# ---- logo_motion_ctrl ----
Figure 1. Selected gate families (logo_motion_ctrl).
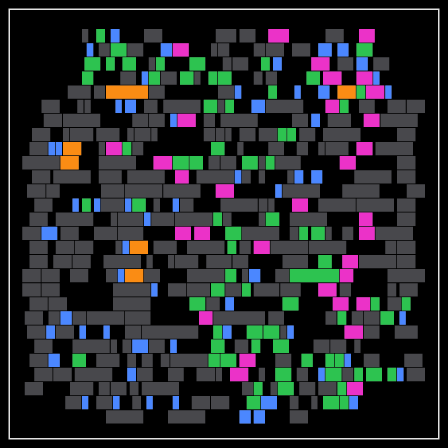

$ cat config.mk
export PLATFORM = sky130hd
export DESIGN_NAME = logo_motion_ctrl
export DESIGN_NICKNAME = d
export VERILOG_FILES = /design/src/rtl/logo_motion_ctrl.sv
export SDC_FILE = /design/constraint.sdc
export NUM_CORES = 1
export LEC_CHECK = 0
export CAP_MARGIN = 20
export CORE_MARGIN = 2
export CORE_UTILIZATION = 49
export DETAILED_ROUTE_END_ITERATION = 8
export MAX_ROUTING_LAYER = met4
export PLACE_DENSITY_LB_ADDON = 0.05
export SLEW_MARGIN = 0
export SYNTH_ARGS = -nofsm -noshare
export SYNTH_HDL_FRONTEND = slang
export SYNTH_SLANG_ARGS = --single-unit
$ cat constraint.sdc
create_clock -name pclk -period 3.9 [get_ports pclk]
set_input_delay 0.39 -clock pclk [delete_from_list [all_inputs] [get_ports pclk]]
set_output_delay 0.39 -clock pclk [all_outputs]
set_load 0.005 [all_outputs]
$ cat src/rtl/logo_motion_ctrl.sv
// Frame-synchronous logo position scheduler: samples direction buttons every FRAME_DIV
// frame ticks and commits a clamped logo origin during vertical blanking. Optional macro: LOGO_AUTO_BOUNCE_EN.
module logo_motion_ctrl #(
    parameter int H_ACTIVE  = 640,
    parameter int V_ACTIVE  = 480,
    parameter int LOGO_W    = 120,
    parameter int LOGO_H    = 160,
    parameter int X_INIT    = 260,
    parameter int Y_INIT    = 160,
    parameter int FRAME_DIV = 2,
    parameter int STEP      = 1
) (
    input  logic       pclk,
    input  logic       rst,
    input  logic [9:0] h_cnt,
    input  logic [9:0] v_cnt,
    input  logic       up,
    input  logic       down,
    input  logic       left,
    input  logic       right,
`ifdef LOGO_AUTO_BOUNCE_EN
    input  logic       auto_en,
`endif
    output logic [9:0] logo_x,
    output logic [9:0] logo_y,
    output logic       pos_upd,
    output logic [3:0] at_edge
);

    localparam logic [9:0]        V_TICK   = 10'(V_ACTIVE);
    localparam logic [7:0]        DIV_LAST = 8'(FRAME_DIV - 1);
    localparam logic [9:0]        X_MAX    = 10'(H_ACTIVE - LOGO_W);
    localparam logic [9:0]        Y_MAX    = 10'(V_ACTIVE - LOGO_H);
    localparam logic signed [10:0] X_MAX_S = 11'(H_ACTIVE - LOGO_W);
    localparam logic signed [10:0] Y_MAX_S = 11'(V_ACTIVE - LOGO_H);
    localparam logic signed [10:0] STEP_S  = 11'(STEP);

    typedef enum logic [1:0] {IDLE, SAMPLE, CALC, COMMIT} state_t;

    state_t state, state_nxt;
    logic       tick;
    logic       start;
    logic [7:0] div_cnt;
    logic       btn_up, btn_down, btn_left, btn_right;

    logic signed [10:0] step_x, step_y;
    logic signed [10:0] cand_x, cand_y;
    logic [9:0]         next_x, next_y;

`ifdef LOGO_AUTO_BOUNCE_EN
    logic auto_q;
    logic dx_neg, dy_neg;
`endif

    // First cycle of vertical blanking
    assign tick  = (v_cnt == V_TICK) && (h_cnt == 10'd0);
    assign start = tick && (state == IDLE) && (div_cnt == DIV_LAST);

    always_ff @(posedge pclk) begin
        if (rst)
            div_cnt <= 8'd0;
        else if (tick && state == IDLE)
            div_cnt <= (div_cnt == DIV_LAST) ? 8'd0 : div_cnt + 8'd1;
    end

    always_ff @(posedge pclk) begin
        if (rst) state <= IDLE;
        else     state <= state_nxt;
    end

    always_comb begin
        state_nxt = state;
        case (state)
            IDLE:    if (start) state_nxt = SAMPLE;
            SAMPLE:  state_nxt = CALC;
            CALC:    state_nxt = COMMIT;
            COMMIT:  state_nxt = IDLE;
            default: state_nxt = IDLE;
        endcase
    end

    always_ff @(posedge pclk) begin
        if (rst) begin
            btn_up    <= 1'b0;
            btn_down  <= 1'b0;
            btn_left  <= 1'b0;
            btn_right <= 1'b0;
`ifdef LOGO_AUTO_BOUNCE_EN
            auto_q    <= 1'b0;
`endif
        end else if (state == SAMPLE) begin
            btn_up    <= up;
            btn_down  <= down;
            btn_left  <= left;
            btn_right <= right;
`ifdef LOGO_AUTO_BOUNCE_EN
            auto_q    <= auto_en;
`endif
        end
    end

    // Opposing buttons cancel; the signed 11-bit sum never wraps before clamping
    always_comb begin
        step_x = 11'sd0;
        step_y = 11'sd0;
        if (btn_right && !btn_left) step_x = STEP_S;
        if (btn_left && !btn_right) step_x = -STEP_S;
        if (btn_down && !btn_up)    step_y = STEP_S;
        if (btn_up && !btn_down)    step_y = -STEP_S;
`ifdef LOGO_AUTO_BOUNCE_EN
        if (auto_q) begin
            step_x = dx_neg ? -STEP_S : STEP_S;
            step_y = dy_neg ? -STEP_S : STEP_S;
        end
`endif
        cand_x = $signed({1'b0, logo_x}) + step_x;
        cand_y = $signed({1'b0, logo_y}) + step_y;

        if (cand_x < 11'sd0)        next_x = 10'd0;
        else if (cand_x > X_MAX_S)  next_x = X_MAX;
        else                        next_x = cand_x[9:0];

        if (cand_y < 11'sd0)        next_y = 10'd0;
        else if (cand_y > Y_MAX_S)  next_y = Y_MAX;
        else                        next_y = cand_y[9:0];
    end

    // New origin is loaded on the CALC->COMMIT edge so it is visible with pos_upd
    always_ff @(posedge pclk) begin
        if (rst) begin
            logo_x  <= 10'(X_INIT);
            logo_y  <= 10'(Y_INIT);
            at_edge <= 4'b0000;
            pos_upd <= 1'b0;
        end else begin
            pos_upd <= (state == CALC);
            if (state == CALC) begin
                logo_x  <= next_x;
                logo_y  <= next_y;
                at_edge <= {next_y == 10'd0, next_y == Y_MAX, next_x == 10'd0, next_x == X_MAX};
            end
        end
    end

`ifdef LOGO_AUTO_BOUNCE_EN
    always_ff @(posedge pclk) begin
        if (rst) begin
            dx_neg <= 1'b0;
            dy_neg <= 1'b0;
        end else if (state == CALC && auto_q) begin
            if (cand_x >= X_MAX_S)     dx_neg <= 1'b1;
            else if (cand_x <= 11'sd0) dx_neg <= 1'b0;
            if (cand_y >= Y_MAX_S)     dy_neg <= 1'b1;
            else if (cand_y <= 11'sd0) dy_neg <= 1'b0;
        end
    end
`endif

endmodule

# ---- lsu_master ----
**config.mk**
```make
export PLATFORM = sky130hd
export DESIGN_NAME = lsu_master
export DESIGN_NICKNAME = d
export VERILOG_FILES = /design/src/rtl/lsu_master.sv
export SDC_FILE = /design/constraint.sdc
export NUM_CORES = 1
export LEC_CHECK = 0
export CAP_MARGIN = 5
export CORE_MARGIN = 1.5
export CORE_UTILIZATION = 52
export CTS_CLUSTER_DIAMETER = 150
export CTS_CLUSTER_SIZE = 16
export DETAILED_ROUTE_END_ITERATION = 8
export PLACE_DENSITY_LB_ADDON = 0.3
export SLEW_MARGIN = 20
export SYNTH_ARGS = -nofsm -noshare
export SYNTH_HDL_FRONTEND = slang
export SYNTH_SLANG_ARGS = --single-unit
```
**constraint.sdc**
```tcl
create_clock -name clk -period 3.2 [get_ports clk]
set_input_delay 0.64 -clock clk [delete_from_list [all_inputs] [get_ports clk]]
set_output_delay 0.64 -clock clk [all_outputs]
set_load 0.01 [all_outputs]
```
**src/rtl/lsu_master.sv**
```systemverilog
// Load/store initiator: turns execute-stage memory ops into word-bus beats,
// splitting accesses that straddle a 32-bit word into two beats, and returns
// extended load data with its destination register to writeback.
module lsu_master (
    input  logic        clk,
    input  logic        rst_n,
    input  logic        req_valid_i,
    output logic        req_ready_o,
    input  logic [2:0]  info_load_i,
    input  logic [1:0]  info_store_i,
    input  logic [31:0] addr_i,
    input  logic [31:0] wdata_i,
    input  logic [4:0]  dst_addr_i,
    output logic        mem_valid_o,
    input  logic        mem_ready_i,
    output logic        mem_we_o,
    output logic [29:0] mem_addr_o,
    output logic [3:0]  mem_be_o,
    output logic [31:0] mem_wdata_o,
    input  logic        mem_rvalid_i,
    input  logic [31:0] mem_rdata_i,
    output logic [31:0] rd_data_o,
    output logic        w_reg_o,
    output logic [4:0]  dst_addr_d_o,
    output logic        busy_o
);

    typedef enum logic [2:0] {StIdle, StReq0, StWait0, StReq1, StWait1, StResp} state_e;

    localparam logic [2:0] LdLb  = 3'd1;
    localparam logic [2:0] LdLh  = 3'd2;
    localparam logic [2:0] LdLw  = 3'd3;
    localparam logic [2:0] LdLbu = 3'd4;
    localparam logic [2:0] LdLhu = 3'd5;

    state_e      state_q;
    logic        store_q;
    logic        split_q;
    logic [2:0]  ltype_q;
    logic [1:0]  rem_q;
    logic [4:0]  dst_q;
    logic [3:0]  be_hi_q;
    logic [31:0] wd_hi_q;
    logic [31:0] lo_q;

    logic        mem_valid_q;
    logic        mem_we_q;
    logic [29:0] mem_addr_q;
    logic [3:0]  mem_be_q;
    logic [31:0] mem_wdata_q;
    logic [31:0] rd_data_q;
    logic        w_reg_q;
    logic [4:0]  dst_addr_q;

    // Accept-side decode: size, lane-shifted byte enables and data, split detection
    logic        acc_store;
    logic        acc_load;
    logic [2:0]  acc_size;
    logic [7:0]  acc_be8;
    logic [63:0] acc_wd64;
    logic        acc_split;

    always_comb begin
        acc_store = (info_store_i != 2'd0);
        acc_load  = !acc_store && (info_load_i >= LdLb) && (info_load_i <= LdLhu);
        acc_size  = 3'd0;
        if (acc_store) begin
            unique case (info_store_i)
                2'd1:    acc_size = 3'd1;
                2'd2:    acc_size = 3'd2;
                default: acc_size = 3'd4;
            endcase
        end else if (acc_load) begin
            unique case (info_load_i)
                LdLb, LdLbu: acc_size = 3'd1;
                LdLh, LdLhu: acc_size = 3'd2;
                default:     acc_size = 3'd4;
            endcase
        end
        unique case (acc_size)
            3'd1:    acc_be8 = 8'h01 << addr_i[1:0];
            3'd2:    acc_be8 = 8'h03 << addr_i[1:0];
            3'd4:    acc_be8 = 8'h0F << addr_i[1:0];
            default: acc_be8 = 8'h00;
        endcase
        acc_wd64  = {32'd0, wdata_i} << {addr_i[1:0], 3'b000};
        acc_split = ({1'b0, addr_i[1:0]} + acc_size) > 3'd4;
    end

    // Load result: align the captured word pair to the access offset, then extend
    logic [31:0] lo_sel;
    logic [31:0] hi_sel;
    logic [63:0] raw64;
    logic [31:0] load_ext;
    logic        unused_raw_hi;

    always_comb begin
        lo_sel   = (state_q == StWait0) ? mem_rdata_i : lo_q;
        hi_sel   = (state_q == StWait1) ? mem_rdata_i : 32'd0;
        raw64    = {hi_sel, lo_sel} >> {rem_q, 3'b000};
        load_ext = raw64[31:0];
        unique case (ltype_q)
            LdLb:    load_ext = {{24{raw64[7]}}, raw64[7:0]};
            LdLh:    load_ext = {{16{raw64[15]}}, raw64[15:0]};
            LdLbu:   load_ext = {24'd0, raw64[7:0]};
            LdLhu:   load_ext = {16'd0, raw64[15:0]};
            default: load_ext = raw64[31:0];
        endcase
    end

    assign unused_raw_hi = ^raw64[63:32];

    // Control FSM with all bus and writeback outputs registered
    always_ff @(posedge clk or negedge rst_n) begin
        if (!rst_n) begin
            state_q     <= StIdle;
            store_q     <= 1'b0;
            split_q     <= 1'b0;
            ltype_q     <= 3'd0;
            rem_q       <= 2'd0;
            dst_q       <= 5'd0;
            be_hi_q     <= 4'd0;
            wd_hi_q     <= 32'd0;
            lo_q        <= 32'd0;
            mem_valid_q <= 1'b0;
            mem_we_q    <= 1'b0;
            mem_addr_q  <= 30'd0;
            mem_be_q    <= 4'd0;
            mem_wdata_q <= 32'd0;
            rd_data_q   <= 32'd0;
            w_reg_q     <= 1'b0;
            dst_addr_q  <= 5'd0;
        end else begin
            w_reg_q <= 1'b0;
            unique case (state_q)
                StIdle: begin
                    // Ops with neither load nor store are swallowed without bus activity
                    if (req_valid_i && (acc_store || acc_load)) begin
                        store_q     <= acc_store;
                        split_q     <= acc_split;
                        ltype_q     <= info_load_i;
                        rem_q       <= addr_i[1:0];
                        dst_q       <= dst_addr_i;
                        be_hi_q     <= acc_be8[7:4];
                        wd_hi_q     <= acc_wd64[63:32];
                        mem_valid_q <= 1'b1;
                        mem_we_q    <= acc_store;
                        mem_addr_q  <= addr_i[31:2];
                        mem_be_q    <= acc_be8[3:0];
                        mem_wdata_q <= acc_wd64[31:0];
                        state_q     <= StReq0;
                    end
                end
                StReq0: begin
                    if (mem_ready_i) begin
                        if (store_q && split_q) begin
                            // Second store beat follows back-to-back
                            mem_addr_q  <= mem_addr_q + 30'd1;
                            mem_be_q    <= be_hi_q;
                            mem_wdata_q <= wd_hi_q;
                            state_q     <= StReq1;
                        end else begin
                            mem_valid_q <= 1'b0;
                            mem_we_q    <= 1'b0;
                            state_q     <= store_q ? StIdle : StWait0;
                        end
                    end
                end
                StWait0: begin
                    if (mem_rvalid_i) begin
                        lo_q <= mem_rdata_i;
                        if (split_q) begin
                            mem_valid_q <= 1'b1;
                            mem_addr_q  <= mem_addr_q + 30'd1;
                            mem_be_q    <= be_hi_q;
                            mem_wdata_q <= wd_hi_q;
                            state_q     <= StReq1;
                        end else begin
                            rd_data_q  <= load_ext;
                            dst_addr_q <= dst_q;
                            w_reg_q    <= 1'b1;
                            state_q    <= StResp;
                        end
                    end
                end
                StReq1: begin
                    if (mem_ready_i) begin
                        mem_valid_q <= 1'b0;
                        mem_we_q    <= 1'b0;
                        state_q     <= store_q ? StIdle : StWait1;
                    end
                end
                StWait1: begin
                    if (mem_rvalid_i) begin
                        rd_data_q  <= load_ext;
                        dst_addr_q <= dst_q;
                        w_reg_q    <= 1'b1;
                        state_q    <= StResp;
                    end
                end
                StResp: begin
                    state_q <= StIdle;
                end
                default: begin
                    state_q <= StIdle;
                end
            endcase
        end
    end

    assign req_ready_o  = (state_q == StIdle);
    assign busy_o       = (state_q != StIdle);
    assign mem_valid_o  = mem_valid_q;
    assign mem_we_o     = mem_we_q;
    assign mem_addr_o   = mem_addr_q;
    assign mem_be_o     = mem_be_q;
    assign mem_wdata_o  = mem_wdata_q;
    assign rd_data_o    = rd_data_q;
    assign w_reg_o      = w_reg_q;
    assign dst_addr_d_o = dst_addr_q;

endmodule

```
# ---- np_mm_frame_scheduler ----
==> src/rtl/np_mm_frame_scheduler.sv <==
// Frame scheduler for the non-pipelined matrix-multiply MAC engine: rotates NUM_BUF
// frame buffers between the loader (write side) and the engine read-address sweep.
module np_mm_frame_scheduler #(
  parameter int unsigned NUM_BUF   = 4,
  parameter int unsigned COUNT_W   = 10,
  parameter int unsigned MAX_COUNT = 783,
  parameter int unsigned PIPE_LAT  = 2
) (
  input  logic               clock,
  input  logic               reset,
  input  logic               wr_done,
  input  logic               halt,
  output logic [NUM_BUF-1:0] wr_sel,
  output logic               wr_ready,
  output logic [NUM_BUF-1:0] reading_frame,
  output logic [COUNT_W-1:0] buf_addr,
  output logic               mac_en,
  output logic               mac_clear,
  output logic               frame_done,
  output logic [NUM_BUF-1:0] full_flags,
  output logic               wr_overflow
);

  localparam int unsigned DW = (PIPE_LAT > 2) ? $clog2(PIPE_LAT) : 1;
  localparam logic [DW-1:0] DONE_AT = DW'((PIPE_LAT >= 2) ? PIPE_LAT - 2 : 0);
  localparam logic [COUNT_W-1:0] LAST_ADDR = COUNT_W'(MAX_COUNT);

  typedef enum logic [1:0] {IDLE, RUN, DRAIN} state_t;

  state_t             state_q, state_d;
  logic [NUM_BUF-1:0] wr_sel_q, wr_sel_d;
  logic [NUM_BUF-1:0] rd_sel_q, rd_sel_d;
  logic [NUM_BUF-1:0] full_q, full_d;
  logic [COUNT_W-1:0] addr_q, addr_d;
  logic [DW-1:0]      drain_cnt_q, drain_cnt_d;
  logic               wr_ready_q, wr_ready_d;
  logic               mac_en_q, mac_en_d;
  logic               mac_clear_q, mac_clear_d;
  logic               frame_done_q, frame_done_d;
  logic               wr_overflow_q, wr_overflow_d;
  logic               release_buf;

  always_comb begin
    state_d       = state_q;
    addr_d        = addr_q;
    rd_sel_d      = rd_sel_q;
    drain_cnt_d   = drain_cnt_q;
    mac_en_d      = 1'b0;
    mac_clear_d   = 1'b0;
    frame_done_d  = 1'b0;
    release_buf   = 1'b0;

    unique case (state_q)
      IDLE: begin
        if ((|(rd_sel_q & full_q)) && !halt) begin
          state_d     = RUN;
          addr_d      = '0;
          mac_en_d    = 1'b1;
          mac_clear_d = 1'b1;
        end
      end
      RUN: begin
        // The presented address is consumed whenever mac_en was high, so a halt
        // only delays the next increment; the last address leaves RUN regardless.
        if (mac_en_q && (addr_q == LAST_ADDR)) begin
          state_d      = DRAIN;
          addr_d       = '0;
          release_buf  = 1'b1;
          drain_cnt_d  = '0;
          frame_done_d = (PIPE_LAT == 1);
        end else if (!halt) begin
          addr_d   = addr_q + COUNT_W'(1);
          mac_en_d = 1'b1;
        end
      end
      DRAIN: begin
        if (frame_done_q) begin
          state_d  = IDLE;
          rd_sel_d = {rd_sel_q[NUM_BUF-2:0], rd_sel_q[NUM_BUF-1]};
        end else begin
          frame_done_d = (drain_cnt_q == DONE_AT);
          drain_cnt_d  = drain_cnt_q + DW'(1);
        end
      end
      default: state_d = IDLE;
    endcase

    wr_sel_d      = wr_sel_q;
    full_d        = full_q;
    wr_overflow_d = wr_done && !wr_ready_q;
    if (wr_done && wr_ready_q) begin
      full_d   = full_d | wr_sel_q;
      wr_sel_d = {wr_sel_q[NUM_BUF-2:0], wr_sel_q[NUM_BUF-1]};
    end
    if (release_buf) begin
      full_d = full_d & ~rd_sel_q;
    end
    wr_ready_d = ~|(wr_sel_d & full_d);
  end

  always_ff @(posedge clock) begin
    if (reset) begin
      state_q       <= IDLE;
      wr_sel_q      <= NUM_BUF'(1);
      rd_sel_q      <= NUM_BUF'(1);
      full_q        <= '0;
      addr_q        <= '0;
      drain_cnt_q   <= '0;
      wr_ready_q    <= 1'b1;
      mac_en_q      <= 1'b0;
      mac_clear_q   <= 1'b0;
      frame_done_q  <= 1'b0;
      wr_overflow_q <= 1'b0;
    end else begin
      state_q       <= state_d;
      wr_sel_q      <= wr_sel_d;
      rd_sel_q      <= rd_sel_d;
      full_q        <= full_d;
      addr_q        <= addr_d;
      drain_cnt_q   <= drain_cnt_d;
      wr_ready_q    <= wr_ready_d;
      mac_en_q      <= mac_en_d;
      mac_clear_q   <= mac_clear_d;
      frame_done_q  <= frame_done_d;
      wr_overflow_q <= wr_overflow_d;
    end
  end

  assign wr_sel        = wr_sel_q;
  assign wr_ready      = wr_ready_q;
  assign reading_frame = rd_sel_q;
  assign buf_addr      = addr_q;
  assign mac_en        = mac_en_q;
  assign mac_clear     = mac_clear_q;
  assign frame_done    = frame_done_q;
  assign full_flags    = full_q;
  assign wr_overflow   = wr_overflow_q;

endmodule

==> config.mk <==
export PLATFORM = sky130hd
export DESIGN_NAME = np_mm_frame_scheduler
export DESIGN_NICKNAME = d
export VERILOG_FILES = /design/src/rtl/np_mm_frame_scheduler.sv
export SDC_FILE = /design/constraint.sdc
export NUM_CORES = 1
export LEC_CHECK = 0
export CELL_PAD_IN_SITES_DETAIL_PLACEMENT = 0
export CELL_PAD_IN_SITES_GLOBAL_PLACEMENT = 1
export CORE_UTILIZATION = 38
export CTS_CLUSTER_SIZE = 28
export DETAILED_ROUTE_END_ITERATION = 16
export PLACE_DENSITY_LB_ADDON = 0.05
export SKIP_CTS_REPAIR_TIMING = 1
export SKIP_LAST_GASP = 1
export SYNTH_ARGS = -nofsm -noshare
export SYNTH_HDL_FRONTEND = slang
export SYNTH_SLANG_ARGS = --single-unit
==> constraint.sdc <==
create_clock -name clock -period 2 [get_ports clock]
set_clock_uncertainty 0.15 [all_clocks]
set_input_delay 0.6 -clock clock [delete_from_list [all_inputs] [get_ports clock]]
set_output_delay 0.6 -clock clock [all_outputs]
set_load 0.005 [all_outputs]
# ---- sem_mem_arbiter ----
File: src/rtl/sem_arb_pkg.sv
// Shared types and helpers for the semaphore-slot arbiter.
package sem_arb_pkg;

    typedef enum logic {
        SEM_ARB_EMPTY = 1'b0,
        SEM_ARB_FULL  = 1'b1
    } sem_arb_state_e;

    // Width of a requester index; never below 1 so a 2-requester build still has a bit.
    function automatic int sem_arb_id_w(input int n_req);
        return (n_req <= 2) ? 1 : $clog2(n_req);
    endfunction

endpackage

File: src/rtl/sem_rr_picker.sv
// Combinational round-robin picker: first asserted request at or after ptr, wrapping.
module sem_rr_picker
    import sem_arb_pkg::*;
#(
    parameter int N_REQ = 4,
    parameter int ID_W  = sem_arb_id_w(N_REQ)
) (
    input  logic [N_REQ-1:0] req,
    input  logic [ID_W-1:0]  ptr,
    output logic [N_REQ-1:0] grant,
    output logic [ID_W-1:0]  idx,
    output logic             found
);

    int              cand;
    logic [ID_W-1:0] cand_idx;

    always_comb begin
        grant    = '0;
        idx      = '0;
        found    = 1'b0;
        cand     = 0;
        cand_idx = '0;
        for (int k = 0; k < N_REQ; k++) begin
            cand = int'(ptr) + k;
            if (cand >= N_REQ) begin
                cand = cand - N_REQ;
            end
            cand_idx = ID_W'(cand);
            if (!found && req[cand_idx]) begin
                found           = 1'b1;
                idx             = cand_idx;
                grant[cand_idx] = 1'b1;
            end
        end
    end

endmodule

File: src/rtl/sem_mem_arbiter.sv
// One-slot semaphore arbiter: N_REQ producers share a 1-bit slot drained by one consumer.
// Optional consumer timeout is compiled in with SEM_ARB_TIMEOUT_EN.
module sem_mem_arbiter
    import sem_arb_pkg::*;
#(
    parameter  int N_REQ   = 4,
    parameter  int TIMEOUT = 16,
    localparam int ID_W    = sem_arb_id_w(N_REQ)
) (
    input  logic             clk_s,
    input  logic             rst_s,
    input  logic [N_REQ-1:0] req_write_i,
    input  logic [N_REQ-1:0] req_data_i,
    output logic [N_REQ-1:0] req_grant_o,
    output logic             sema_valid_o,
    output logic             sema_data_o,
    output logic [ID_W-1:0]  sema_src_o,
    input  logic             sema_ready_i,
    output logic             sema_drop_o
);

    if (N_REQ < 2 || N_REQ > 16) begin : g_bad_n_req
        $error("sem_mem_arbiter: N_REQ out of range 2..16");
    end
    if (TIMEOUT < 2 || TIMEOUT > 255) begin : g_bad_timeout
        $error("sem_mem_arbiter: TIMEOUT out of range 2..255");
    end

    sem_arb_state_e   state;
    sem_arb_state_e   state_nxt;
    logic [ID_W-1:0]  ptr;
    logic [ID_W-1:0]  ptr_nxt;
    logic [N_REQ-1:0] pick_grant;
    logic [ID_W-1:0]  pick_idx;
    logic             pick_found;
    logic             accept;
    logic             expire;

    sem_rr_picker #(
        .N_REQ (N_REQ),
        .ID_W  (ID_W)
    ) u_picker (
        .req   (req_write_i),
        .ptr   (ptr),
        .grant (pick_grant),
        .idx   (pick_idx),
        .found (pick_found)
    );

    // Grants only leave the block while the slot is empty and reset is low.
    assign accept      = (state == SEM_ARB_EMPTY) && !rst_s && pick_found;
    assign req_grant_o = accept ? pick_grant : '0;
    assign ptr_nxt     = (int'(pick_idx) == N_REQ - 1) ? '0 : pick_idx + ID_W'(1);

`ifdef SEM_ARB_TIMEOUT_EN
    logic [7:0] wait_cnt;

    assign expire = (state == SEM_ARB_FULL) && !sema_ready_i
                    && (wait_cnt == 8'(TIMEOUT - 1));

    always_ff @(posedge clk_s) begin
        if (rst_s) begin
            wait_cnt <= '0;
        end else if (accept) begin
            wait_cnt <= '0;
        end else if (state == SEM_ARB_FULL && !sema_ready_i) begin
            wait_cnt <= wait_cnt + 8'd1;
        end
    end
`else
    assign expire = 1'b0;
`endif

    // A reset landing on the expiry cycle discards the bit silently.
    assign sema_drop_o  = expire && !rst_s;
    assign sema_valid_o = (state == SEM_ARB_FULL);

    always_comb begin
        state_nxt = state;
        case (state)
            SEM_ARB_EMPTY: if (accept) state_nxt = SEM_ARB_FULL;
            SEM_ARB_FULL:  if (sema_ready_i || expire) state_nxt = SEM_ARB_EMPTY;
            default:       state_nxt = SEM_ARB_EMPTY;
        endcase
    end

    always_ff @(posedge clk_s) begin
        if (rst_s) begin
            state       <= SEM_ARB_EMPTY;
            ptr         <= '0;
            sema_data_o <= 1'b0;
            sema_src_o  <= '0;
        end else begin
            state <= state_nxt;
            if (accept) begin
                ptr         <= ptr_nxt;
                sema_data_o <= req_data_i[pick_idx];
                sema_src_o  <= pick_idx;
            end
        end
    end

endmodule

File: config.mk
export PLATFORM = sky130hd
export DESIGN_NAME = sem_mem_arbiter
export DESIGN_NICKNAME = d
export VERILOG_FILES = /design/src/rtl/sem_arb_pkg.sv /design/src/rtl/sem_rr_picker.sv /design/src/rtl/sem_mem_arbiter.sv
export SDC_FILE = /design/constraint.sdc
export NUM_CORES = 1
export LEC_CHECK = 0
export ABC_CLOCK_PERIOD_IN_PS = 2450
export CORE_ASPECT_RATIO = 0.75
export CORE_MARGIN = 4
export CORE_UTILIZATION = 44
export CTS_BUF_LIST = sky130_fd_sc_hd__clkbuf_16
export CTS_CLUSTER_DIAMETER = 100
export DETAILED_ROUTE_END_ITERATION = 8
export PLACE_DENSITY = 0.86
export RECOVER_POWER = 25
export SLEW_MARGIN = 5
export SYNTH_ARGS = -nofsm -noshare
export SYNTH_HDL_FRONTEND = slang
export SYNTH_SLANG_ARGS = --single-unit
File: constraint.sdc
create_clock -name clk_s -period 2.45 [get_ports clk_s]
set_input_delay 0.3675 -clock clk_s [delete_from_list [all_inputs] [get_ports clk_s]]
set_output_delay 0.3675 -clock clk_s [all_outputs]
set_load 0.1 [all_outputs]
# ---- recorrido_izq_der_serial ----
--- src/rtl/recorrido_izq_der_serial.sv ---
// recorrido_izq_der_serial: bit-serial MSB-first magnitude comparator with start/done handshake
module recorrido_izq_der_serial #(
  parameter int N          = 8,
  parameter bit EARLY_EXIT = 1'b1,
  parameter int CW         = $clog2(N) + 1
) (
  input  logic          clk,
  input  logic          rst_n,
  input  logic          start,
  input  logic [N-1:0]  wordA,
  input  logic [N-1:0]  wordB,
  output logic          busy,
  output logic          done,
  output logic          res_valid,
  output logic          mayor,
  output logic          menor,
  output logic          igual,
  output logic [CW-1:0] ciclos
);
  localparam int IW = $clog2(N);
  typedef enum logic [1:0] {IDLE, SCAN, DONE} state_t;
  state_t        r_state, w_next;
  logic [N-1:0]  r_a, r_b;
  logic [IW-1:0] r_idx;
  logic [CW-1:0] r_cnt, w_cnt, r_ciclos;
  logic          r_diff, r_valid, r_mayor, r_menor, r_igual;
  logic          w_hit, w_last, w_accept;
  always_comb begin
    w_hit    = !r_diff && (r_a[r_idx] != r_b[r_idx]);
    w_last   = (EARLY_EXIT && w_hit) || (r_idx == '0);
    w_cnt    = (r_cnt == CW'(N)) ? r_cnt : r_cnt + CW'(1);
    w_accept = start && (r_state != SCAN);
    w_next   = w_accept ? SCAN : (r_state == SCAN) ? (w_last ? DONE : SCAN) : IDLE;
  end
  always_ff @(posedge clk or negedge rst_n)
    if (!rst_n) r_state <= IDLE;
    else        r_state <= w_next;
  always_ff @(posedge clk or negedge rst_n) begin
    if (!rst_n) begin
      r_a      <= '0;
      r_b      <= '0;
      r_idx    <= '0;
      r_cnt    <= '0;
      r_diff   <= 1'b0;
      r_valid  <= 1'b0;
      r_mayor  <= 1'b0;
      r_menor  <= 1'b0;
      r_igual  <= 1'b0;
      r_ciclos <= '0;
    end else if (w_accept) begin
      r_a     <= wordA;
      r_b     <= wordB;
      r_idx   <= IW'(N - 1);
      r_cnt   <= '0;
      r_diff  <= 1'b0;
      r_valid <= 1'b0;
      r_mayor <= 1'b0;
      r_menor <= 1'b0;
      r_igual <= 1'b0;
    end else if (r_state == SCAN) begin
      r_cnt <= w_cnt;
      if (w_hit) begin
        r_diff  <= 1'b1;
        r_mayor <= r_a[r_idx];
        r_menor <= r_b[r_idx];
      end
      // result becomes visible in the DONE cycle, including this edge's finding
      if (w_last) begin
        r_valid  <= 1'b1;
        r_ciclos <= w_cnt;
        r_igual  <= !(r_diff || w_hit);
      end else begin
        r_idx <= r_idx - IW'(1);
      end
    end
  end
  assign busy      = (r_state == SCAN);
  assign done      = (r_state == DONE);
  assign res_valid = r_valid;
  assign mayor     = r_mayor;
  assign menor     = r_menor;
  assign igual     = r_igual;
  assign ciclos    = r_ciclos;
endmodule
--- config.mk ---
export PLATFORM = sky130hd
export DESIGN_NAME = recorrido_izq_der_serial
export DESIGN_NICKNAME = d
export VERILOG_FILES = /design/src/rtl/recorrido_izq_der_serial.sv
export SDC_FILE = /design/constraint.sdc
export NUM_CORES = 1
export LEC_CHECK = 0
export CORE_UTILIZATION = 50
export CTS_BUF_LIST = sky130_fd_sc_hd__clkbuf_16
export DETAILED_ROUTE_END_ITERATION = 8
export PLACE_DENSITY = 0.83
export SETUP_SLACK_MARGIN = 0.2
export SLEW_MARGIN = 15
export SYNTH_ARGS = -nofsm -noshare
export SYNTH_HDL_FRONTEND = slang
export SYNTH_SLANG_ARGS = --single-unit
--- constraint.sdc ---
create_clock -name clk -period 4.5 [get_ports clk]
set_clock_uncertainty 0.1 [all_clocks]
set_input_delay 0.675 -clock clk [delete_from_list [all_inputs] [get_ports clk]]
set_output_delay 0.675 -clock clk [all_outputs]
set_load 0.02 [all_outputs]
Figure 2. Layout detail (lsu_master).
Region (11, 82) to (61, 132) µm. Cells in gray, sequential cells in the stronger gray; small squares are vias.
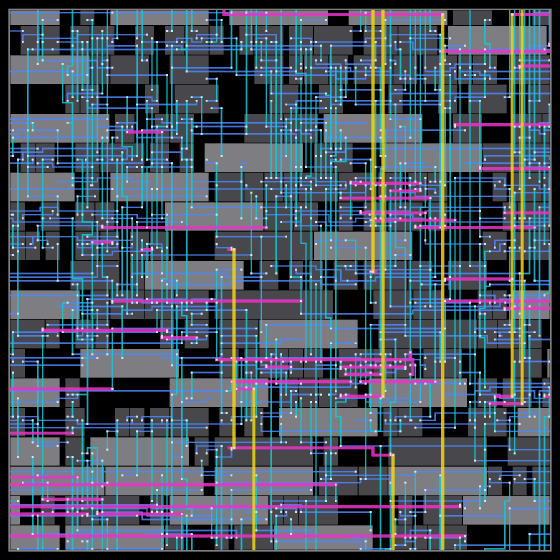
| layer | color |
|---|---|
| met2 | cyan |
| met3 | magenta |
| met4 | yellow |
| met1 | blue |
sequential cells in the window: 33
most frequent: dfrtp_1 (33), nor2_1 (30)
netlist names of flops here include: `mem_addr_o` (19), `mem_wdata_o` (11), `wd_hi_q` (3)
cells with their middle in the window: 209

==> flow_summary.rst, lsu_master <==
Run summary
-----------

.. list-table::
   :header-rows: 1

   * - Metric
     - Value
   * - Antenna diodes
     - 0
   * - Area after detailed placement
     - 0.0126 mm²
   * - Run status
     - finished clean
   * - Slew Viols, Final
     - 0
   * - Count of max-cap constraint violations
     - 0
   * - Switching share of power
     - 0.408
   * - Worst hold slack across all endpoints
     - 205 ps
   * - H-tree levels
     - 4
   * - Mean cell area of the mapped netlist
     - 9.49 µm²
   * - Post-layout minimum cycle time
     - 2860 ps
   * - Maximum VDD drop
     - 582 µV
   * - Width of the chip
     - 142 µm
   * - Met3 GRT Util
     - 0.0646
   * - Overall chip area
     - 0.0202 mm²
   * - Detailed-route vias per instance
     - 5.98
   * - AO/OA Area Share
     - 0.175
   * - Post-detailed-route DRC marker count
     - 0
   * - Clock skew after layout
     - 10.5 ps
   * - Wire per inst
     - 19.2 µm
   * - Yosys Warn Count
     - 0
   * - IO Pins
     - 219
   * - Count of buffers not belonging to the clock network in the layout
     - 258
   * - Max stage delay on crit path
     - 570 ps
   * - Insertion delay of the later-clocked pin in the worst-skew pair
     - 430 ps
   * - Layout cell share with drive strength beyond 1
     - 0.127
   * - Yosys Chip Area
     - 0.0101 mm²
   * - Crit path capture
     - req_ready_o
   * - Worst Setup Start Kind
     - flop
   * - Buffers plus inverters on the worst setup path
     - 2
   * - Combinational cell area excluding buffers and inverters
     - 0.00518 mm²
   * - Share of the core filled with cells
     - 0.704
   * - Uppermost routed layer
     - met4
   * - Library cell with the highest instance count after synthesis
     - dfrtp_1
   * - Cell group occupying the most layout area
     - multi-input combinational cells
   * - Seq/Total Area, Yosys
     - 0.448
   * - Wire length of the first global-routing pass
     - 46.4 mm
   * - Capture point of the worst reg-to-reg path
     - rd_data_o[16]$_DFFE_PN0P_
   * - Multi-input combinational area share
     - 0.390
   * - Total track usage
     - 0.296
   * - Fraction of met1 tracks used by global routing
     - 0.378
   * - Port-buffer cells
     - 218
   * - Slowest cell on the critical path
     - clkdlybuf4s50_1
   * - Detailed placer's ending HPWL
     - 21.0 mm
   * - Post-synthesis cell count
     - 1061
   * - Global routing met2 resource utilization
     - 0.489
   * - Largest delay contributor family on the critical path
     - buffers and inverters
   * - Share of total power in sequential cells
     - 0.319
   * - Met2 routed wirelength
     - 14.3 mm
   * - Via count of the first global-routing pass
     - 8855
   * - Total Neg Setup Slack
     - 0 ps
   * - Post-synthesis xor/xnor area fraction
     - 0.00609
   * - Max Freq
     - 349 MHz
   * - Library cells used by synthesis
     - 72
   * - Largest net degree at the start of global routing
     - 69
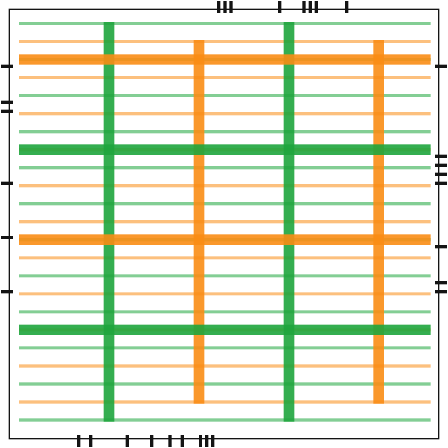
Figure 3: np_mm_frame_scheduler, PDN straps and rails.
Pins as bars on the die edge.
| net | color |
|---|---|
| VSS | green |
| VDD | orange |
met4 straps: 4
met5 straps: 4
met1 rails: 23
rows: 22
signal pins: 31
placeable core region: 0.00372 mm²
width of the chip: 64.6 µm
Chip Height: 64.6 µm
maximum VDD drop: 445 µV

==> flow_summary.rst, np_mm_frame_scheduler <==
Run summary
-----------

.. list-table::
   :header-rows: 1

   * - Metric
     - Value
   * - Placed cell count
     - 269
   * - Insertion delay of the later-clocked pin in the worst-skew pair
     - 280 ps
   * - Switching share of power
     - 0.240
   * - Multi-input combinational area share
     - 0.379
   * - Wire per inst
     - 14.5 µm
   * - Crit path capture type
     - flop
   * - Worst-case register-to-register setup slack
     - 90 ps
   * - Wire length of the first global-routing pass
     - 6.73 mm
   * - Max stage delay on crit path
     - 510 ps
   * - Switching Power
     - 0.000294 W
   * - Combinational cell area excluding buffers and inverters
     - 851 µm²
   * - Combinational gate power
     - 0.000145 W
   * - Mean cell area of the mapped netlist
     - 9.13 µm²
   * - Main area contributors after synthesis
     - dfxtp_1 (40%), nand2_1 (4.8%), a211o_1 (4.1%)
   * - Run status
     - finished clean
   * - Core Density at Floorplan
     - 0.401
   * - Clock power share
     - 0.365
   * - Port-buffer cells
     - 30
   * - Library cells used by synthesis
     - 46
   * - Max Freq
     - 511 MHz
   * - Global routing met2 resource utilization
     - 0.324
   * - WP depth
     - 4
   * - Area taken by flip-flops and latches
     - 626 µm²
   * - WHS Path Cells
     - 1
   * - Critical path, cell by cell
     - clkdlybuf4s50_1 -> a311o_2 -> nor4_1 -> a211o_1
   * - Final cell count without fillers
     - 280
   * - Antenna diodes
     - 0
   * - Pre-Repair DR Iteration Count
     - 4
   * - Period Utilization, post-route
     - 0.978
   * - Power consumed by sequential cells
     - 0.000631 W
   * - Cell type with the highest aggregate area in the netlist
     - dfxtp_1
   * - Number of violations reported at the end of detailed-routing iteration 0
     - 137
   * - Pint
     - 0.000929 W
   * - Standard-cell rows
     - 22
   * - Post-route setup slack
     - 44.3 ps
   * - Post-synthesis net count
     - 168
   * - Count of max-cap constraint violations
     - 0
   * - Buffers plus inverters on the worst setup path
     - 1
   * - And+or+nand+nor area frac
     - 0.311
   * - Flop count
     - 30
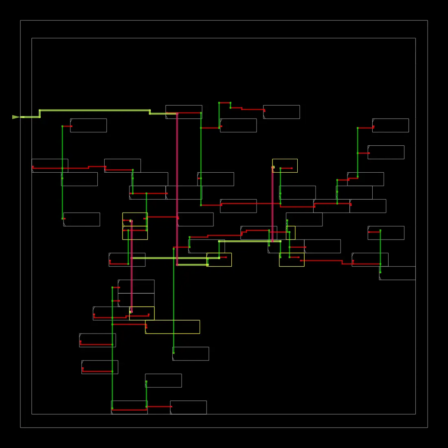
Figure 4: logo_motion_ctrl, clock nets.
clock skew after layout: 8.75 ps
power in the clock group: 0.000351 W
insertion delay of the later-clocked pin in the worst-skew pair: 290 ps
Layout clock buffers: 6

Figure 5. Where the registers sit (logo_motion_ctrl).
Other sequential cells in the stronger gray, the rest of the logic in the fainter gray.
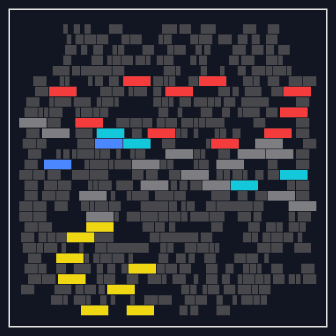
| signal | color | placed flops |
|---|---|---|
| `state` | blue | 2 |
| `at_edge` | cyan | 4 |
| `logo_x` | red | 10 |
| `div_cnt` | yellow | 8 |
not colored: 15
share of the core filled with cells: 0.621
power consumed by sequential cells: 0.000435 W
area taken by flip-flops and latches: 781 µm²

## Picture notes: Figure 1
| family | color | cells | most used |
|---|---|---|---|
| AND-OR and OR-AND gates | magenta | 32 | a22o_1 |
| NOR gates | blue | 57 | nor2_1 |
| multiplexers | orange | 6 | mux2i_1 |
| inverting AOI/OAI gates | green | 70 | o21ai_0 |
multi-input combinational area share: 0.565
final cell count without fillers: 477
most common logic cell in the routed design: clkdlybuf4s50_1

==> flow_summary.rst, logo_motion_ctrl <==
Run summary
-----------

.. list-table::
   :header-rows: 1

   * - Metric
     - Value
   * - AO/OA Area Share
     - 0.256
   * - Largest net degree at the start of global routing
     - 27
   * - Maximum VDD drop
     - 268 µV
   * - Number of setup buffers added after CTS
     - 0
   * - Detailed placer's ending HPWL
     - 5.38 mm
   * - Run status
     - finished clean
   * - Number of warnings in the stage logs
     - 32
   * - Worst Setup Start Kind
     - flop
   * - Met2 routed wirelength
     - 3.12 mm
   * - Worst min-delay path startpoint
     - logo_x[9]$_SDFFE_PP0P_
   * - Number of hold-slack violations in the final timing report
     - 0
   * - Top cell area share
     - 0.259
   * - Max Freq
     - 268 MHz
   * - Post-synthesis xor/xnor area fraction
     - 0.0904
   * - Worst hold path endpoint
     - logo_x[9]$_SDFFE_PP0P_
   * - Proportion of register bits with asynchronous set or reset after synthesis
     - 0
   * - Largest registers
     - logo_x: 10 flops, logo_y: 10 flops, div_cnt: 8 flops
   * - Largest delay contributor family on the critical path
     - simple AND/OR/NAND/NOR gates
   * - WHS Path Cells
     - 2
   * - Clock tree cell share of total cell area
     - 0.0320
   * - Combinational gate power
     - 0.000650 W
   * - Post-Layout Inst Area
     - 0.00367 mm²
   * - Count of max-cap constraint violations
     - 0
   * - Worst hold slack across all endpoints
     - 473 ps
   * - Final RePlAce weighted congestion
     - 0.885
   * - Source of the critical timing path
     - btn_down$_SDFFE_PP0N_
   * - Clock transition at the register clock pins on the worst setup and hold paths after CTS
     - 70 ps
   * - Number of violations reported at the end of detailed-routing iteration 0
     - 196
   * - Critical path, cell by cell
     - inv_1 -> ha_1 -> inv_1 -> ha_1 -> fa_1 -> xnor2_4 -> xnor2_1 -> or4b_4 -> or4_4 -> a311oi_4 -> buf_4 -> and2_1 -> a22o_1
   * - Switching share of power
     - 0.363
   * - Most common logic cells in the final layout
     - clkdlybuf4s50_1 (50), dfxtp_1 (39), nor2_1 (32), nand2_1 (19)
   * - Post-detailed-route DRC marker count
     - 0
   * - Period Utilization, post-route
     - 0.956
   * - Origin of the critical flop-to-flop path
     - btn_down$_SDFFE_PP0N_
   * - Share of total power in sequential cells
     - 0.303
   * - Main logic family after synthesis
     - AND-OR/OR-AND gates
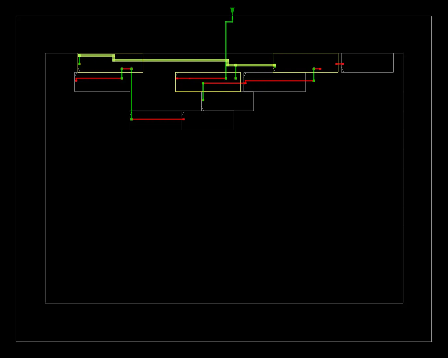
Figure 6: sem_mem_arbiter, clock nets.
clock skew after layout: 0.889 ps
Layout clock buffers: 3

==> flow_summary.rst, sem_mem_arbiter <==
Run summary
-----------

.. list-table::
   :header-rows: 1

   * - Metric
     - Value
   * - IO Pins
     - 20
   * - Antenna viol nets, final
     - 0
   * - Worst hold path endpoint
     - sema_src_o[1]$_SDFFE_PP0P_
   * - Yosys Chip Area
     - 850 µm²
   * - Clock tree from TritonCTS
     - done
   * - Post-synthesis instance area
     - 850 µm²
   * - Post-CTS resize count
     - 13
   * - Met3 GRT Util
     - 0.0504
   * - Most common logic cells in the final layout
     - buf_4 (33), nor2_1 (8), a21oi_1 (8), nand2_1 (7), ha_1 (7)
   * - Share of the core filled with cells
     - 0.855
   * - Post-synthesis net count
     - 124
   * - Run status
     - finished with violations
   * - Post-route setup slack
     - -214 ps
   * - Cell group occupying the most layout area
     - multi-input combinational cells
   * - Worst min-delay path startpoint
     - sema_src_o[1]$_SDFFE_PP0P_
   * - Top contributor to total power
     - combinational cells
   * - Switching share of power
     - 0.494
   * - Period Utilization, post-route
     - 1.09
   * - Crit path arrival time
     - 2300 ps
   * - Cell chosen for the clock root
     - clkbuf_16
   * - Final routed wirelength across all metal layers
     - 3.65 mm
   * - Detailed-route vias per instance
     - 6.49
   * - Non-clock buffering overhead
     - 0.316
   * - Buffers plus inverters on the worst setup path
     - 3
   * - Core Density at Floorplan
     - 0.475
   * - And+or+nand+nor area frac
     - 0.256
   * - Main logic family after synthesis
     - AND-OR/OR-AND gates
   * - Violated checks
     - negative setup slack
   * - Synthesized registers
     - 6
   * - Slew Viols, Final
     - 0
   * - Number of warnings in the stage logs
     - 36
   * - Clock buffer count from CTS
     - 3
   * - Final-report setup violation count
     - 6
   * - Global routing met2 resource utilization
     - 0.507
   * - Power consumed by sequential cells
     - 0.000163 W
   * - Total Neg Setup Slack
     - -815 ps
   * - Pre-Repair DR Iteration Count
     - 4
   * - Count of buffers not belonging to the clock network in the layout
     - 53
   * - Standard-cell rows
     - 13
   * - Fraction of synthesized area in multiplexers
     - 0.0795
   * - Port-buffer cells
     - 18
   * - Power Total
     - 0.00193 W
   * - CTS Hold Buffers Added
     - 0
   * - Filler Cells Inserted
     - 94
   * - Library cells used by synthesis
     - 39
   * - H-tree levels
     - 1
   * - Origin of the critical flop-to-flop path
     - ptr[0]$_SDFFE_PP0P_
   * - Uppermost routed layer
     - met4
   * - Metal3 WL
     - 320 µm
   * - Fraction of met1 tracks used by global routing
     - 0.301
   * - Maximum fanout along the worst path
     - 6
   * - Transition time at the pin with the least slew margin
     - 1220 ps
   * - Register fraction of the total cell area
     - 0.0818
   * - Worst Setup Slack post-DPL
     - -362 ps
   * - Area taken by flip-flops and latches
     - 125 µm²
   * - Most frequently used flop master after synthesis
     - dfxtp_1
   * - Largest delay contributor family on the critical path
     - simple AND/OR/NAND/NOR gates
Figure 7. Clock nets (recorrido_izq_der_serial).
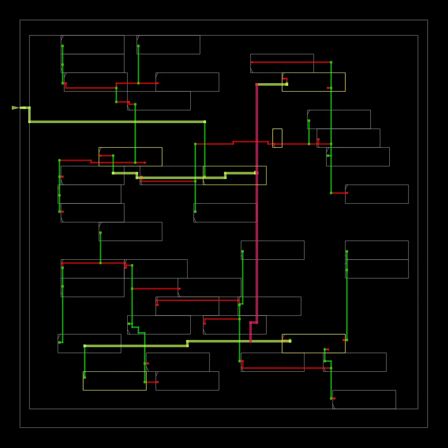
insertion delay of the later-clocked pin in the worst-skew pair: 280 ps
power in the clock group: 0.000309 W

Figure 8. PDN straps and rails (recorrido_izq_der_serial).
Pins as bars on the die edge.
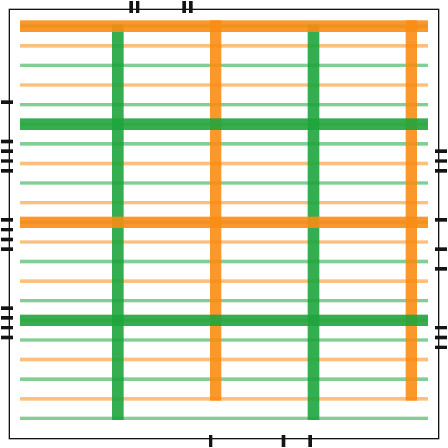
| net | color |
|---|---|
| VDD | orange |
| VSS | green |
rows: 20
met4 straps: 4
met5 straps: 4
signal pins: 29
met1 rails: 21
Chip Height: 59.4 µm
width of the chip: 59.4 µm
placeable core region: 0.00308 mm²
maximum VDD drop: 410 µV

==> flow_summary.rst, recorrido_izq_der_serial <==
Run summary
-----------

.. list-table::
   :header-rows: 1

   * - Metric
     - Value
   * - Post-synthesis cell count
     - 129
   * - Depth of the worst register-to-register path
     - 6
   * - Clock tree cell share of total cell area
     - 0.0616
   * - Antenna viol nets, final
     - 0
   * - Most crowded layer after global routing
     - met2
   * - Number of warnings in the stage logs
     - 28
   * - Worst Setup Slack post-DPL
     - 1970 ps
   * - Worst max-slew margin expressed relative to the limit
     - 0.500
   * - Worst EP required
     - 3720 ps
   * - Layout clock buffers
     - 5
   * - Worst hold slack across all endpoints
     - 381 ps
   * - WHS Path Cells
     - 2
   * - Count of non-CTS inverters in the layout
     - 9
   * - Post-route setup slack
     - 1770 ps
   * - Critical path type
     - flop to output pin
   * - Number of setup buffers added after CTS
     - 0
   * - Crit path capture type
     - output pin
   * - Overall chip area
     - 0.00352 mm²
   * - Crit path capture
     - busy
   * - Wire length of the first global-routing pass
     - 5.07 mm
   * - Library cells used by synthesis
     - 30
   * - Post-CTS resize count
     - 0
   * - Non-clock buffering overhead
     - 0.138
   * - Origin of the critical flop-to-flop path
     - r_idx[0]$_DFFE_PN0P_
   * - Cell chosen for the clock root
     - clkbuf_16
   * - Slew Viols, Final
     - 0
   * - Detailed placer's ending HPWL
     - 2.24 mm
   * - Post-synthesis xor/xnor area fraction
     - 0.0160
   * - Clock tree from TritonCTS
     - done
   * - Area after detailed placement
     - 0.00196 mm²
   * - Library cell with the highest instance count after synthesis
     - dfrtp_1
   * - Uppermost routed layer
     - met4
   * - Number of hold-slack violations in the final timing report
     - 0
   * - Run status
     - finished clean
   * - Clock buffer count from CTS
     - 5

# ---- fetch_miss_ctrl ----
===== src/rtl/fetch_miss_ctrl_pkg.sv =====
// rtl/fetch_miss_ctrl_pkg.sv - shared types and constants for instruction-side miss handling
//
// Contents:
//   ICACHE_LINE_BEATS  32-bit beats per I-cache line
//   L2TLB_*            field positions inside an L2 TLB response entry
//   fm_state_t         miss-sequencer state encoding
//   line_align()       clears the byte offset within an I-cache line
package fetch_miss_ctrl_pkg;

    localparam int ICACHE_LINE_BEATS = 8;

    localparam int PAGE_OFFSET_BITS = 12;
    localparam int L2TLB_PPN_MSB    = 31;
    localparam int L2TLB_PPN_LSB    = 12;
    localparam int L2TLB_FAULT_BIT  = 0;

    typedef enum logic [2:0] {
        IDLE       = 3'd0,
        TLB_REQ    = 3'd1,
        TLB_WAIT   = 3'd2,
        CACHE_REQ  = 3'd3,
        CACHE_FILL = 3'd4,
        DRAIN      = 3'd5
    } fm_state_t;

    function automatic logic [31:0] line_align(input logic [31:0] addr, input int beats);
        return addr & ~(32'(beats * 4) - 32'd1);
    endfunction

endpackage


===== src/rtl/fetch_miss_ctrl.sv =====
// rtl/fetch_miss_ctrl.sv - fetch-side ITLB / I-cache miss sequencer
//
// Ports:
//   i_clk, i_rst_n                 clock, synchronous active-low reset
//   i_flush                        abandon the miss in progress (redirect)
//   i_itlb_miss, i_icache_miss     fetch miss levels, sampled in IDLE
//   i_vaddr, i_paddr               fetch VA and translated PA
//   o_stall                        front-end hold (combinational)
//   o_l2tlb_*  / i_l2tlb_*         L2 TLB request, ack, response
//   o_itlb_fill*                   ITLB write strobe with VPN/PPN
//   o_l2cache_* / i_l2cache_*      L2 line request, ack, data beats
//   o_icache_fill_*                I-cache beat writes and line-done pulse
//   o_page_fault                   ITLB page-fault pulse
//   i_log_fd                       simulation log descriptor, 0 disables logging
module fetch_miss_ctrl
    import fetch_miss_ctrl_pkg::*;
#(
    parameter int LINE_BEATS = ICACHE_LINE_BEATS
) (
    input  logic                          i_clk,
    input  logic                          i_rst_n,
    input  logic                          i_flush,
    input  logic                          i_itlb_miss,
    input  logic                          i_icache_miss,
    input  logic [31:0]                   i_vaddr,
    input  logic [31:0]                   i_paddr,
    output logic                          o_stall,
    output logic                          o_l2tlb_req,
    output logic [31:0]                   o_l2tlb_vaddr,
    input  logic                          i_l2tlb_ack,
    input  logic                          i_l2tlb_resp,
    input  logic [31:0]                   i_l2tlb_entry,
    output logic                          o_itlb_fill,
    output logic [19:0]                   o_itlb_fill_vpn,
    output logic [19:0]                   o_itlb_fill_ppn,
    output logic                          o_l2cache_req,
    output logic [31:0]                   o_l2cache_paddr,
    input  logic                          i_l2cache_ack,
    input  logic                          i_l2cache_resp,
    input  logic [31:0]                   i_l2cache_data,
    output logic                          o_icache_fill_we,
    output logic [$clog2(LINE_BEATS)-1:0] o_icache_fill_idx,
    output logic [31:0]                   o_icache_fill_data,
    output logic                          o_icache_fill_done,
    output logic                          o_page_fault,
    input  logic [31:0]                   i_log_fd
);

    localparam int IDX_W = $clog2(LINE_BEATS);
    localparam int OWE_W = IDX_W + 1;
    localparam logic [IDX_W-1:0] LAST_IDX  = IDX_W'(LINE_BEATS - 1);
    localparam logic [OWE_W-1:0] FULL_LINE = OWE_W'(LINE_BEATS);

    fm_state_t state_q, state_d;

    logic [19:0]       vpn_q;
    logic [11:0]       offset_q;
    logic [IDX_W-1:0]  beat_q;
    logic [OWE_W-1:0]  owed_q, owed_d;     // responses still to swallow in DRAIN
    logic              drain_cache_q, drain_cache_d;
    logic              line_done_q;        // last beat written, done pulse owed next

    logic              beat_we;
    logic              itlb_fill;
    logic              fault;
    logic              done;
    logic              drain_resp;
    logic [OWE_W-1:0]  remaining;

    logic [19:0] entry_ppn;
    logic        entry_fault;
    logic        unused_entry_bits;

    assign entry_ppn         = i_l2tlb_entry[L2TLB_PPN_MSB:L2TLB_PPN_LSB];
    assign entry_fault       = i_l2tlb_entry[L2TLB_FAULT_BIT];
    assign unused_entry_bits = ^i_l2tlb_entry[L2TLB_PPN_LSB-1:L2TLB_FAULT_BIT+1];
    assign remaining         = FULL_LINE - {1'b0, beat_q};

    assign o_stall = (state_q != IDLE) | ((i_itlb_miss | i_icache_miss) & ~i_flush);

    always_comb begin
        state_d       = state_q;
        owed_d        = owed_q;
        drain_cache_d = drain_cache_q;
        beat_we       = 1'b0;
        itlb_fill     = 1'b0;
        fault         = 1'b0;
        done          = 1'b0;
        drain_resp    = drain_cache_q ? i_l2cache_resp : i_l2tlb_resp;

        case (state_q)
            IDLE: begin
                if (!i_flush) begin
                    if (i_itlb_miss)        state_d = TLB_REQ;
                    else if (i_icache_miss) state_d = CACHE_REQ;
                end
            end
            TLB_REQ: begin
                if (i_flush) begin
                    // An accepted request still owes its response.
                    if (i_l2tlb_ack) begin
                        state_d       = DRAIN;
                        owed_d        = OWE_W'(1);
                        drain_cache_d = 1'b0;
                    end else begin
                        state_d = IDLE;
                    end
                end else if (i_l2tlb_ack) begin
                    state_d = TLB_WAIT;
                end
            end
            TLB_WAIT: begin
                if (i_l2tlb_resp) begin
                    if (i_flush) begin
                        state_d = IDLE;
                    end else if (entry_fault) begin
                        fault   = 1'b1;
                        state_d = IDLE;
                    end else begin
                        itlb_fill = 1'b1;
                        state_d   = CACHE_REQ;
                    end
                end else if (i_flush) begin
                    state_d       = DRAIN;
                    owed_d        = OWE_W'(1);
                    drain_cache_d = 1'b0;
                end
            end
            CACHE_REQ: begin
                if (i_flush) begin
                    if (i_l2cache_ack) begin
                        state_d       = DRAIN;
                        owed_d        = FULL_LINE;
                        drain_cache_d = 1'b1;
                    end else begin
                        state_d = IDLE;
                    end
                end else if (i_l2cache_ack) begin
                    state_d = CACHE_FILL;
                end
            end
            CACHE_FILL: begin
                if (line_done_q) begin
                    // Stall is held through the last write so fetch never
                    // restarts ahead of the final beat landing.
                    state_d = IDLE;
                    done    = ~i_flush;
                end else if (i_flush) begin
                    // A beat arriving with the flush is abandoned, not written.
                    owed_d        = remaining - OWE_W'(i_l2cache_resp);
                    drain_cache_d = 1'b1;
                    state_d       = (owed_d == '0) ? IDLE : DRAIN;
                end else if (i_l2cache_resp) begin
                    beat_we = 1'b1;
                end
            end
            DRAIN: begin
                if (drain_resp) begin
                    owed_d = owed_q - OWE_W'(1);
                    if (owed_q == OWE_W'(1)) state_d = IDLE;
                end
            end
            default: state_d = IDLE;
        endcase
    end

    always_ff @(posedge i_clk) begin
        if (!i_rst_n) begin
            state_q            <= IDLE;
            owed_q             <= '0;
            drain_cache_q      <= 1'b0;
            line_done_q        <= 1'b0;
            beat_q             <= '0;
            vpn_q              <= '0;
            offset_q           <= '0;
            o_l2tlb_req        <= 1'b0;
            o_l2tlb_vaddr      <= '0;
            o_itlb_fill        <= 1'b0;
            o_itlb_fill_vpn    <= '0;
            o_itlb_fill_ppn    <= '0;
            o_l2cache_req      <= 1'b0;
            o_l2cache_paddr    <= '0;
            o_icache_fill_we   <= 1'b0;
            o_icache_fill_idx  <= '0;
            o_icache_fill_data <= '0;
            o_icache_fill_done <= 1'b0;
            o_page_fault       <= 1'b0;
        end else begin
            state_q            <= state_d;
            owed_q             <= owed_d;
            drain_cache_q      <= drain_cache_d;
            line_done_q        <= beat_we && (beat_q == LAST_IDX);
            o_l2tlb_req        <= (state_d == TLB_REQ);
            o_l2cache_req      <= (state_d == CACHE_REQ);
            o_itlb_fill        <= itlb_fill;
            o_page_fault       <= fault;
            o_icache_fill_we   <= beat_we;
            o_icache_fill_done <= done;

            if (state_q == IDLE && state_d == TLB_REQ) begin
                vpn_q         <= i_vaddr[31:PAGE_OFFSET_BITS];
                offset_q      <= i_vaddr[PAGE_OFFSET_BITS-1:0];
                o_l2tlb_vaddr <= {i_vaddr[31:PAGE_OFFSET_BITS], 12'h000};
            end
            if (state_q == IDLE && state_d == CACHE_REQ) begin
                o_l2cache_paddr <= line_align(i_paddr, LINE_BEATS);
            end
            if (itlb_fill) begin
                o_itlb_fill_vpn <= vpn_q;
                o_itlb_fill_ppn <= entry_ppn;
                o_l2cache_paddr <= line_align({entry_ppn, offset_q}, LINE_BEATS);
            end
            if (state_q == CACHE_REQ) begin
                beat_q <= '0;
            end
            if (beat_we) begin
                o_icache_fill_idx  <= beat_q;
                o_icache_fill_data <= i_l2cache_data;
                beat_q             <= beat_q + 1'b1;
            end
        end
    end

`ifndef SYNTHESIS
    always_ff @(posedge i_clk) begin
        if (i_rst_n && i_log_fd != 32'd0 && state_d != state_q) begin
            $display("[IFM] %s -> %s vaddr=%08h paddr=%08h",
                     state_q.name(), state_d.name(), {vpn_q, offset_q}, o_l2cache_paddr);
        end
    end
`endif

endmodule


===== config.mk =====
export PLATFORM = sky130hd
export DESIGN_NAME = fetch_miss_ctrl
export DESIGN_NICKNAME = d
export VERILOG_FILES = /design/src/rtl/fetch_miss_ctrl_pkg.sv /design/src/rtl/fetch_miss_ctrl.sv
export SDC_FILE = /design/constraint.sdc
export NUM_CORES = 1
export LEC_CHECK = 0
export CAP_MARGIN = 0
export CORE_MARGIN = 2
export CORE_UTILIZATION = 39
export DETAILED_ROUTE_END_ITERATION = 6
export PLACE_DENSITY = 0.86
export SKIP_CTS_REPAIR_TIMING = 1
export SLEW_MARGIN = 10
export SYNTH_ARGS = -nofsm -noshare
export SYNTH_HDL_FRONTEND = slang
export SYNTH_SLANG_ARGS = --single-unit

===== constraint.sdc =====
create_clock -name i_clk -period 3.3 [get_ports i_clk]
set_clock_uncertainty 0.1 [all_clocks]
set_input_delay 0.99 -clock i_clk [delete_from_list [all_inputs] [get_ports i_clk]]
set_output_delay 0.99 -clock i_clk [all_outputs]
set_load 0.01 [all_outputs]

# ---- mem_access_arbiter ----
==> config.mk <==
export PLATFORM = sky130hd
export DESIGN_NAME = mem_access_arbiter
export DESIGN_NICKNAME = d
export VERILOG_FILES = /design/src/rtl/mem_access_arbiter.sv
export SDC_FILE = /design/constraint.sdc
export NUM_CORES = 1
export LEC_CHECK = 0
export CAP_MARGIN = 20
export CORE_MARGIN = 2
export CORE_UTILIZATION = 37
export CTS_CLUSTER_DIAMETER = 50
export CTS_CLUSTER_SIZE = 28
export DETAILED_ROUTE_END_ITERATION = 12
export PLACE_DENSITY_LB_ADDON = 0.12
export SYNTH_ARGS = -nofsm -noshare
export SYNTH_HDL_FRONTEND = slang
export SYNTH_SLANG_ARGS = --single-unit
==> constraint.sdc <==
create_clock -name CLK -period 1.3 [get_ports CLK]
set_input_delay 0.26 -clock CLK [delete_from_list [all_inputs] [get_ports CLK]]
set_output_delay 0.26 -clock CLK [all_outputs]
set_load 0.01 [all_outputs]
==> src/rtl/mem_access_arbiter.sv <==
// Single-port RAM arbiter between instruction fetch (IF) and data load/store (D).
// Owns the MOV/MOC handshake and the RAM bus fields; returns data and done pulses.
module mem_access_arbiter #(
  parameter int unsigned ADDR_W  = 8,
  parameter int unsigned DATA_W  = 32,
  parameter int unsigned TIMEOUT = 15
) (
  input  logic              CLK,
  input  logic              CLR,
  input  logic              if_req,
  input  logic [ADDR_W-1:0] if_addr,
  output logic              if_gnt,
  output logic              if_done,
  output logic [DATA_W-1:0] if_data,
  input  logic              d_req,
  input  logic              d_rw,
  input  logic [1:0]        d_type,
  input  logic [ADDR_W-1:0] d_addr,
  input  logic [DATA_W-1:0] d_wdata,
  output logic              d_gnt,
  output logic              d_done,
  output logic [DATA_W-1:0] d_rdata,
  output logic              err,
  output logic              MOV,
  output logic              RW,
  output logic [1:0]        typeData,
  output logic [ADDR_W-1:0] address,
  output logic [DATA_W-1:0] DataIn,
  input  logic [DATA_W-1:0] DataOut,
  input  logic              MOC
);

  localparam int unsigned CNT_W     = $clog2(TIMEOUT + 1);
  localparam logic [1:0]  TYPE_WORD = 2'b10;

  typedef enum logic [1:0] {
    S_IDLE    = 2'd0,
    S_ACCESS  = 2'd1,
    S_RELEASE = 2'd2
  } state_e;

  state_e state_q, state_d;

  // last_d_q doubles as the owner of the access in flight (1 = D, 0 = IF)
  logic              last_d_q, last_d_d;
  logic [CNT_W-1:0]  cnt_q, cnt_d;
  logic              if_gnt_q, if_gnt_d;
  logic              d_gnt_q, d_gnt_d;
  logic              if_done_q, if_done_d;
  logic              d_done_q, d_done_d;
  logic              err_q, err_d;
  logic              mov_q, mov_d;
  logic              rw_q, rw_d;
  logic [1:0]        type_q, type_d;
  logic [ADDR_W-1:0] addr_q, addr_d;
  logic [DATA_W-1:0] wdata_q, wdata_d;
  logic [DATA_W-1:0] if_data_q, if_data_d;
  logic [DATA_W-1:0] d_rdata_q, d_rdata_d;

  logic any_req_c;
  logic pick_d_c;
  logic timeout_hit_c;

  assign any_req_c     = if_req || d_req;
  // On a tie the requester that did not win last time goes first
  assign pick_d_c      = d_req && (!if_req || !last_d_q);
  assign timeout_hit_c = (cnt_q == CNT_W'(TIMEOUT - 1));

  // State register with synchronous active-low clear
  always_ff @(posedge CLK) begin
    if (!CLR) begin
      state_q <= S_IDLE;
    end else begin
      state_q <= state_d;
    end
  end

  // Next-state: grant from IDLE, finish on MOC or timeout, drain MOC in RELEASE
  always_comb begin
    state_d = state_q;
    case (state_q)
      S_IDLE:    if (any_req_c) state_d = S_ACCESS;
      S_ACCESS:  if (MOC || timeout_hit_c) state_d = S_RELEASE;
      S_RELEASE: if (!MOC) state_d = S_IDLE;
      default:   state_d = S_IDLE;
    endcase
  end

  // Output/datapath next values; pulses default low, everything else holds
  always_comb begin
    last_d_d  = last_d_q;
    cnt_d     = cnt_q;
    if_gnt_d  = 1'b0;
    d_gnt_d   = 1'b0;
    if_done_d = 1'b0;
    d_done_d  = 1'b0;
    err_d     = 1'b0;
    mov_d     = mov_q;
    rw_d      = rw_q;
    type_d    = type_q;
    addr_d    = addr_q;
    wdata_d   = wdata_q;
    if_data_d = if_data_q;
    d_rdata_d = d_rdata_q;
    case (state_q)
      S_IDLE: begin
        if (any_req_c) begin
          mov_d    = 1'b1;
          cnt_d    = '0;
          last_d_d = pick_d_c;
          if (pick_d_c) begin
            d_gnt_d = 1'b1;
            rw_d    = d_rw;
            type_d  = d_type;
            addr_d  = d_addr;
            wdata_d = d_wdata;
          end else begin
            if_gnt_d = 1'b1;
            rw_d     = 1'b1;
            type_d   = TYPE_WORD;
            addr_d   = if_addr;
            wdata_d  = '0;
          end
        end
      end
      S_ACCESS: begin
        cnt_d = cnt_q + CNT_W'(1);
        if (MOC || timeout_hit_c) begin
          mov_d = 1'b0;
          err_d = !MOC;
          if (last_d_q) begin
            d_done_d = 1'b1;
          end else begin
            if_done_d = 1'b1;
          end
          // MOC beats a coincident timeout; only completed reads capture data
          if (MOC && rw_q) begin
            if (last_d_q) begin
              d_rdata_d = DataOut;
            end else begin
              if_data_d = DataOut;
            end
          end
        end
      end
      default: ;
    endcase
  end

  // Output and datapath registers
  always_ff @(posedge CLK) begin
    if (!CLR) begin
      last_d_q  <= 1'b1;
      cnt_q     <= '0;
      if_gnt_q  <= 1'b0;
      d_gnt_q   <= 1'b0;
      if_done_q <= 1'b0;
      d_done_q  <= 1'b0;
      err_q     <= 1'b0;
      mov_q     <= 1'b0;
      rw_q      <= 1'b0;
      type_q    <= '0;
      addr_q    <= '0;
      wdata_q   <= '0;
      if_data_q <= '0;
      d_rdata_q <= '0;
    end else begin
      last_d_q  <= last_d_d;
      cnt_q     <= cnt_d;
      if_gnt_q  <= if_gnt_d;
      d_gnt_q   <= d_gnt_d;
      if_done_q <= if_done_d;
      d_done_q  <= d_done_d;
      err_q     <= err_d;
      mov_q     <= mov_d;
      rw_q      <= rw_d;
      type_q    <= type_d;
      addr_q    <= addr_d;
      wdata_q   <= wdata_d;
      if_data_q <= if_data_d;
      d_rdata_q <= d_rdata_d;
    end
  end

  assign if_gnt   = if_gnt_q;
  assign d_gnt    = d_gnt_q;
  assign if_done  = if_done_q;
  assign d_done   = d_done_q;
  assign err      = err_q;
  assign MOV      = mov_q;
  assign RW       = rw_q;
  assign typeData = type_q;
  assign address  = addr_q;
  assign DataIn   = wdata_q;
  assign if_data  = if_data_q;
  assign d_rdata  = d_rdata_q;

endmodule

# ---- conv_feeder ----
**src/rtl/conv_feeder.sv**
```systemverilog
// Frame buffer and window sequencer for the 3x3 conv core: store one raster image,
// then load each fully-inside 3x3 window into the core, compute once, and stream results.
module conv_feeder #(
    parameter int IMG_W = 8,
    parameter int IMG_H = 8
) (
    input  logic              clk,
    input  logic              rst_n,
    input  logic              pix_valid,
    output logic              pix_ready,
    input  logic [7:0]        pix_data,
    output logic              data_in,
    output logic [1:0]        row_in,
    output logic [1:0]        col_in,
    output logic signed [7:0] data,
    input  logic signed [7:0] conv_out,
    output logic              res_valid,
    input  logic              res_ready,
    output logic [7:0]        res_data,
    output logic              res_last,
    output logic              busy
);

    localparam int NPIX = IMG_W * IMG_H;
    localparam int AW   = $clog2(NPIX);
    localparam int RW   = $clog2(IMG_H);
    localparam int CW   = $clog2(IMG_W);

    typedef enum logic [2:0] {LOAD, WRITE, COMP, WAIT, OUT} state_t;

    state_t        state, state_nxt;
    logic [AW-1:0] count;
    logic [RW-1:0] r;
    logic [CW-1:0] c;
    logic [1:0]    kr, kc;
    logic          started;
    logic [AW-1:0] addr;
    logic          pix_take, last_pix, last_win, k_done;
    logic [7:0]    mem [NPIX];

    assign pix_take = pix_ready && pix_valid;
    assign last_pix = (count == AW'(NPIX - 1));
    assign last_win = (r == RW'(IMG_H - 3)) && (c == CW'(IMG_W - 3));
    assign k_done   = (kr == 2'd2) && (kc == 2'd2);
    assign addr     = AW'((32'(r) + 32'(kr)) * IMG_W + 32'(c) + 32'(kc));

    // Image storage is deliberately not reset; a new frame always overwrites it.
    always_ff @(posedge clk) begin
        if (pix_take) mem[count] <= pix_data;
    end

    always_comb begin
        state_nxt = state;
        case (state)
            LOAD:  if (pix_take && last_pix) state_nxt = WRITE;
            WRITE: if (k_done) state_nxt = COMP;
            COMP:  state_nxt = WAIT;
            WAIT:  state_nxt = OUT;
            OUT:   if (res_ready) state_nxt = last_win ? LOAD : WRITE;
            default: state_nxt = LOAD;
        endcase
    end

    // pix_ready is gated by started so it stays low while reset is held.
    always_comb begin
        pix_ready = started && (state == LOAD);
        busy      = (state != LOAD);
        data_in   = 1'b0;
        row_in    = 2'd0;
        col_in    = 2'd0;
        data      = 8'sd0;
        if (state == WRITE) begin
            data_in = 1'b1;
            row_in  = kr;
            col_in  = kc;
            data    = mem[addr];
        end
    end

    always_ff @(posedge clk or negedge rst_n) begin
        if (!rst_n) begin
            state     <= LOAD;
            started   <= 1'b0;
            count     <= '0;
            r         <= '0;
            c         <= '0;
            kr        <= 2'd0;
            kc        <= 2'd0;
            res_valid <= 1'b0;
            res_data  <= 8'd0;
            res_last  <= 1'b0;
        end else begin
            state   <= state_nxt;
            started <= 1'b1;
            case (state)
                LOAD: if (pix_take) begin
                    count <= last_pix ? '0 : count + 1'b1;
                    r     <= '0;
                    c     <= '0;
                    kr    <= 2'd0;
                    kc    <= 2'd0;
                end
                WRITE: begin
                    if (k_done) begin
                        kr <= 2'd0;
                        kc <= 2'd0;
                    end else if (kc == 2'd2) begin
                        kc <= 2'd0;
                        kr <= kr + 2'd1;
                    end else begin
                        kc <= kc + 2'd1;
                    end
                end
                WAIT: begin
                    res_valid <= 1'b1;
                    res_data  <= conv_out;
                    res_last  <= last_win;
                end
                OUT: if (res_ready) begin
                    res_valid <= 1'b0;
                    res_last  <= 1'b0;
                    if (last_win) begin
                        r     <= '0;
                        c     <= '0;
                        count <= '0;
                    end else if (c == CW'(IMG_W - 3)) begin
                        c <= '0;
                        r <= r + 1'b1;
                    end else begin
                        c <= c + 1'b1;
                    end
                end
                default: ;
            endcase
        end
    end

endmodule

```
**config.mk**
```make
export PLATFORM = sky130hd
export DESIGN_NAME = conv_feeder
export DESIGN_NICKNAME = d
export VERILOG_FILES = /design/src/rtl/conv_feeder.sv
export SDC_FILE = /design/constraint.sdc
export NUM_CORES = 1
export LEC_CHECK = 0
export CAP_MARGIN = 40
export CORE_MARGIN = 3
export CORE_UTILIZATION = 45
export CTS_BUF_LIST = sky130_fd_sc_hd__clkbuf_8
export DETAILED_ROUTE_END_ITERATION = 10
export GPL_TIMING_DRIVEN = 0
export SKIP_LAST_GASP = 1
export SYNTH_ARGS = -nofsm -noshare
export SYNTH_HDL_FRONTEND = slang
export SYNTH_SLANG_ARGS = --single-unit
```
**constraint.sdc**
```tcl
create_clock -name clk -period 3.4 [get_ports clk]
set_clock_uncertainty 0.2 [all_clocks]
set_input_delay 0.68 -clock clk [delete_from_list [all_inputs] [get_ports clk]]
set_output_delay 0.68 -clock clk [all_outputs]
set_load 0.01 [all_outputs]
```
Figure 9. PDN straps and rails (fetch_miss_ctrl).
Pins as bars on the die edge.
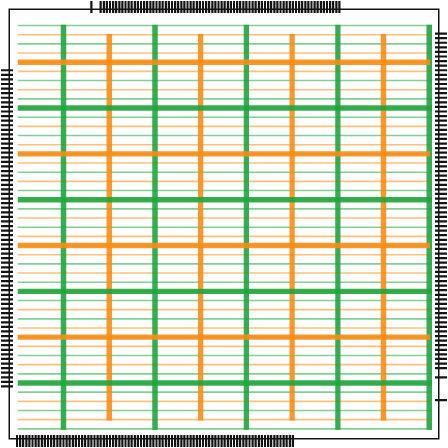
| net | color |
|---|---|
| VDD | orange |
| VSS | green |
rows: 44
met5 straps: 8
met1 rails: 45
signal pins: 315
met4 straps: 9
width of the chip: 127 µm
placeable core region: 0.0146 mm²
Chip Height: 127 µm
maximum VDD drop: 426 µV

==> flow_summary.rst, fetch_miss_ctrl <==
Run summary
-----------

.. list-table::
   :header-rows: 1

   * - Metric
     - Value
   * - Area after detailed placement
     - 0.00849 mm²
   * - Switching share of power
     - 0.239
   * - Final routed wirelength across all metal layers
     - 17.7 mm
   * - Cell type with the highest aggregate area in the netlist
     - dfxtp_1
   * - Max Freq
     - 331 MHz
   * - Synthesized registers
     - 147
   * - Overall chip area
     - 0.0161 mm²
   * - Post-synthesis xor/xnor area fraction
     - 0.00148
   * - Slowest cell on the critical path
     - clkdlybuf4s50_1
   * - Largest net degree at the start of global routing
     - 109
   * - Cell chosen for the clock root
     - clkbuf_16
   * - Total congestion overflow after global routing
     - 0
   * - Largest delay contributor family on the critical path
     - buffers and inverters
   * - Worst max-slew margin expressed relative to the limit
     - 0.531
   * - Library cells used by synthesis
     - 60
   * - Number of buffers on the longest clock path
     - 2
   * - Post-synthesis instance area
     - 0.00590 mm²
   * - Worst hold path endpoint
     - o_icache_fill_data[11]$_SDFFE_PN0P_
   * - Sinks on Clock Net
     - 147
   * - Library cell with the highest instance count after synthesis
     - nand2_1
   * - Crit path arrival time
     - 1930 ps
   * - Share of the core filled with cells
     - 0.629
   * - Fraction of synthesized area in multiplexers
     - 0.0519
   * - RSZ-0062 raised after global routing
     - no
   * - Count of buffers not belonging to the clock network in the layout
     - 271
   * - Cell total in the yosys stat output
     - 672
   * - Class of the tightest hold or removal check
     - flop to flop
   * - N_taps
     - 184
   * - Crit path capture type
     - output pin
   * - Power consumed by sequential cells
     - 0.00192 W
   * - Cell group occupying the most layout area
     - sequential cells
   * - Largest registers
     - o_icache_fill_data: 32 flops, o_l2cache_paddr: 27 flops
   * - Met2 routed wirelength
     - 8.72 mm
   * - Yosys Chip Area
     - 0.00590 mm²
   * - Number of violations reported at the end of detailed-routing iteration 0
     - 248
   * - Run status
     - finished clean
   * - Antenna viol nets, final
     - 0
   * - Number of multi-input logic gates
     - 468
   * - Yosys Warn Count
     - 0
   * - Most common logic cells in the final layout
     - clkdlybuf4s50_1 (242), nand2_1 (187), dfxtp_1 (147), a21oi_1 (101), a22o_1 (27)
   * - Worst Setup Start Kind
     - input port
   * - Worst hold slack across all endpoints
     - 351 ps
   * - Post-route setup slack
     - 280 ps
   * - Clock power share
     - 0.440
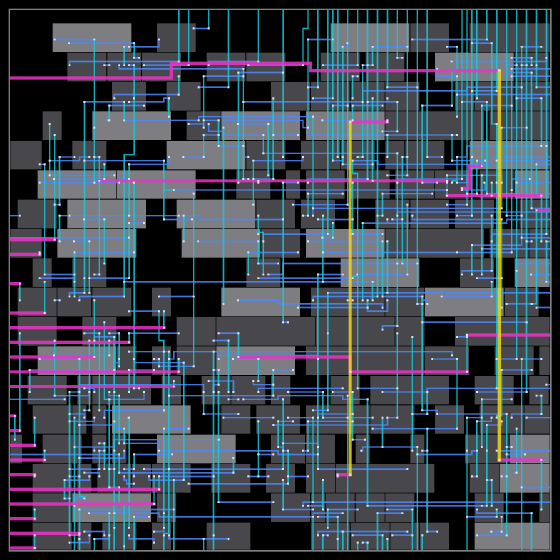
Figure 10: mem_access_arbiter, layout detail.
Region (3, 60) to (53, 110) µm. Cells in gray, sequential cells in the stronger gray; small squares are vias.
| layer | color |
|---|---|
| met4 | yellow |
| met3 | magenta |
| met2 | cyan |
| met1 | blue |
netlist names of flops here include: `DataIn` (15), `address` (6), `typeData` (2)
cells with their middle in the window: 159
sequential cells in the window: 26
most frequent: clkdlybuf4s50_1 (31), dfxtp_1 (24), a22o_1 (18)

==> flow_summary.rst, mem_access_arbiter <==
Run summary
-----------

.. list-table::
   :header-rows: 1

   * - Metric
     - Value
   * - Main area contributors after synthesis
     - dfxtp_1 (55%), mux2i_1 (15%), nand2_1 (9.9%)
   * - Logic gate share of total power
     - 0.125
   * - WP depth
     - 3
   * - Multi-input combinational area share
     - 0.245
   * - Largest delay contributor family on the critical path
     - buffers and inverters
   * - Worst-case register-to-register setup slack
     - -40 ps
   * - Capture point of the worst reg-to-reg path
     - DataIn[2]$_SDFFE_PN0P_
   * - Combinational cell area excluding buffers and inverters
     - 0.00184 mm²
   * - Total track usage
     - 0.191
   * - Number of multi-input logic gates
     - 269
   * - Cell type with the highest aggregate area in the netlist
     - dfxtp_1
   * - Overall chip area
     - 0.0127 mm²
   * - Cell mode on critical path
     - buf_4
   * - Detailed placer's ending HPWL
     - 8.49 mm
   * - Post-layout minimum cycle time
     - 1360 ps
   * - Most frequently used flop master after synthesis
     - dfxtp_1
   * - Total number of vias
     - 3888
   * - Final-report setup violation count
     - 43
   * - Post-synthesis xor/xnor area fraction
     - 0.00200
   * - Transition time at the pin with the least slew margin
     - 279 ps
   * - Met1 layer wirelength in the final routing
     - 5.40 mm
   * - Post-route setup slack
     - -60.9 ps
   * - Antenna viol nets, final
     - 0
   * - Violated checks
     - negative setup slack
   * - Worst Setup Start Kind
     - flop
   * - Run status
     - finished with violations
   * - Crit path capture type
     - output pin
   * - Cell total in the yosys stat output
     - 424
Figure 11. Layout detail (conv_feeder).
Region (31, 144) to (81, 194) µm. Cells in gray, sequential cells in the stronger gray; small squares are vias.
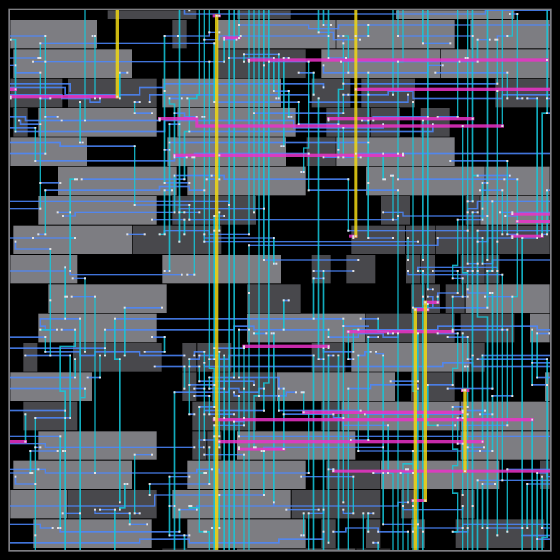
| layer | color |
|---|---|
| met4 | yellow |
| met3 | magenta |
| met2 | cyan |
| met1 | blue |
cells with their middle in the window: 97
netlist names of flops here include: `mem` (40)
most frequent: edfxtp_1 (40), mux4_2 (10), nor2_1 (8)
sequential cells in the window: 40

Figure 12. Clock nets (conv_feeder).
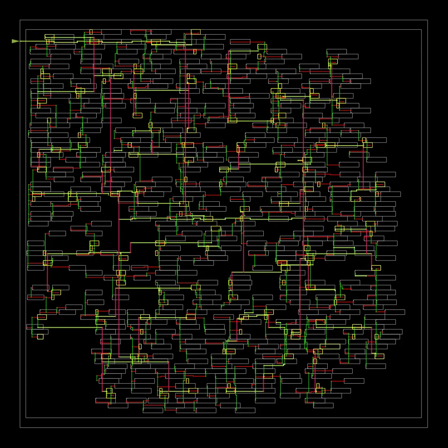
insertion delay of the later-clocked pin in the worst-skew pair: 670 ps
Sinks on Clock Net: 542
power in the clock group: 0.00511 W
flop count: 542
clock buffer count from CTS: 88

==> flow_summary.rst, conv_feeder <==
Run summary
-----------

.. list-table::
   :header-rows: 1

   * - Metric
     - Value
   * - Source of the critical timing path
     - c[0]$_DFFE_PN0P_
   * - Share of the core filled with cells
     - 0.543
   * - Run status
     - finished with violations
   * - Maximum fanout along the worst path
     - 10
   * - Number of violations reported at the end of detailed-routing iteration 0
     - 1177
   * - Fraction of synthesized area in multiplexers
     - 0.128
   * - Global routing met2 resource utilization
     - 0.335
   * - RSZ-0062 raised after global routing
     - yes
   * - Final cell count without fillers
     - 2086
   * - Switching share of power
     - 0.234
   * - Violated checks
     - negative setup slack
   * - Count of buffers not belonging to the clock network in the layout
     - 156
   * - Top cell area share
     - 0.709
   * - Maximum VDD drop
     - 323 µV
   * - Number of multi-input logic gates
     - 611
   * - Post-synthesis xor/xnor area fraction
     - 0.00329
   * - Filler Cells Inserted
     - 3765
   * - Max Freq
     - 226 MHz
   * - Worst min-delay path startpoint
     - pix_data[5]
   * - Number of enable-type register cells in the synthesized netlist
     - 512
   * - Post-detailed-route DRC marker count
     - 0
   * - Overall chip area
     - 0.0509 mm²
   * - Final-report setup violation count
     - 8
   * - Post-route setup slack
     - -1030 ps
   * - Clock transition at the register clock pins on the worst setup and hold paths after CTS
     - 60 ps
   * - Top contributor to total power
     - registers
   * - Worst Setup Start Kind
     - flop
   * - WP depth
     - 11
   * - Number of flip-flops under the largest register name
     - 512
   * - Area after detailed placement
     - 0.0232 mm²
   * - Library cell with the highest instance count after synthesis
     - edfxtp_1
   * - Total congestion overflow after global routing
     - 0

==> layout pictures side by side <==
Selected gate families.
(a)
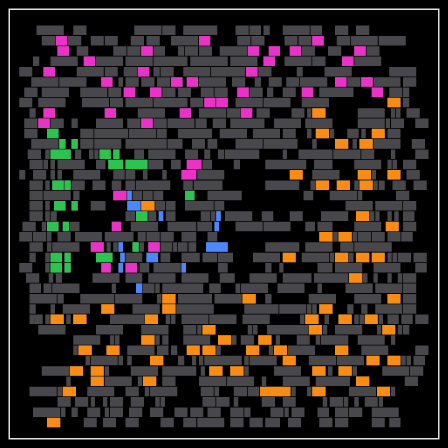
(b)
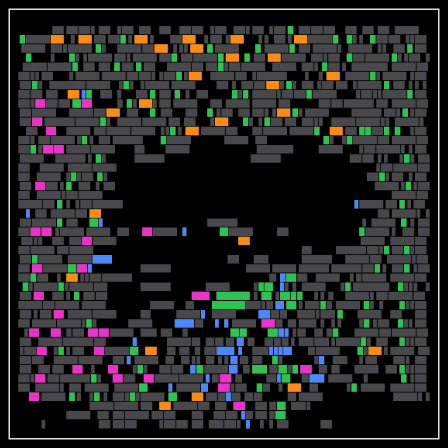
(c)
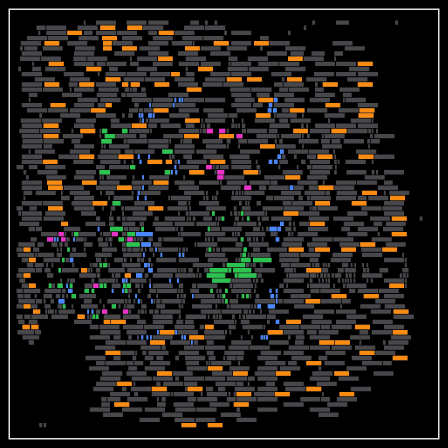
(b): fetch_miss_ctrl
(c): conv_feeder
(a): mem_access_arbiter
- most cells: (c)


# ---- slot_count_gen ----
==> src/rtl/slot_count_gen.sv <==
// Count sweep for the slot-address decoder with prescaler, wrap pulse and slot seek.
// Optional pause-at-slot-start feature: SLOT_COUNT_GEN_PAUSE_EN.
module slot_count_gen #(
  parameter int DIV       = 4,
  parameter int MAX_COUNT = 174
) (
  input  logic       clk,
  input  logic       rst,
  input  logic       en,
`ifdef SLOT_COUNT_GEN_PAUSE_EN
  input  logic       pause,
`endif
  input  logic       seek_valid,
  input  logic [3:0] seek_slot,
  output logic       seek_ready,
  output logic [7:0] count,
  output logic [3:0] slot,
  output logic       wrap
);

  localparam int DW = (DIV > 1) ? $clog2(DIV) : 1;
  localparam logic [DW-1:0] DIV_LAST = DW'(DIV - 1);
  localparam logic [7:0] MAXC = 8'(MAX_COUNT);

  typedef enum logic {RUN, SEEK} state_t;

  state_t        state_q;
  logic [DW-1:0] div_q;
  logic [7:0]    count_q;
  logic [3:0]    slot_q;
  logic          wrap_q;
  logic          ready_q;

  function automatic logic [7:0] slot_start(input logic [3:0] s);
    logic [7:0] r;
    case (s)
      4'd0:    r = 8'd0;
      4'd15:   r = 8'd164;
      default: r = {4'd0, s} * 8'd11 - 8'd1;
    endcase
    return r;
  endfunction

  function automatic logic [3:0] slot_of(input logic [7:0] c);
    logic [3:0] r;
    r = 4'd0;
    for (int s = 1; s < 16; s++) begin
      if (c >= slot_start(4'(s))) r = 4'(s);
    end
    return r;
  endfunction

  logic       accept;
  logic [7:0] tgt;
  logic       clamp;
  logic       hold;
  logic       last;
  logic       step;
  logic [7:0] count_d;
  logic [3:0] slot_d;
  logic [DW-1:0] div_d;

  assign accept = seek_valid & ready_q;
  assign tgt    = slot_start(seek_slot);
  assign clamp  = tgt > MAXC;

`ifdef SLOT_COUNT_GEN_PAUSE_EN
  // Paused only once the count sits exactly on a slot's first value.
  assign hold = pause & (count_q == slot_start(slot_q));
`else
  assign hold = 1'b0;
`endif

  assign last    = div_q == DIV_LAST;
  assign step    = en & ~hold & last & (state_q == RUN);
  assign count_d = (count_q == MAXC) ? 8'd0 : count_q + 8'd1;
  assign slot_d  = slot_of(count_d);

  always_comb begin
    div_d = div_q;
    if (hold)    div_d = '0;
    else if (en) div_d = last ? '0 : div_q + 1'b1;
  end

  always_ff @(posedge clk or posedge rst) begin
    if (rst) begin
      state_q <= RUN;
      div_q   <= '0;
      count_q <= 8'd0;
      slot_q  <= 4'd0;
      wrap_q  <= 1'b0;
      ready_q <= 1'b1;
    end else begin
      wrap_q <= 1'b0;
      unique case (state_q)
        RUN: begin
          if (accept) begin
            count_q <= clamp ? 8'd0 : tgt;
            slot_q  <= clamp ? 4'd0 : seek_slot;
            div_q   <= '0;
            state_q <= SEEK;
            ready_q <= 1'b0;
          end else begin
            div_q <= div_d;
            if (step) begin
              count_q <= count_d;
              slot_q  <= slot_d;
              wrap_q  <= count_q == MAXC;
            end
          end
        end
        SEEK: begin
          state_q <= RUN;
          ready_q <= 1'b1;
          div_q   <= div_d;
        end
      endcase
    end
  end

  assign seek_ready = ready_q;
  assign count      = count_q;
  assign slot       = slot_q;
  assign wrap       = wrap_q;

endmodule
==> config.mk <==
export PLATFORM = sky130hd
export DESIGN_NAME = slot_count_gen
export DESIGN_NICKNAME = d
export VERILOG_FILES = /design/src/rtl/slot_count_gen.sv
export SDC_FILE = /design/constraint.sdc
export NUM_CORES = 1
export LEC_CHECK = 0
export CORE_ASPECT_RATIO = 1.25
export CORE_MARGIN = 2
export CORE_UTILIZATION = 30
export CTS_CLUSTER_DIAMETER = 150
export DETAILED_ROUTE_END_ITERATION = 6
export PLACE_DENSITY = 0.54
export SKIP_LAST_GASP = 1
export SLEW_MARGIN = 0
export SYNTH_ARGS = -nofsm -noshare
export SYNTH_HDL_FRONTEND = slang
export SYNTH_SLANG_ARGS = --single-unit
==> constraint.sdc <==
create_clock -name clk -period 4.4 [get_ports clk]
set_input_delay 0.66 -clock clk [delete_from_list [all_inputs] [get_ports clk]]
set_output_delay 0.66 -clock clk [all_outputs]
set_load 0.1 [all_outputs]
# ---- spi_phase_sequencer ----
===== config.mk =====
export PLATFORM = sky130hd
export DESIGN_NAME = spi_phase_sequencer
export DESIGN_NICKNAME = d
export VERILOG_FILES = /design/src/rtl/spi_seq_pkg.sv /design/src/rtl/phase_timer.sv /design/src/rtl/spi_phase_sequencer.sv
export SDC_FILE = /design/constraint.sdc
export NUM_CORES = 1
export LEC_CHECK = 0
export CAP_MARGIN = 10
export CORE_ASPECT_RATIO = 1.5
export CORE_MARGIN = 3
export CORE_UTILIZATION = 25
export DETAILED_ROUTE_END_ITERATION = 16
export MAX_ROUTING_LAYER = met4
export PLACE_DENSITY = 0.5
export SYNTH_ARGS = -nofsm -noshare
export SYNTH_HDL_FRONTEND = slang
export SYNTH_SLANG_ARGS = --single-unit

===== constraint.sdc =====
create_clock -name clock -period 3.05 [get_ports clock]
set_input_delay 0.915 -clock clock [delete_from_list [all_inputs] [get_ports clock]]
set_output_delay 0.915 -clock clock [all_outputs]
set_load 0.01 [all_outputs]

===== src/rtl/spi_seq_pkg.sv =====
// spi_seq_pkg: shared state encoding, default phase lengths and width helpers
// for the SPI phase sequencer.
package spi_seq_pkg;

  typedef enum logic [1:0] {
    IDLE = 2'd0,
    AMP  = 2'd1,
    ADC  = 2'd2,
    DAC  = 2'd3
  } state_e;

  localparam int DEF_AMP_CYCLES = 10;
  localparam int DEF_ADC_CYCLES = 35;
  localparam int DEF_DAC_CYCLES = 33;
  localparam int DEF_NUM_CH     = 2;

  // Index width for n items, never narrower than one bit.
  function automatic int idx_width(input int n);
    return (n > 1) ? $clog2(n) : 1;
  endfunction

  function automatic int max3(input int a, input int b, input int c);
    int m;
    m = (a > b) ? a : b;
    return (m > c) ? m : c;
  endfunction

endpackage


===== src/rtl/phase_timer.sv =====
// phase_timer: loadable down-counter that parks at zero and flags it.
module phase_timer #(
  parameter int W = 6
) (
  input  logic         clk_i,
  input  logic         rst_ni,
  input  logic         load_i,
  input  logic [W-1:0] load_val_i,
  output logic         zero_o
);

  logic [W-1:0] count_q;

  always_ff @(negedge clk_i or negedge rst_ni) begin
    if (!rst_ni)      count_q <= '0;
    else if (load_i)  count_q <= load_val_i;
    else if (!zero_o) count_q <= count_q - 1'b1;
  end

  assign zero_o = (count_q == '0);

endmodule


===== src/rtl/spi_phase_sequencer.sv =====
// spi_phase_sequencer: sequences AMP -> ADC -> DAC enable phases on the falling
// clock edge, with gain re-configuration, graceful stop and round-robin DAC channel.
module spi_phase_sequencer
  import spi_seq_pkg::*;
#(
  parameter int AMP_CYCLES = DEF_AMP_CYCLES,
  parameter int ADC_CYCLES = DEF_ADC_CYCLES,
  parameter int DAC_CYCLES = DEF_DAC_CYCLES,
  parameter int NUM_CH     = DEF_NUM_CH
) (
  input  logic                         clock,
  input  logic                         reset_n,
  input  logic                         start,
  input  logic                         continuous,
  input  logic                         stop,
  input  logic                         regain_req,
  output logic                         enable_amp,
  output logic                         enable_adc,
  output logic                         enable_dac,
  output logic [idx_width(NUM_CH)-1:0] dac_channel,
  output logic                         busy,
  output logic                         frame_done,
  output logic                         spi_ss_b,
  output logic                         sf_ce0,
  output logic                         fpga_init_b
);

  localparam int CH_W = idx_width(NUM_CH);
  localparam int CW   = idx_width(max3(AMP_CYCLES, ADC_CYCLES, DAC_CYCLES));

  localparam logic [CW-1:0]   AMP_LEN = CW'(AMP_CYCLES - 1);
  localparam logic [CW-1:0]   ADC_LEN = CW'(ADC_CYCLES - 1);
  localparam logic [CW-1:0]   DAC_LEN = CW'(DAC_CYCLES - 1);
  localparam logic [CH_W-1:0] CH_LAST = CH_W'(NUM_CH - 1);

  state_e          state_q, state_d;
  logic            gain_ok_q, gain_ok_d;
  logic            stop_q, stop_d;
  logic            regain_q, regain_d;
  logic [CH_W-1:0] ch_q, ch_d;
  logic            load;
  logic [CW-1:0]   load_val;
  logic            zero;
  logic            regain_eff;
  logic            dac_done;

  phase_timer #(.W(CW)) u_timer (
    .clk_i      (clock),
    .rst_ni     (reset_n),
    .load_i     (load),
    .load_val_i (load_val),
    .zero_o     (zero)
  );

  always_ff @(negedge clock or negedge reset_n) begin
    if (!reset_n) begin
      state_q   <= IDLE;
      gain_ok_q <= 1'b0;
      stop_q    <= 1'b0;
      regain_q  <= 1'b0;
      ch_q      <= '0;
    end else begin
      state_q   <= state_d;
      gain_ok_q <= gain_ok_d;
      stop_q    <= stop_d;
      regain_q  <= regain_d;
      ch_q      <= ch_d;
    end
  end

  // A request arriving on the deciding cycle counts as already pending.
  assign regain_eff = regain_q | regain_req;
  assign dac_done   = (state_q == DAC) && zero;

  always_comb begin
    state_d = state_q;
    load    = 1'b0;
    unique case (state_q)
      IDLE: if (start) begin
        load    = 1'b1;
        state_d = (!gain_ok_q || regain_eff) ? AMP : ADC;
      end
      AMP: if (zero) begin
        load    = 1'b1;
        state_d = ADC;
      end
      ADC: if (zero) begin
        load    = 1'b1;
        state_d = DAC;
      end
      DAC: if (zero) begin
        load    = 1'b1;
        state_d = (continuous && !(stop_q || stop)) ? (regain_eff ? AMP : ADC) : IDLE;
      end
      default: state_d = IDLE;
    endcase
    load_val  = (state_d == AMP) ? AMP_LEN :
                (state_d == ADC) ? ADC_LEN :
                (state_d == DAC) ? DAC_LEN : '0;
    gain_ok_d = gain_ok_q | ((state_q == AMP) && zero);
    // Stop in IDLE only counts when it arrives together with start.
    stop_d    = dac_done ? 1'b0 : (stop_q | (stop && ((state_q != IDLE) || start)));
    regain_d  = ((state_d == AMP) && (state_q != AMP)) ? 1'b0 :
                (regain_q | (regain_req && (state_q != AMP)));
    ch_d      = dac_done ? ((ch_q == CH_LAST) ? '0 : ch_q + 1'b1) : ch_q;
  end

  assign enable_amp  = (state_q == AMP);
  assign enable_adc  = (state_q == ADC);
  assign enable_dac  = (state_q == DAC);
  assign busy        = (state_q != IDLE);
  assign frame_done  = dac_done;
  assign dac_channel = ch_q;
  assign spi_ss_b    = 1'b1;
  assign sf_ce0      = 1'b1;
  assign fpga_init_b = 1'b0;

endmodule

# ---- rectangle_sbox_layer_3sh ----
[src/rtl/rectangle_sbox_layer_3sh.sv]
// rectangle_sbox_layer_3sh: 3-share masked nibble-serial S-box layer for
// RECTANGLE. A single threshold-implemented G-stage is shared across the
// 16 nibbles and G_PASSES passes.
//
// G (unmasked), x/y bit 0 = LSB of the nibble:
//   y0 = x0 ^ x1&x2   y1 = x1 ^ x2&x3   y2 = x2 ^ x3&x0   y3 = x3
//
// Optional build macro RECT_SBOX_OUT_GATE_EN: out_share1..3 read zero
// unless out_valid is high, so intermediate pass values are never exposed.

// 3-share G-stage using direct sharing. Output share i only sees input
// shares i+1 and i+2, so no single output share ever depends on all
// three input shares. Needs no fresh randomness. One register of latency
// and no reset; the owner discards output it did not request.
module rect_g_stage_3sh (
  input  logic       clk,
  input  logic [3:0] a1,
  input  logic [3:0] a2,
  input  logic [3:0] a3,
  output logic [3:0] b1,
  output logic [3:0] b2,
  output logic [3:0] b3
);
  // One output share of G, built from two input shares j and k.
  // The linear part comes from share j. Each AND term contributes
  // jj ^ jk ^ kj.
  function automatic logic [3:0] g_share(input logic [3:0] xj, input logic [3:0] xk);
    logic [3:0] y;
    y[0] = xj[0] ^ (xj[1] & xj[2]) ^ (xj[1] & xk[2]) ^ (xk[1] & xj[2]);
    y[1] = xj[1] ^ (xj[2] & xj[3]) ^ (xj[2] & xk[3]) ^ (xk[2] & xj[3]);
    y[2] = xj[2] ^ (xj[3] & xj[0]) ^ (xj[3] & xk[0]) ^ (xk[3] & xj[0]);
    y[3] = xj[3];
    return y;
  endfunction

  logic [3:0] b1_d, b2_d, b3_d;

  // Non-complete share functions.
  always_comb begin
    b1_d = g_share(a2, a3);
    b2_d = g_share(a3, a1);
    b3_d = g_share(a1, a2);
  end

  // Output register, deliberately not reset.
  always_ff @(posedge clk) begin
    b1 <= b1_d;
    b2 <= b2_d;
    b3 <= b3_d;
  end
endmodule

module rectangle_sbox_layer_3sh #(
  parameter int G_PASSES = 2
) (
  input  logic        clk,
  input  logic        rst_n,
  input  logic        start,
  input  logic [63:0] in_share1,
  input  logic [63:0] in_share2,
  input  logic [63:0] in_share3,
  output logic        busy,
  output logic        done,
  output logic        out_valid,
  output logic [63:0] out_share1,
  output logic [63:0] out_share2,
  output logic [63:0] out_share3
);
  typedef enum logic [1:0] {IDLE, RUN, DRAIN} state_t;

  localparam logic [5:0] LAST = 6'(16 * G_PASSES - 1);

  state_t      state_q, state_d;
  logic [5:0]  cnt_q, cnt_d;
  logic        we_q, we_d;
  logic [3:0]  widx_q, widx_d;
  logic [63:0] buf1_q, buf1_d, buf2_q, buf2_d, buf3_q, buf3_d;
  logic        done_q, done_d;
  logic        out_valid_q, out_valid_d;

  logic [5:0]  rd_base, wr_base;
  logic [3:0]  g1_in, g2_in, g3_in, g1_out, g2_out, g3_out;

  assign rd_base = {cnt_q[3:0], 2'b00};
  assign wr_base = {widx_q, 2'b00};
  assign g1_in   = buf1_q[rd_base +: 4];
  assign g2_in   = buf2_q[rd_base +: 4];
  assign g3_in   = buf3_q[rd_base +: 4];

  rect_g_stage_3sh u_g (
    .clk (clk),
    .a1  (g1_in),
    .a2  (g2_in),
    .a3  (g3_in),
    .b1  (g1_out),
    .b2  (g2_out),
    .b3  (g3_out)
  );

  // Next-state, issue sequencing and write-back of the G-stage result.
  always_comb begin
    state_d     = state_q;
    cnt_d       = cnt_q;
    we_d        = 1'b0;
    widx_d      = widx_q;
    buf1_d      = buf1_q;
    buf2_d      = buf2_q;
    buf3_d      = buf3_q;
    done_d      = 1'b0;
    out_valid_d = out_valid_q;

    // Only a flagged issue may land; G-stage garbage is otherwise ignored.
    if (we_q) begin
      buf1_d[wr_base +: 4] = g1_out;
      buf2_d[wr_base +: 4] = g2_out;
      buf3_d[wr_base +: 4] = g3_out;
    end

    case (state_q)
      IDLE: begin
        // A start in the done cycle is not taken; it must persist a cycle.
        if (start && !done_q) begin
          buf1_d      = in_share1;
          buf2_d      = in_share2;
          buf3_d      = in_share3;
          cnt_d       = '0;
          out_valid_d = 1'b0;
          state_d     = RUN;
        end
      end
      RUN: begin
        we_d   = 1'b1;
        widx_d = cnt_q[3:0];
        if (cnt_q == LAST) state_d = DRAIN;
        else               cnt_d   = cnt_q + 6'd1;
      end
      DRAIN: begin
        // The final write-back lands on this edge.
        done_d      = 1'b1;
        out_valid_d = 1'b1;
        state_d     = IDLE;
      end
      default: state_d = IDLE;
    endcase
  end

  // State registers with asynchronous active-low clear.
  always_ff @(posedge clk or negedge rst_n) begin
    if (!rst_n) begin
      state_q     <= IDLE;
      cnt_q       <= '0;
      we_q        <= 1'b0;
      widx_q      <= '0;
      buf1_q      <= '0;
      buf2_q      <= '0;
      buf3_q      <= '0;
      done_q      <= 1'b0;
      out_valid_q <= 1'b0;
    end else begin
      state_q     <= state_d;
      cnt_q       <= cnt_d;
      we_q        <= we_d;
      widx_q      <= widx_d;
      buf1_q      <= buf1_d;
      buf2_q      <= buf2_d;
      buf3_q      <= buf3_d;
      done_q      <= done_d;
      out_valid_q <= out_valid_d;
    end
  end

  assign busy      = (state_q != IDLE);
  assign done      = done_q;
  assign out_valid = out_valid_q;

`ifdef RECT_SBOX_OUT_GATE_EN
  assign out_share1 = out_valid_q ? buf1_q : 64'h0;
  assign out_share2 = out_valid_q ? buf2_q : 64'h0;
  assign out_share3 = out_valid_q ? buf3_q : 64'h0;
`else
  assign out_share1 = buf1_q;
  assign out_share2 = buf2_q;
  assign out_share3 = buf3_q;
`endif
endmodule
[config.mk]
export PLATFORM = sky130hd
export DESIGN_NAME = rectangle_sbox_layer_3sh
export DESIGN_NICKNAME = d
export VERILOG_FILES = /design/src/rtl/rectangle_sbox_layer_3sh.sv
export SDC_FILE = /design/constraint.sdc
export NUM_CORES = 1
export LEC_CHECK = 0
export CAP_MARGIN = 20
export CORE_ASPECT_RATIO = 0.7
export CORE_MARGIN = 4
export CORE_UTILIZATION = 48
export DETAILED_ROUTE_END_ITERATION = 16
export GPL_TIMING_DRIVEN = 0
export HOLD_SLACK_MARGIN = 0.08
export PLACE_DENSITY = 0.82
export SKIP_CTS_REPAIR_TIMING = 1
export SLEW_MARGIN = 0
export SYNTH_ARGS = -nofsm -noshare
export SYNTH_HDL_FRONTEND = slang
export SYNTH_HIERARCHICAL = 1
export SYNTH_SLANG_ARGS = --single-unit
[constraint.sdc]
create_clock -name clk -period 3.85 [get_ports clk]
set_input_delay 0.77 -clock clk [delete_from_list [all_inputs] [get_ports clk]]
set_output_delay 0.77 -clock clk [all_outputs]
set_load 0.01 [all_outputs]
# ---- pipelined_array_multiplier ----
==> src/rtl/pipelined_array_multiplier.sv <==
// pipelined_array_multiplier
//   Exact X*Y multiplier, unsigned or two's-complement per transaction.
//   Partial-product row k is summed in stage floor(k*STAGES/WIDTH_X). The
//   last stage is the output register. All stages advance together whenever
//   the output slot is empty or being consumed.
//
//   Optional build macro: MULT_ACC_EN
//     When defined, z carries a running sum of products. The sum wraps modulo
//     2^(WIDTH_X+WIDTH_Y) and is restarted by a transaction that has acc_clr
//     set. When undefined, acc_clr is carried but ignored, and z is the plain
//     product.
module pipelined_array_multiplier #(
    parameter int WIDTH_X = 4,
    parameter int WIDTH_Y = 5,
    parameter int STAGES  = 2
) (
    input  logic                       clk,
    input  logic                       rst_n,
    input  logic                       in_valid,
    output logic                       in_ready,
    input  logic [WIDTH_X-1:0]         x,
    input  logic [WIDTH_Y-1:0]         y,
    input  logic                       is_signed,
    input  logic                       acc_clr,
    output logic                       out_valid,
    input  logic                       out_ready,
    output logic [WIDTH_X+WIDTH_Y-1:0] z
);

    localparam int WZ   = WIDTH_X + WIDTH_Y;
    localparam int LAST = STAGES - 1;

    // Sum of the partial-product rows owned by stage s, modulo 2^WZ.
    // Signed mode sign-extends y inside every row and subtracts the row of
    // the x sign bit; because the exact result fits in WZ bits, the modular
    // sum is the exact product.
    function automatic logic [WZ-1:0] stage_rows(
        input int                 s,
        input logic [WIDTH_X-1:0] fx,
        input logic [WIDTH_Y-1:0] fy,
        input logic               fs
    );
        logic [WZ-1:0] ext_y;
        logic [WZ-1:0] row;
        logic [WZ-1:0] sum;
        ext_y = fs ? {{WIDTH_X{fy[WIDTH_Y-1]}}, fy} : {{WIDTH_X{1'b0}}, fy};
        sum   = '0;
        row   = '0;
        for (int k = 0; k < WIDTH_X; k++) begin
            if ((k * STAGES) / WIDTH_X == s) begin
                row = fx[k] ? (ext_y << k) : '0;
                if (fs && (k == WIDTH_X - 1)) begin
                    sum = sum - row;
                end else begin
                    sum = sum + row;
                end
            end
        end
        return sum;
    endfunction

    logic w_advance;

    // Global stall: everything moves when the output slot is free or drained.
    always_comb begin
        w_advance = ~out_valid | out_ready;
        in_ready  = w_advance;
    end

    for (genvar s = 0; s < STAGES; s++) begin : g_stage
        logic               r_vld;
        logic [WZ-1:0]      r_sum;
        logic [WIDTH_X-1:0] r_x;
        logic [WIDTH_Y-1:0] r_y;
        logic               r_sgn;
        logic               r_clr;

        logic               w_vld_in;
        logic [WZ-1:0]      w_sum_in;
        logic [WIDTH_X-1:0] w_x_in;
        logic [WIDTH_Y-1:0] w_y_in;
        logic               w_sgn_in;
        logic               w_clr_in;
        logic [WZ-1:0]      w_sum_nxt;

        if (s == 0) begin : g_head
            // Stage 0 takes the new operands; no transfer means a bubble.
            always_comb begin
                w_vld_in = in_valid;
                w_sum_in = '0;
                w_x_in   = x;
                w_y_in   = y;
                w_sgn_in = is_signed;
                w_clr_in = acc_clr;
            end
        end else begin : g_body
            // Later stages take the previous stage's carried transaction.
            always_comb begin
                w_vld_in = g_stage[s-1].r_vld;
                w_sum_in = g_stage[s-1].r_sum;
                w_x_in   = g_stage[s-1].r_x;
                w_y_in   = g_stage[s-1].r_y;
                w_sgn_in = g_stage[s-1].r_sgn;
                w_clr_in = g_stage[s-1].r_clr;
            end
        end

        assign w_sum_nxt = w_sum_in + stage_rows(s, w_x_in, w_y_in, w_sgn_in);

        // Stage register: loads the incoming transaction (or bubble) on advance.
        always_ff @(posedge clk or negedge rst_n) begin
            if (!rst_n) begin
                r_vld <= 1'b0;
                r_sum <= '0;
                r_x   <= '0;
                r_y   <= '0;
                r_sgn <= 1'b0;
                r_clr <= 1'b0;
            end else if (w_advance) begin
                r_vld <= w_vld_in;
                r_sum <= w_sum_nxt;
                r_x   <= w_x_in;
                r_y   <= w_y_in;
                r_sgn <= w_sgn_in;
                r_clr <= w_clr_in;
            end
        end
    end

    // The final stage's operand copies have no consumer after it.
    logic w_unused_tail;
    assign w_unused_tail = ^{g_stage[LAST].r_x, g_stage[LAST].r_y,
                             g_stage[LAST].r_sgn, g_stage[LAST].r_clr};

    assign out_valid = g_stage[LAST].r_vld;

`ifdef MULT_ACC_EN
    logic [WZ-1:0] r_acc;

    // Running sum is updated as a valid product enters the output register,
    // so it appears on z with the same latency as a plain product would.
    always_ff @(posedge clk or negedge rst_n) begin
        if (!rst_n) begin
            r_acc <= '0;
        end else if (w_advance && g_stage[LAST].w_vld_in) begin
            r_acc <= (g_stage[LAST].w_clr_in ? '0 : r_acc) + g_stage[LAST].w_sum_nxt;
        end
    end

    assign z = r_acc;
`else
    assign z = g_stage[LAST].r_sum;
`endif

endmodule
==> config.mk <==
export PLATFORM = sky130hd
export DESIGN_NAME = pipelined_array_multiplier
export DESIGN_NICKNAME = d
export VERILOG_FILES = /design/src/rtl/pipelined_array_multiplier.sv
export SDC_FILE = /design/constraint.sdc
export NUM_CORES = 1
export LEC_CHECK = 0
export CORE_MARGIN = 8
export CORE_UTILIZATION = 30
export DETAILED_ROUTE_END_ITERATION = 8
export DONT_BUFFER_PORTS = 1
export GPL_TIMING_DRIVEN = 1
export SLEW_MARGIN = 20
export SYNTH_ARGS = -nofsm -noshare
export SYNTH_HDL_FRONTEND = slang
export SYNTH_SLANG_ARGS = --single-unit
==> constraint.sdc <==
create_clock -name clk -period 3 [get_ports clk]
set_clock_uncertainty 0.2 [all_clocks]
set_input_delay 0.3 -clock clk [delete_from_list [all_inputs] [get_ports clk]]
set_output_delay 0.3 -clock clk [all_outputs]
set_load 0.05 [all_outputs]
Figure 13. Selected gate families (spi_phase_sequencer).
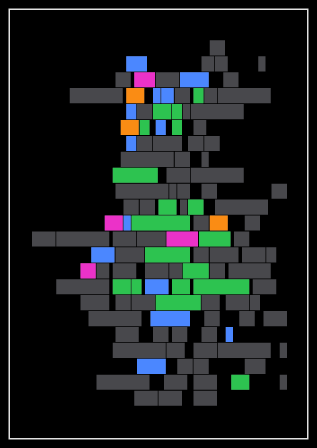
| family | color | cells |
|---|---|---|
| inverting AOI/OAI gates | green | 18 |
| NOR gates | blue | 13 |
| XOR/XNOR gates | orange | 3 |
| AND-OR and OR-AND gates | magenta | 4 |
multi-input combinational area share: 0.424
final cell count without fillers: 157
most common logic cell in the routed design: buf_4

==> flow_summary.rst, spi_phase_sequencer <==
Run summary
-----------

.. list-table::
   :header-rows: 1

   * - Metric
     - Value
   * - Met2 routed wirelength
     - 1.20 mm
   * - Clock skew after layout
     - 1.50 ps
   * - Switching Power
     - 0.000562 W
   * - Worst Setup Slack post-DPL
     - -946 ps
   * - Count of buffers not belonging to the clock network in the layout
     - 43
   * - Share of the core filled with cells
     - 0.495
   * - Final-report setup violation count
     - 13
   * - Post-Layout Inst Area
     - 0.00137 mm²
   * - Post-synthesis cell count
     - 77
   * - Uppermost routed layer
     - met4
   * - Most common logic cells in the final layout
     - buf_4 (26), buf_6 (13), dfrtn_1 (12), o21ai_0 (4)
   * - Violated checks
     - negative setup slack
   * - Crit path capture
     - frame_done
   * - Worst-case register-to-register setup slack
     - 1110 ps
   * - Number of enable-type register cells in the synthesized netlist
     - 0
   * - Sinks on Clock Net
     - 12
   * - Count of non-CTS inverters in the layout
     - 4
   * - Top cell area share
     - 0.400
   * - Wire length of the first global-routing pass
     - 3.74 mm
   * - Register fraction of the total cell area
     - 0.220
   * - Post-route setup slack
     - -698 ps
   * - Standard-cell rows
     - 23
   * - Number of hold-slack violations in the final timing report
     - 0
   * - Combinational cell area excluding buffers and inverters
     - 579 µm²
   * - Clock buffer count from CTS
     - 3
   * - Most instantiated cells after synthesis
     - dfrtn_1 (12), nor2_1 (5), o21ai_0 (5)
   * - Flop count
     - 12
   * - Via count of the first global-routing pass
     - 798
   * - Port-buffer cells
     - 11
   * - Worst EP required
     - 2130 ps
   * - Worst min-delay path startpoint
     - stop_q$_DFF_NN0_
   * - Run status
     - finished with violations
   * - Non-clock buffering overhead
     - 0.279
   * - Pre-Repair DR Iteration Count
     - 3
   * - Main logic family after synthesis
     - simple AND/OR/NAND/NOR gates
   * - Library cells used by synthesis
     - 38
   * - Crit path capture type
     - output pin
   * - Static Leak
     - 0.607 nW
   * - Met1 layer wirelength in the final routing
     - 832 µm
   * - Final RePlAce weighted congestion
     - 0.803
   * - Yosys Warn Count
     - 0
   * - Antenna violations before repair
     - 0
   * - Number of setup buffers added after CTS
     - 6
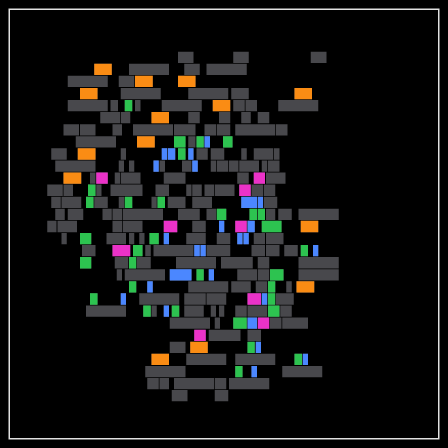
Figure 14: pipelined_array_multiplier, selected gate families.
| family | color | cells | most used |
|---|---|---|---|
| AND-OR and OR-AND gates | magenta | 9 | o21a_1 |
| inverting AOI/OAI gates | green | 32 | a21oi_1 |
| multiplexers | orange | 14 | mux2_2 |
| NOR gates | blue | 26 | nor2_1 |
most common logic cell in the routed design: dfrtp_1
multi-input combinational area share: 0.485
final cell count without fillers: 311

==> flow_summary.rst, pipelined_array_multiplier <==
Run summary
-----------

.. list-table::
   :header-rows: 1

   * - Metric
     - Value
   * - Run status
     - finished with violations
   * - Violated checks
     - negative setup slack
   * - Total track usage
     - 0.0947
   * - Pre-Repair DR Iteration Count
     - 4
   * - Power consumed by sequential cells
     - 0.000716 W
   * - Crit path arrival time
     - 3210 ps
   * - Final-report setup violation count
     - 3
   * - Critical path, cell by cell
     - nand2_4 -> ha_4 -> and2b_2 -> a31oi_1 -> ha_1 -> o21a_1 -> o21a_1 -> o21a_1 -> nor2_1 -> xnor2_1 -> ha_2 -> o22ai_2 -> xor2_1 -> xnor2_1 -> a21oi_1
   * - Sinks on Clock Net
     - 28
   * - Origin of the critical flop-to-flop path
     - g_stage[0].r_x[3]$_DFFE_PN0P_
   * - Via count of the first global-routing pass
     - 1511
   * - Post-route setup slack
     - -271 ps
   * - Area after detailed placement
     - 0.00215 mm²
   * - Mean cell area of the mapped netlist
     - 9.68 µm²
   * - Largest delay contributor family on the critical path
     - AND-OR/OR-AND gates
   * - Largest net degree at the start of global routing
     - 42
   * - Number of enable-type register cells in the synthesized netlist
     - 0
   * - Worst max-slew margin expressed relative to the limit
     - 0.445
   * - Total congestion overflow after global routing
     - 0
   * - Power per unit of standard cell area
     - 768 mW/mm²
   * - Overall chip area
     - 0.00928 mm²
   * - Static Leak
     - 1.12 nW
   * - Worst Setup Start Kind
     - flop
   * - Post-layout minimum cycle time
     - 3270 ps
   * - Chip Height
     - 96.3 µm
   * - Most common logic cells in the final layout
     - dfrtp_1 (28), buf_4 (22), nor2_1 (21), ha_1 (17)
   * - Flop count
     - 28
   * - Antenna viol nets, final
     - 0
   * - WP depth
     - 15
   * - Combinational cell area excluding buffers and inverters
     - 0.00117 mm²
   * - Slew Viols, Final
     - 0
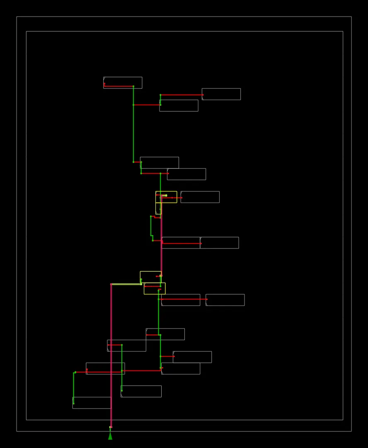
Figure 15: slot_count_gen, clock nets.
flop count: 17
power in the clock group: 0.000118 W

==> flow_summary.rst, slot_count_gen <==
Run summary
-----------

.. list-table::
   :header-rows: 1

   * - Metric
     - Value
   * - Placeable core region
     - 0.00698 mm²
   * - Post-route setup slack
     - 488 ps
   * - Run status
     - finished clean
   * - Final-report setup violation count
     - 0
   * - Clock power share
     - 0.081
   * - Period Utilization, post-route
     - 0.889
   * - Post-Layout Inst Area
     - 0.00243 mm²
   * - Worst min-delay path startpoint
     - seek_ready$_DFFE_PP1P_
   * - Most common logic cell in the routed design
     - nand2_1
   * - CTS Hold Buffers Added
     - 0
   * - Global routing met2 resource utilization
     - 0.271
   * - Worst Setup Start Kind
     - input port
   * - Worst Setup Slack post-DPL
     - 234 ps
   * - Most frequently used flop master after synthesis
     - dfrtp_1
   * - Insertion delay of the later-clocked pin in the worst-skew pair
     - 250 ps
   * - Clock tree from TritonCTS
     - done
   * - Total congestion overflow after global routing
     - 0
   * - Crit path capture type
     - flop
   * - Number of violations reported at the end of detailed-routing iteration 0
     - 87
Figure 16. Selected gate families (rectangle_sbox_layer_3sh).
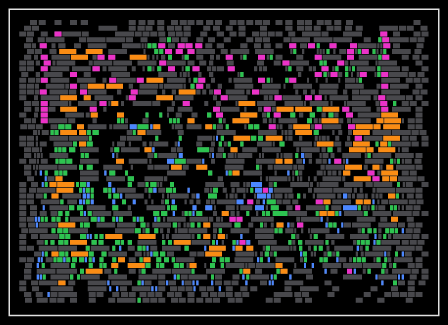
| family | color | cells | most used |
|---|---|---|---|
| inverting AOI/OAI gates | green | 314 | a21oi_1 |
| multiplexers | orange | 102 | mux2i_1 |
| NOR gates | blue | 125 | nor2_1 |
| AND-OR and OR-AND gates | magenta | 92 | a221o_1 |
most common logic cell in the routed design: clkdlybuf4s50_1
multi-input combinational area share: 0.364
final cell count without fillers: 2004

==> flow_summary.rst, rectangle_sbox_layer_3sh <==
Run summary
-----------

.. list-table::
   :header-rows: 1

   * - Metric
     - Value
   * - Port-buffer cells
     - 389
   * - Clock power share
     - 0.132
   * - Clock transition at the register clock pins on the worst setup and hold paths after CTS
     - 70 ps
   * - Pre-Repair DR Iteration Count
     - 6
   * - Largest net degree at the start of global routing
     - 80
   * - Post-synthesis instance area
     - 0.0125 mm²
   * - Post-synthesis to final-layout area growth
     - 41.3%
   * - Cell mode on critical path
     - clkbuf_1
   * - Worst Setup Start Kind
     - flop
   * - Standard-cell rows
     - 49
   * - Largest delay contributor family on the critical path
     - AND-OR/OR-AND gates
   * - Worst-case register-to-register setup slack
     - 360 ps
   * - Yosys Warn Count
     - 6
   * - Antenna violations before repair
     - 3
   * - Overall chip area
     - 0.0288 mm²
   * - Width of the chip
     - 201 µm
   * - Number of multi-input logic gates
     - 876
   * - Fraction of synthesized area in multiplexers
     - 0.130
   * - Run status
     - finished clean
   * - Static Leak
     - 7.20 nW
   * - Final-report setup violation count
     - 0
   * - Post-layout minimum cycle time
     - 3490 ps
   * - Source of the critical timing path
     - cnt_q[2]$_DFFE_PN0P_
   * - Via count of the first global-routing pass
     - 13.2k
   * - Period Utilization, post-route
     - 0.908
   * - Flop count
     - 219
   * - Crit path arrival time
     - 3950 ps
   * - Cell type with the highest aggregate area in the netlist
     - dfrtp_1
   * - Antenna diodes
     - 2
   * - Main logic family after synthesis
     - AND-OR/OR-AND gates
   * - Worst EP required
     - 4310 ps
   * - Cell group occupying the most layout area
     - multi-input combinational cells
   * - Number of hold-slack violations in the final timing report
     - 0
   * - Main area contributors after synthesis
     - dfrtp_1 (41%), mux4_2 (8.6%), a221o_1 (6.7%)
   * - Most common logic cells in the final layout
     - clkdlybuf4s50_1 (388), dfrtp_1 (207), a21oi_1 (128), nor2_1 (97), a221o_1 (84)
   * - Combinational gate power
     - 0.0110 W
   * - Layout clock buffers
     - 37
   * - Area after detailed placement
     - 0.0169 mm²

# ---- mux_scan_capture ----
==> config.mk <==
export PLATFORM = sky130hd
export DESIGN_NAME = mux_scan_capture
export DESIGN_NICKNAME = d
export VERILOG_FILES = /design/src/rtl/mux_scan_capture.sv
export SDC_FILE = /design/constraint.sdc
export NUM_CORES = 1
export LEC_CHECK = 0
export ABC_CLOCK_PERIOD_IN_PS = 1780
export CAP_MARGIN = 10
export CORE_AREA = 2 2 61 63
export DETAILED_ROUTE_END_ITERATION = 10
export DIE_AREA = 0 0 63 65
export PLACE_DENSITY = 0.65
export SLEW_MARGIN = 10
export SYNTH_ARGS = -nofsm -noshare
export SYNTH_HDL_FRONTEND = slang
export SYNTH_SLANG_ARGS = --single-unit
==> constraint.sdc <==
create_clock -name clk -period 1.78 [get_ports clk]
set_input_delay 0.267 -clock clk [delete_from_list [all_inputs] [get_ports clk]]
set_output_delay 0.267 -clock clk [all_outputs]
set_load 0.01 [all_outputs]
==> src/rtl/mux_scan_capture.sv <==
// Scan controller for an IC74HC151 8:1 mux: walks every channel, samples Y after a
// settle delay, rebuilds the word and flags any channel where YF failed to be ~Y.
module mux_scan_capture #(
  parameter int unsigned DATA_SelectPart  = 3,
  parameter int unsigned DATA_Single_Part = 8,
  parameter int unsigned SETTLE_CYC       = 2
) (
  input  logic                        clk,
  input  logic                        rst,
  input  logic                        start,
  input  logic                        continuous,
  input  logic                        mux_y,
  input  logic                        mux_yf,
  output logic                        mux_en_n,
  output logic [DATA_SelectPart-1:0]  mux_sel,
  output logic [DATA_Single_Part-1:0] word,
  output logic                        word_valid,
  output logic                        busy,
  output logic                        err
);

  localparam int unsigned CW = (SETTLE_CYC > 1) ? $clog2(SETTLE_CYC) : 1;
  localparam logic [CW-1:0] CNT_LAST = CW'((SETTLE_CYC > 0) ? SETTLE_CYC - 1 : 0);

  typedef enum logic [1:0] {
    S_IDLE,
    S_SETTLE,
    S_SAMPLE,
    S_DONE
  } state_t;

  // With no settle delay each channel is a single SAMPLE cycle.
  localparam state_t S_FIRST = (SETTLE_CYC == 0) ? S_SAMPLE : S_SETTLE;

  state_t                      r_state, w_state_nxt;
  logic                        r_en_n, w_en_n_nxt;
  logic [DATA_SelectPart-1:0]  r_sel, w_sel_nxt;
  logic [DATA_Single_Part-1:0] r_word, w_word_nxt;
  logic                        r_wv, w_wv_nxt;
  logic                        r_busy, w_busy_nxt;
  logic                        r_err, w_err_nxt;
  logic [DATA_Single_Part-1:0] r_shadow, w_shadow_nxt;
  logic                        r_err_acc, w_err_acc_nxt;
  logic [CW-1:0]               r_cnt, w_cnt_nxt;
  logic [DATA_Single_Part-1:0] w_shadow_cap;
  logic                        w_bad;

  always_ff @(posedge clk or posedge rst) begin
    if (rst) begin
      r_state   <= S_IDLE;
      r_en_n    <= 1'b1;
      r_sel     <= '0;
      r_word    <= '0;
      r_wv      <= 1'b0;
      r_busy    <= 1'b0;
      r_err     <= 1'b0;
      r_shadow  <= '0;
      r_err_acc <= 1'b0;
      r_cnt     <= '0;
    end else begin
      r_state   <= w_state_nxt;
      r_en_n    <= w_en_n_nxt;
      r_sel     <= w_sel_nxt;
      r_word    <= w_word_nxt;
      r_wv      <= w_wv_nxt;
      r_busy    <= w_busy_nxt;
      r_err     <= w_err_nxt;
      r_shadow  <= w_shadow_nxt;
      r_err_acc <= w_err_acc_nxt;
      r_cnt     <= w_cnt_nxt;
    end
  end

  always_comb begin
    w_state_nxt   = r_state;
    w_en_n_nxt    = r_en_n;
    w_sel_nxt     = r_sel;
    w_word_nxt    = r_word;
    w_wv_nxt      = 1'b0;
    w_busy_nxt    = r_busy;
    w_err_nxt     = r_err;
    w_shadow_nxt  = r_shadow;
    w_err_acc_nxt = r_err_acc;
    w_cnt_nxt     = r_cnt;
    w_bad         = (mux_yf == mux_y);
    w_shadow_cap  = r_shadow;
    w_shadow_cap[r_sel] = mux_y;

    unique case (r_state)
      S_IDLE: begin
        if (start) begin
          w_state_nxt   = S_FIRST;
          w_en_n_nxt    = 1'b0;
          w_sel_nxt     = '0;
          w_cnt_nxt     = '0;
          w_err_acc_nxt = 1'b0;
          w_busy_nxt    = 1'b1;
        end
      end
      S_SETTLE: begin
        w_cnt_nxt = r_cnt + 1'b1;
        if (r_cnt == CNT_LAST) w_state_nxt = S_SAMPLE;
      end
      S_SAMPLE: begin
        w_shadow_nxt  = w_shadow_cap;
        w_err_acc_nxt = r_err_acc | w_bad;
        w_cnt_nxt     = '0;
        // Last channel publishes straight from the capture path so DONE already sees it.
        if (r_sel == '1) begin
          w_state_nxt = S_DONE;
          w_word_nxt  = w_shadow_cap;
          w_err_nxt   = r_err_acc | w_bad;
          w_wv_nxt    = 1'b1;
        end else begin
          w_sel_nxt   = r_sel + 1'b1;
          w_state_nxt = S_FIRST;
        end
      end
      S_DONE: begin
        w_sel_nxt = '0;
        w_cnt_nxt = '0;
        if (continuous) begin
          w_state_nxt   = S_FIRST;
          w_err_acc_nxt = 1'b0;
        end else begin
          w_state_nxt = S_IDLE;
          w_en_n_nxt  = 1'b1;
          w_busy_nxt  = 1'b0;
        end
      end
      default: w_state_nxt = S_IDLE;
    endcase
  end

  assign mux_en_n   = r_en_n;
  assign mux_sel    = r_sel;
  assign word       = r_word;
  assign word_valid = r_wv;
  assign busy       = r_busy;
  assign err        = r_err;

endmodule

Figure 17. Where the registers sit (mux_scan_capture).
Other sequential cells in the stronger gray, the rest of the logic in the fainter gray.
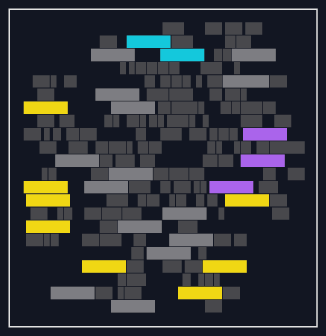
| signal | color | placed flops |
|---|---|---|
| `mux_sel` | purple | 3 |
| `r_state` | cyan | 2 |
| `word` | yellow | 8 |
not colored: 14
area taken by flip-flops and latches: 677 µm²
power consumed by sequential cells: 0.000853 W

Figure 18. Selected gate families (mux_scan_capture).
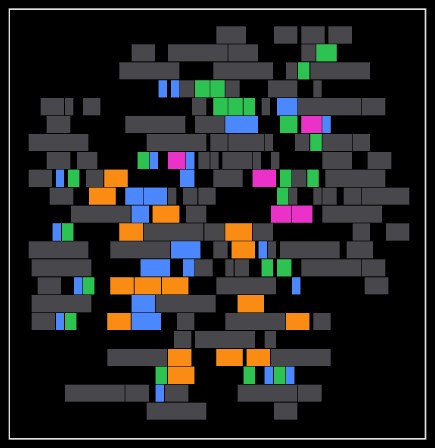
| family | color | cells | most used |
|---|---|---|---|
| AND-OR and OR-AND gates | magenta | 5 | a22o_1 |
| NOR gates | blue | 25 | nor2_1 |
| inverting AOI/OAI gates | green | 22 | a21oi_1 |
| multiplexers | orange | 16 | mux2i_1 |
final cell count without fillers: 214
multi-input combinational area share: 0.418
most common logic cell in the routed design: dfrtp_1

==> flow_summary.rst <==
Run summary
-----------

.. list-table::
   :header-rows: 1

   * - Metric
     - Value
   * - Cell chosen for the clock root
     - clkbuf_4
   * - Clock transition at the register clock pins on the worst setup and hold paths after CTS
     - 160 ps
   * - Via count of the first global-routing pass
     - 1054
   * - Cell total in the yosys stat output
     - 143
   * - Core Density at Floorplan
     - 0.436
   * - Detailed-route vias per instance
     - 5.16
   * - Number of buffers on the longest clock path
     - 2
   * - Slowest cell on the critical path
     - clkdlybuf4s50_1
   * - Register fraction of the total cell area
     - 0.372
   * - Post-CTS resize count
     - 1
   * - Top contributor to total power
     - combinational cells
   * - Library cell with the highest instance count after synthesis
     - dfrtp_1
   * - Post-detailed-route DRC marker count
     - 0
   * - Run status
     - finished clean
   * - Cell group occupying the most layout area
     - multi-input combinational cells
   * - Power Total
     - 0.00204 W
   * - Power per unit of standard cell area
     - 1120 mW/mm²
   * - Post-layout minimum cycle time
     - 1730 ps
   * - Wire length of the first global-routing pass
     - 4.92 mm
   * - Crit path capture
     - mux_sel[1]
   * - Largest net degree at the start of global routing
     - 28
   * - Transition time at the pin with the least slew margin
     - 345 ps
   * - Flop count
     - 27
   * - Filler Cells Inserted
     - 332
   * - Width of the chip
     - 63 µm
   * - Crit path arrival time
     - 1460 ps
   * - Number of setup buffers added after CTS
     - 0
   * - Sinks on Clock Net
     - 27
   * - Source of the critical timing path
     - mux_sel[1]$_DFFE_PP0P_
   * - Clock skew after layout
     - 12.5 ps
   * - Final-report setup violation count
     - 0
   * - Layout clock buffers
     - 3
   * - Worst max-slew margin expressed relative to the limit
     - 0.770
   * - Post-synthesis to final-layout area growth
     - 19.3%


==> screenshots <==
Layout detail.
panel A
Region (0, 32) to (50, 82) µm. Cells in gray, sequential cells in the stronger gray; small squares are vias.
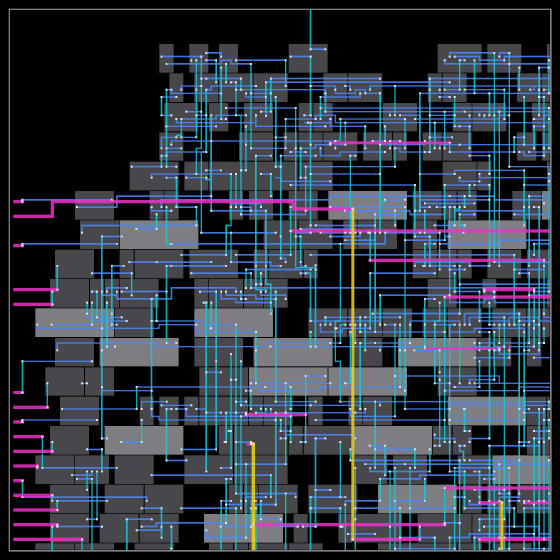
panel B
Region (7, 70) to (57, 120) µm. Cells in gray, sequential cells in the stronger gray; small squares are vias.
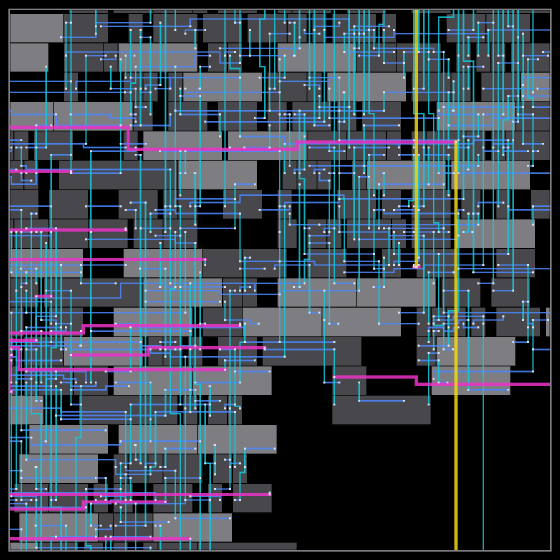
panel C
Region (0, 49) to (50, 99) µm. Cells in gray, sequential cells in the stronger gray; small squares are vias.
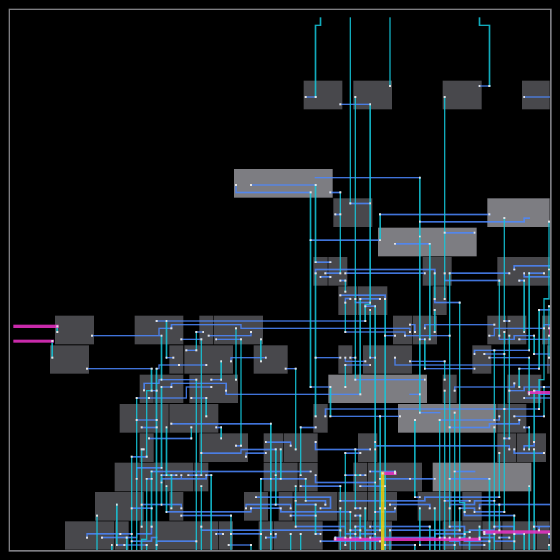
panel D
Region (0, 46) to (50, 96) µm. Cells in gray, sequential cells in the stronger gray; small squares are vias.
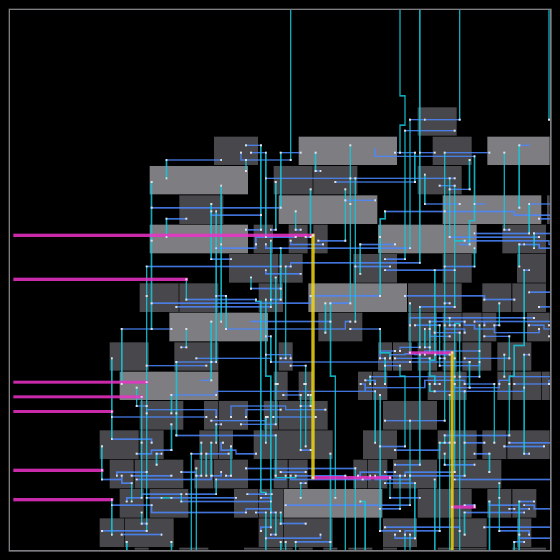
panel E
Region (25, 82) to (75, 132) µm. Cells in gray, sequential cells in the stronger gray; small squares are vias.
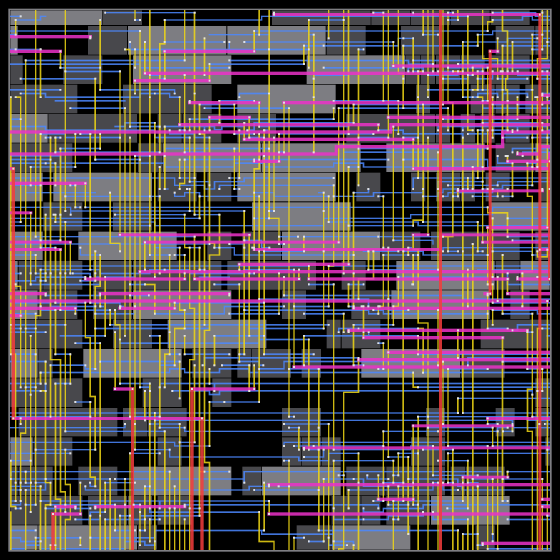
panel E -> rectangle_sbox_layer_3sh
panel A -> logo_motion_ctrl
panel B -> fetch_miss_ctrl
panel C -> slot_count_gen
panel D -> pipelined_array_multiplier

Key to panel E:
| layer | color |
|---|---|
| met2 | yellow |
| met1 | blue |
| met4 | red |
| met3 | magenta |
sequential cells in the window: 26
cells with their middle in the window: 130
netlist names of flops here include: `out_share2` (8), `out_share3` (8), `out_share1` (7)
most frequent: dfrtp_1 (23), a221o_1 (15), clkdlybuf4s50_1 (14)


==> layout pictures side by side <==
Where the registers sit.
Other sequential cells in the stronger gray, the rest of the logic in the fainter gray.
picture 1
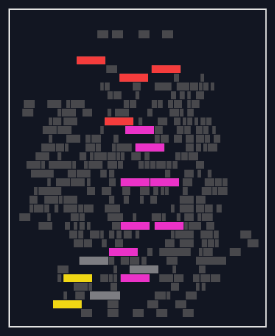
picture 2
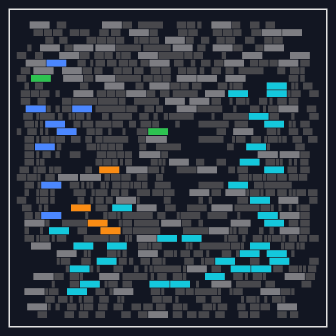
picture 3
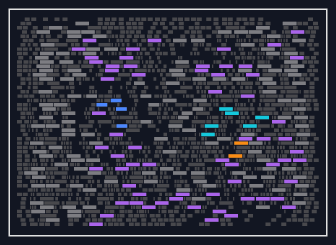
picture 4
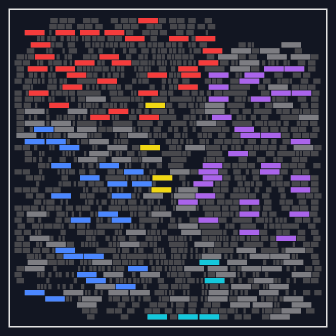
picture 5
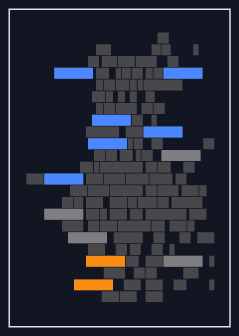
picture 6
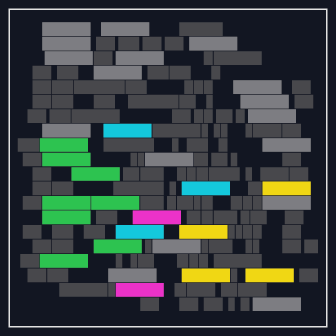
- fewest cells: picture 5
- most cells: picture 3
mem_access_arbiter: picture 2
spi_phase_sequencer: picture 5
slot_count_gen: picture 1
rectangle_sbox_layer_3sh: picture 3
lsu_master: picture 4
recorrido_izq_der_serial: picture 6

Power figures rest on the tool's default switching activity, not on a simulated workload.
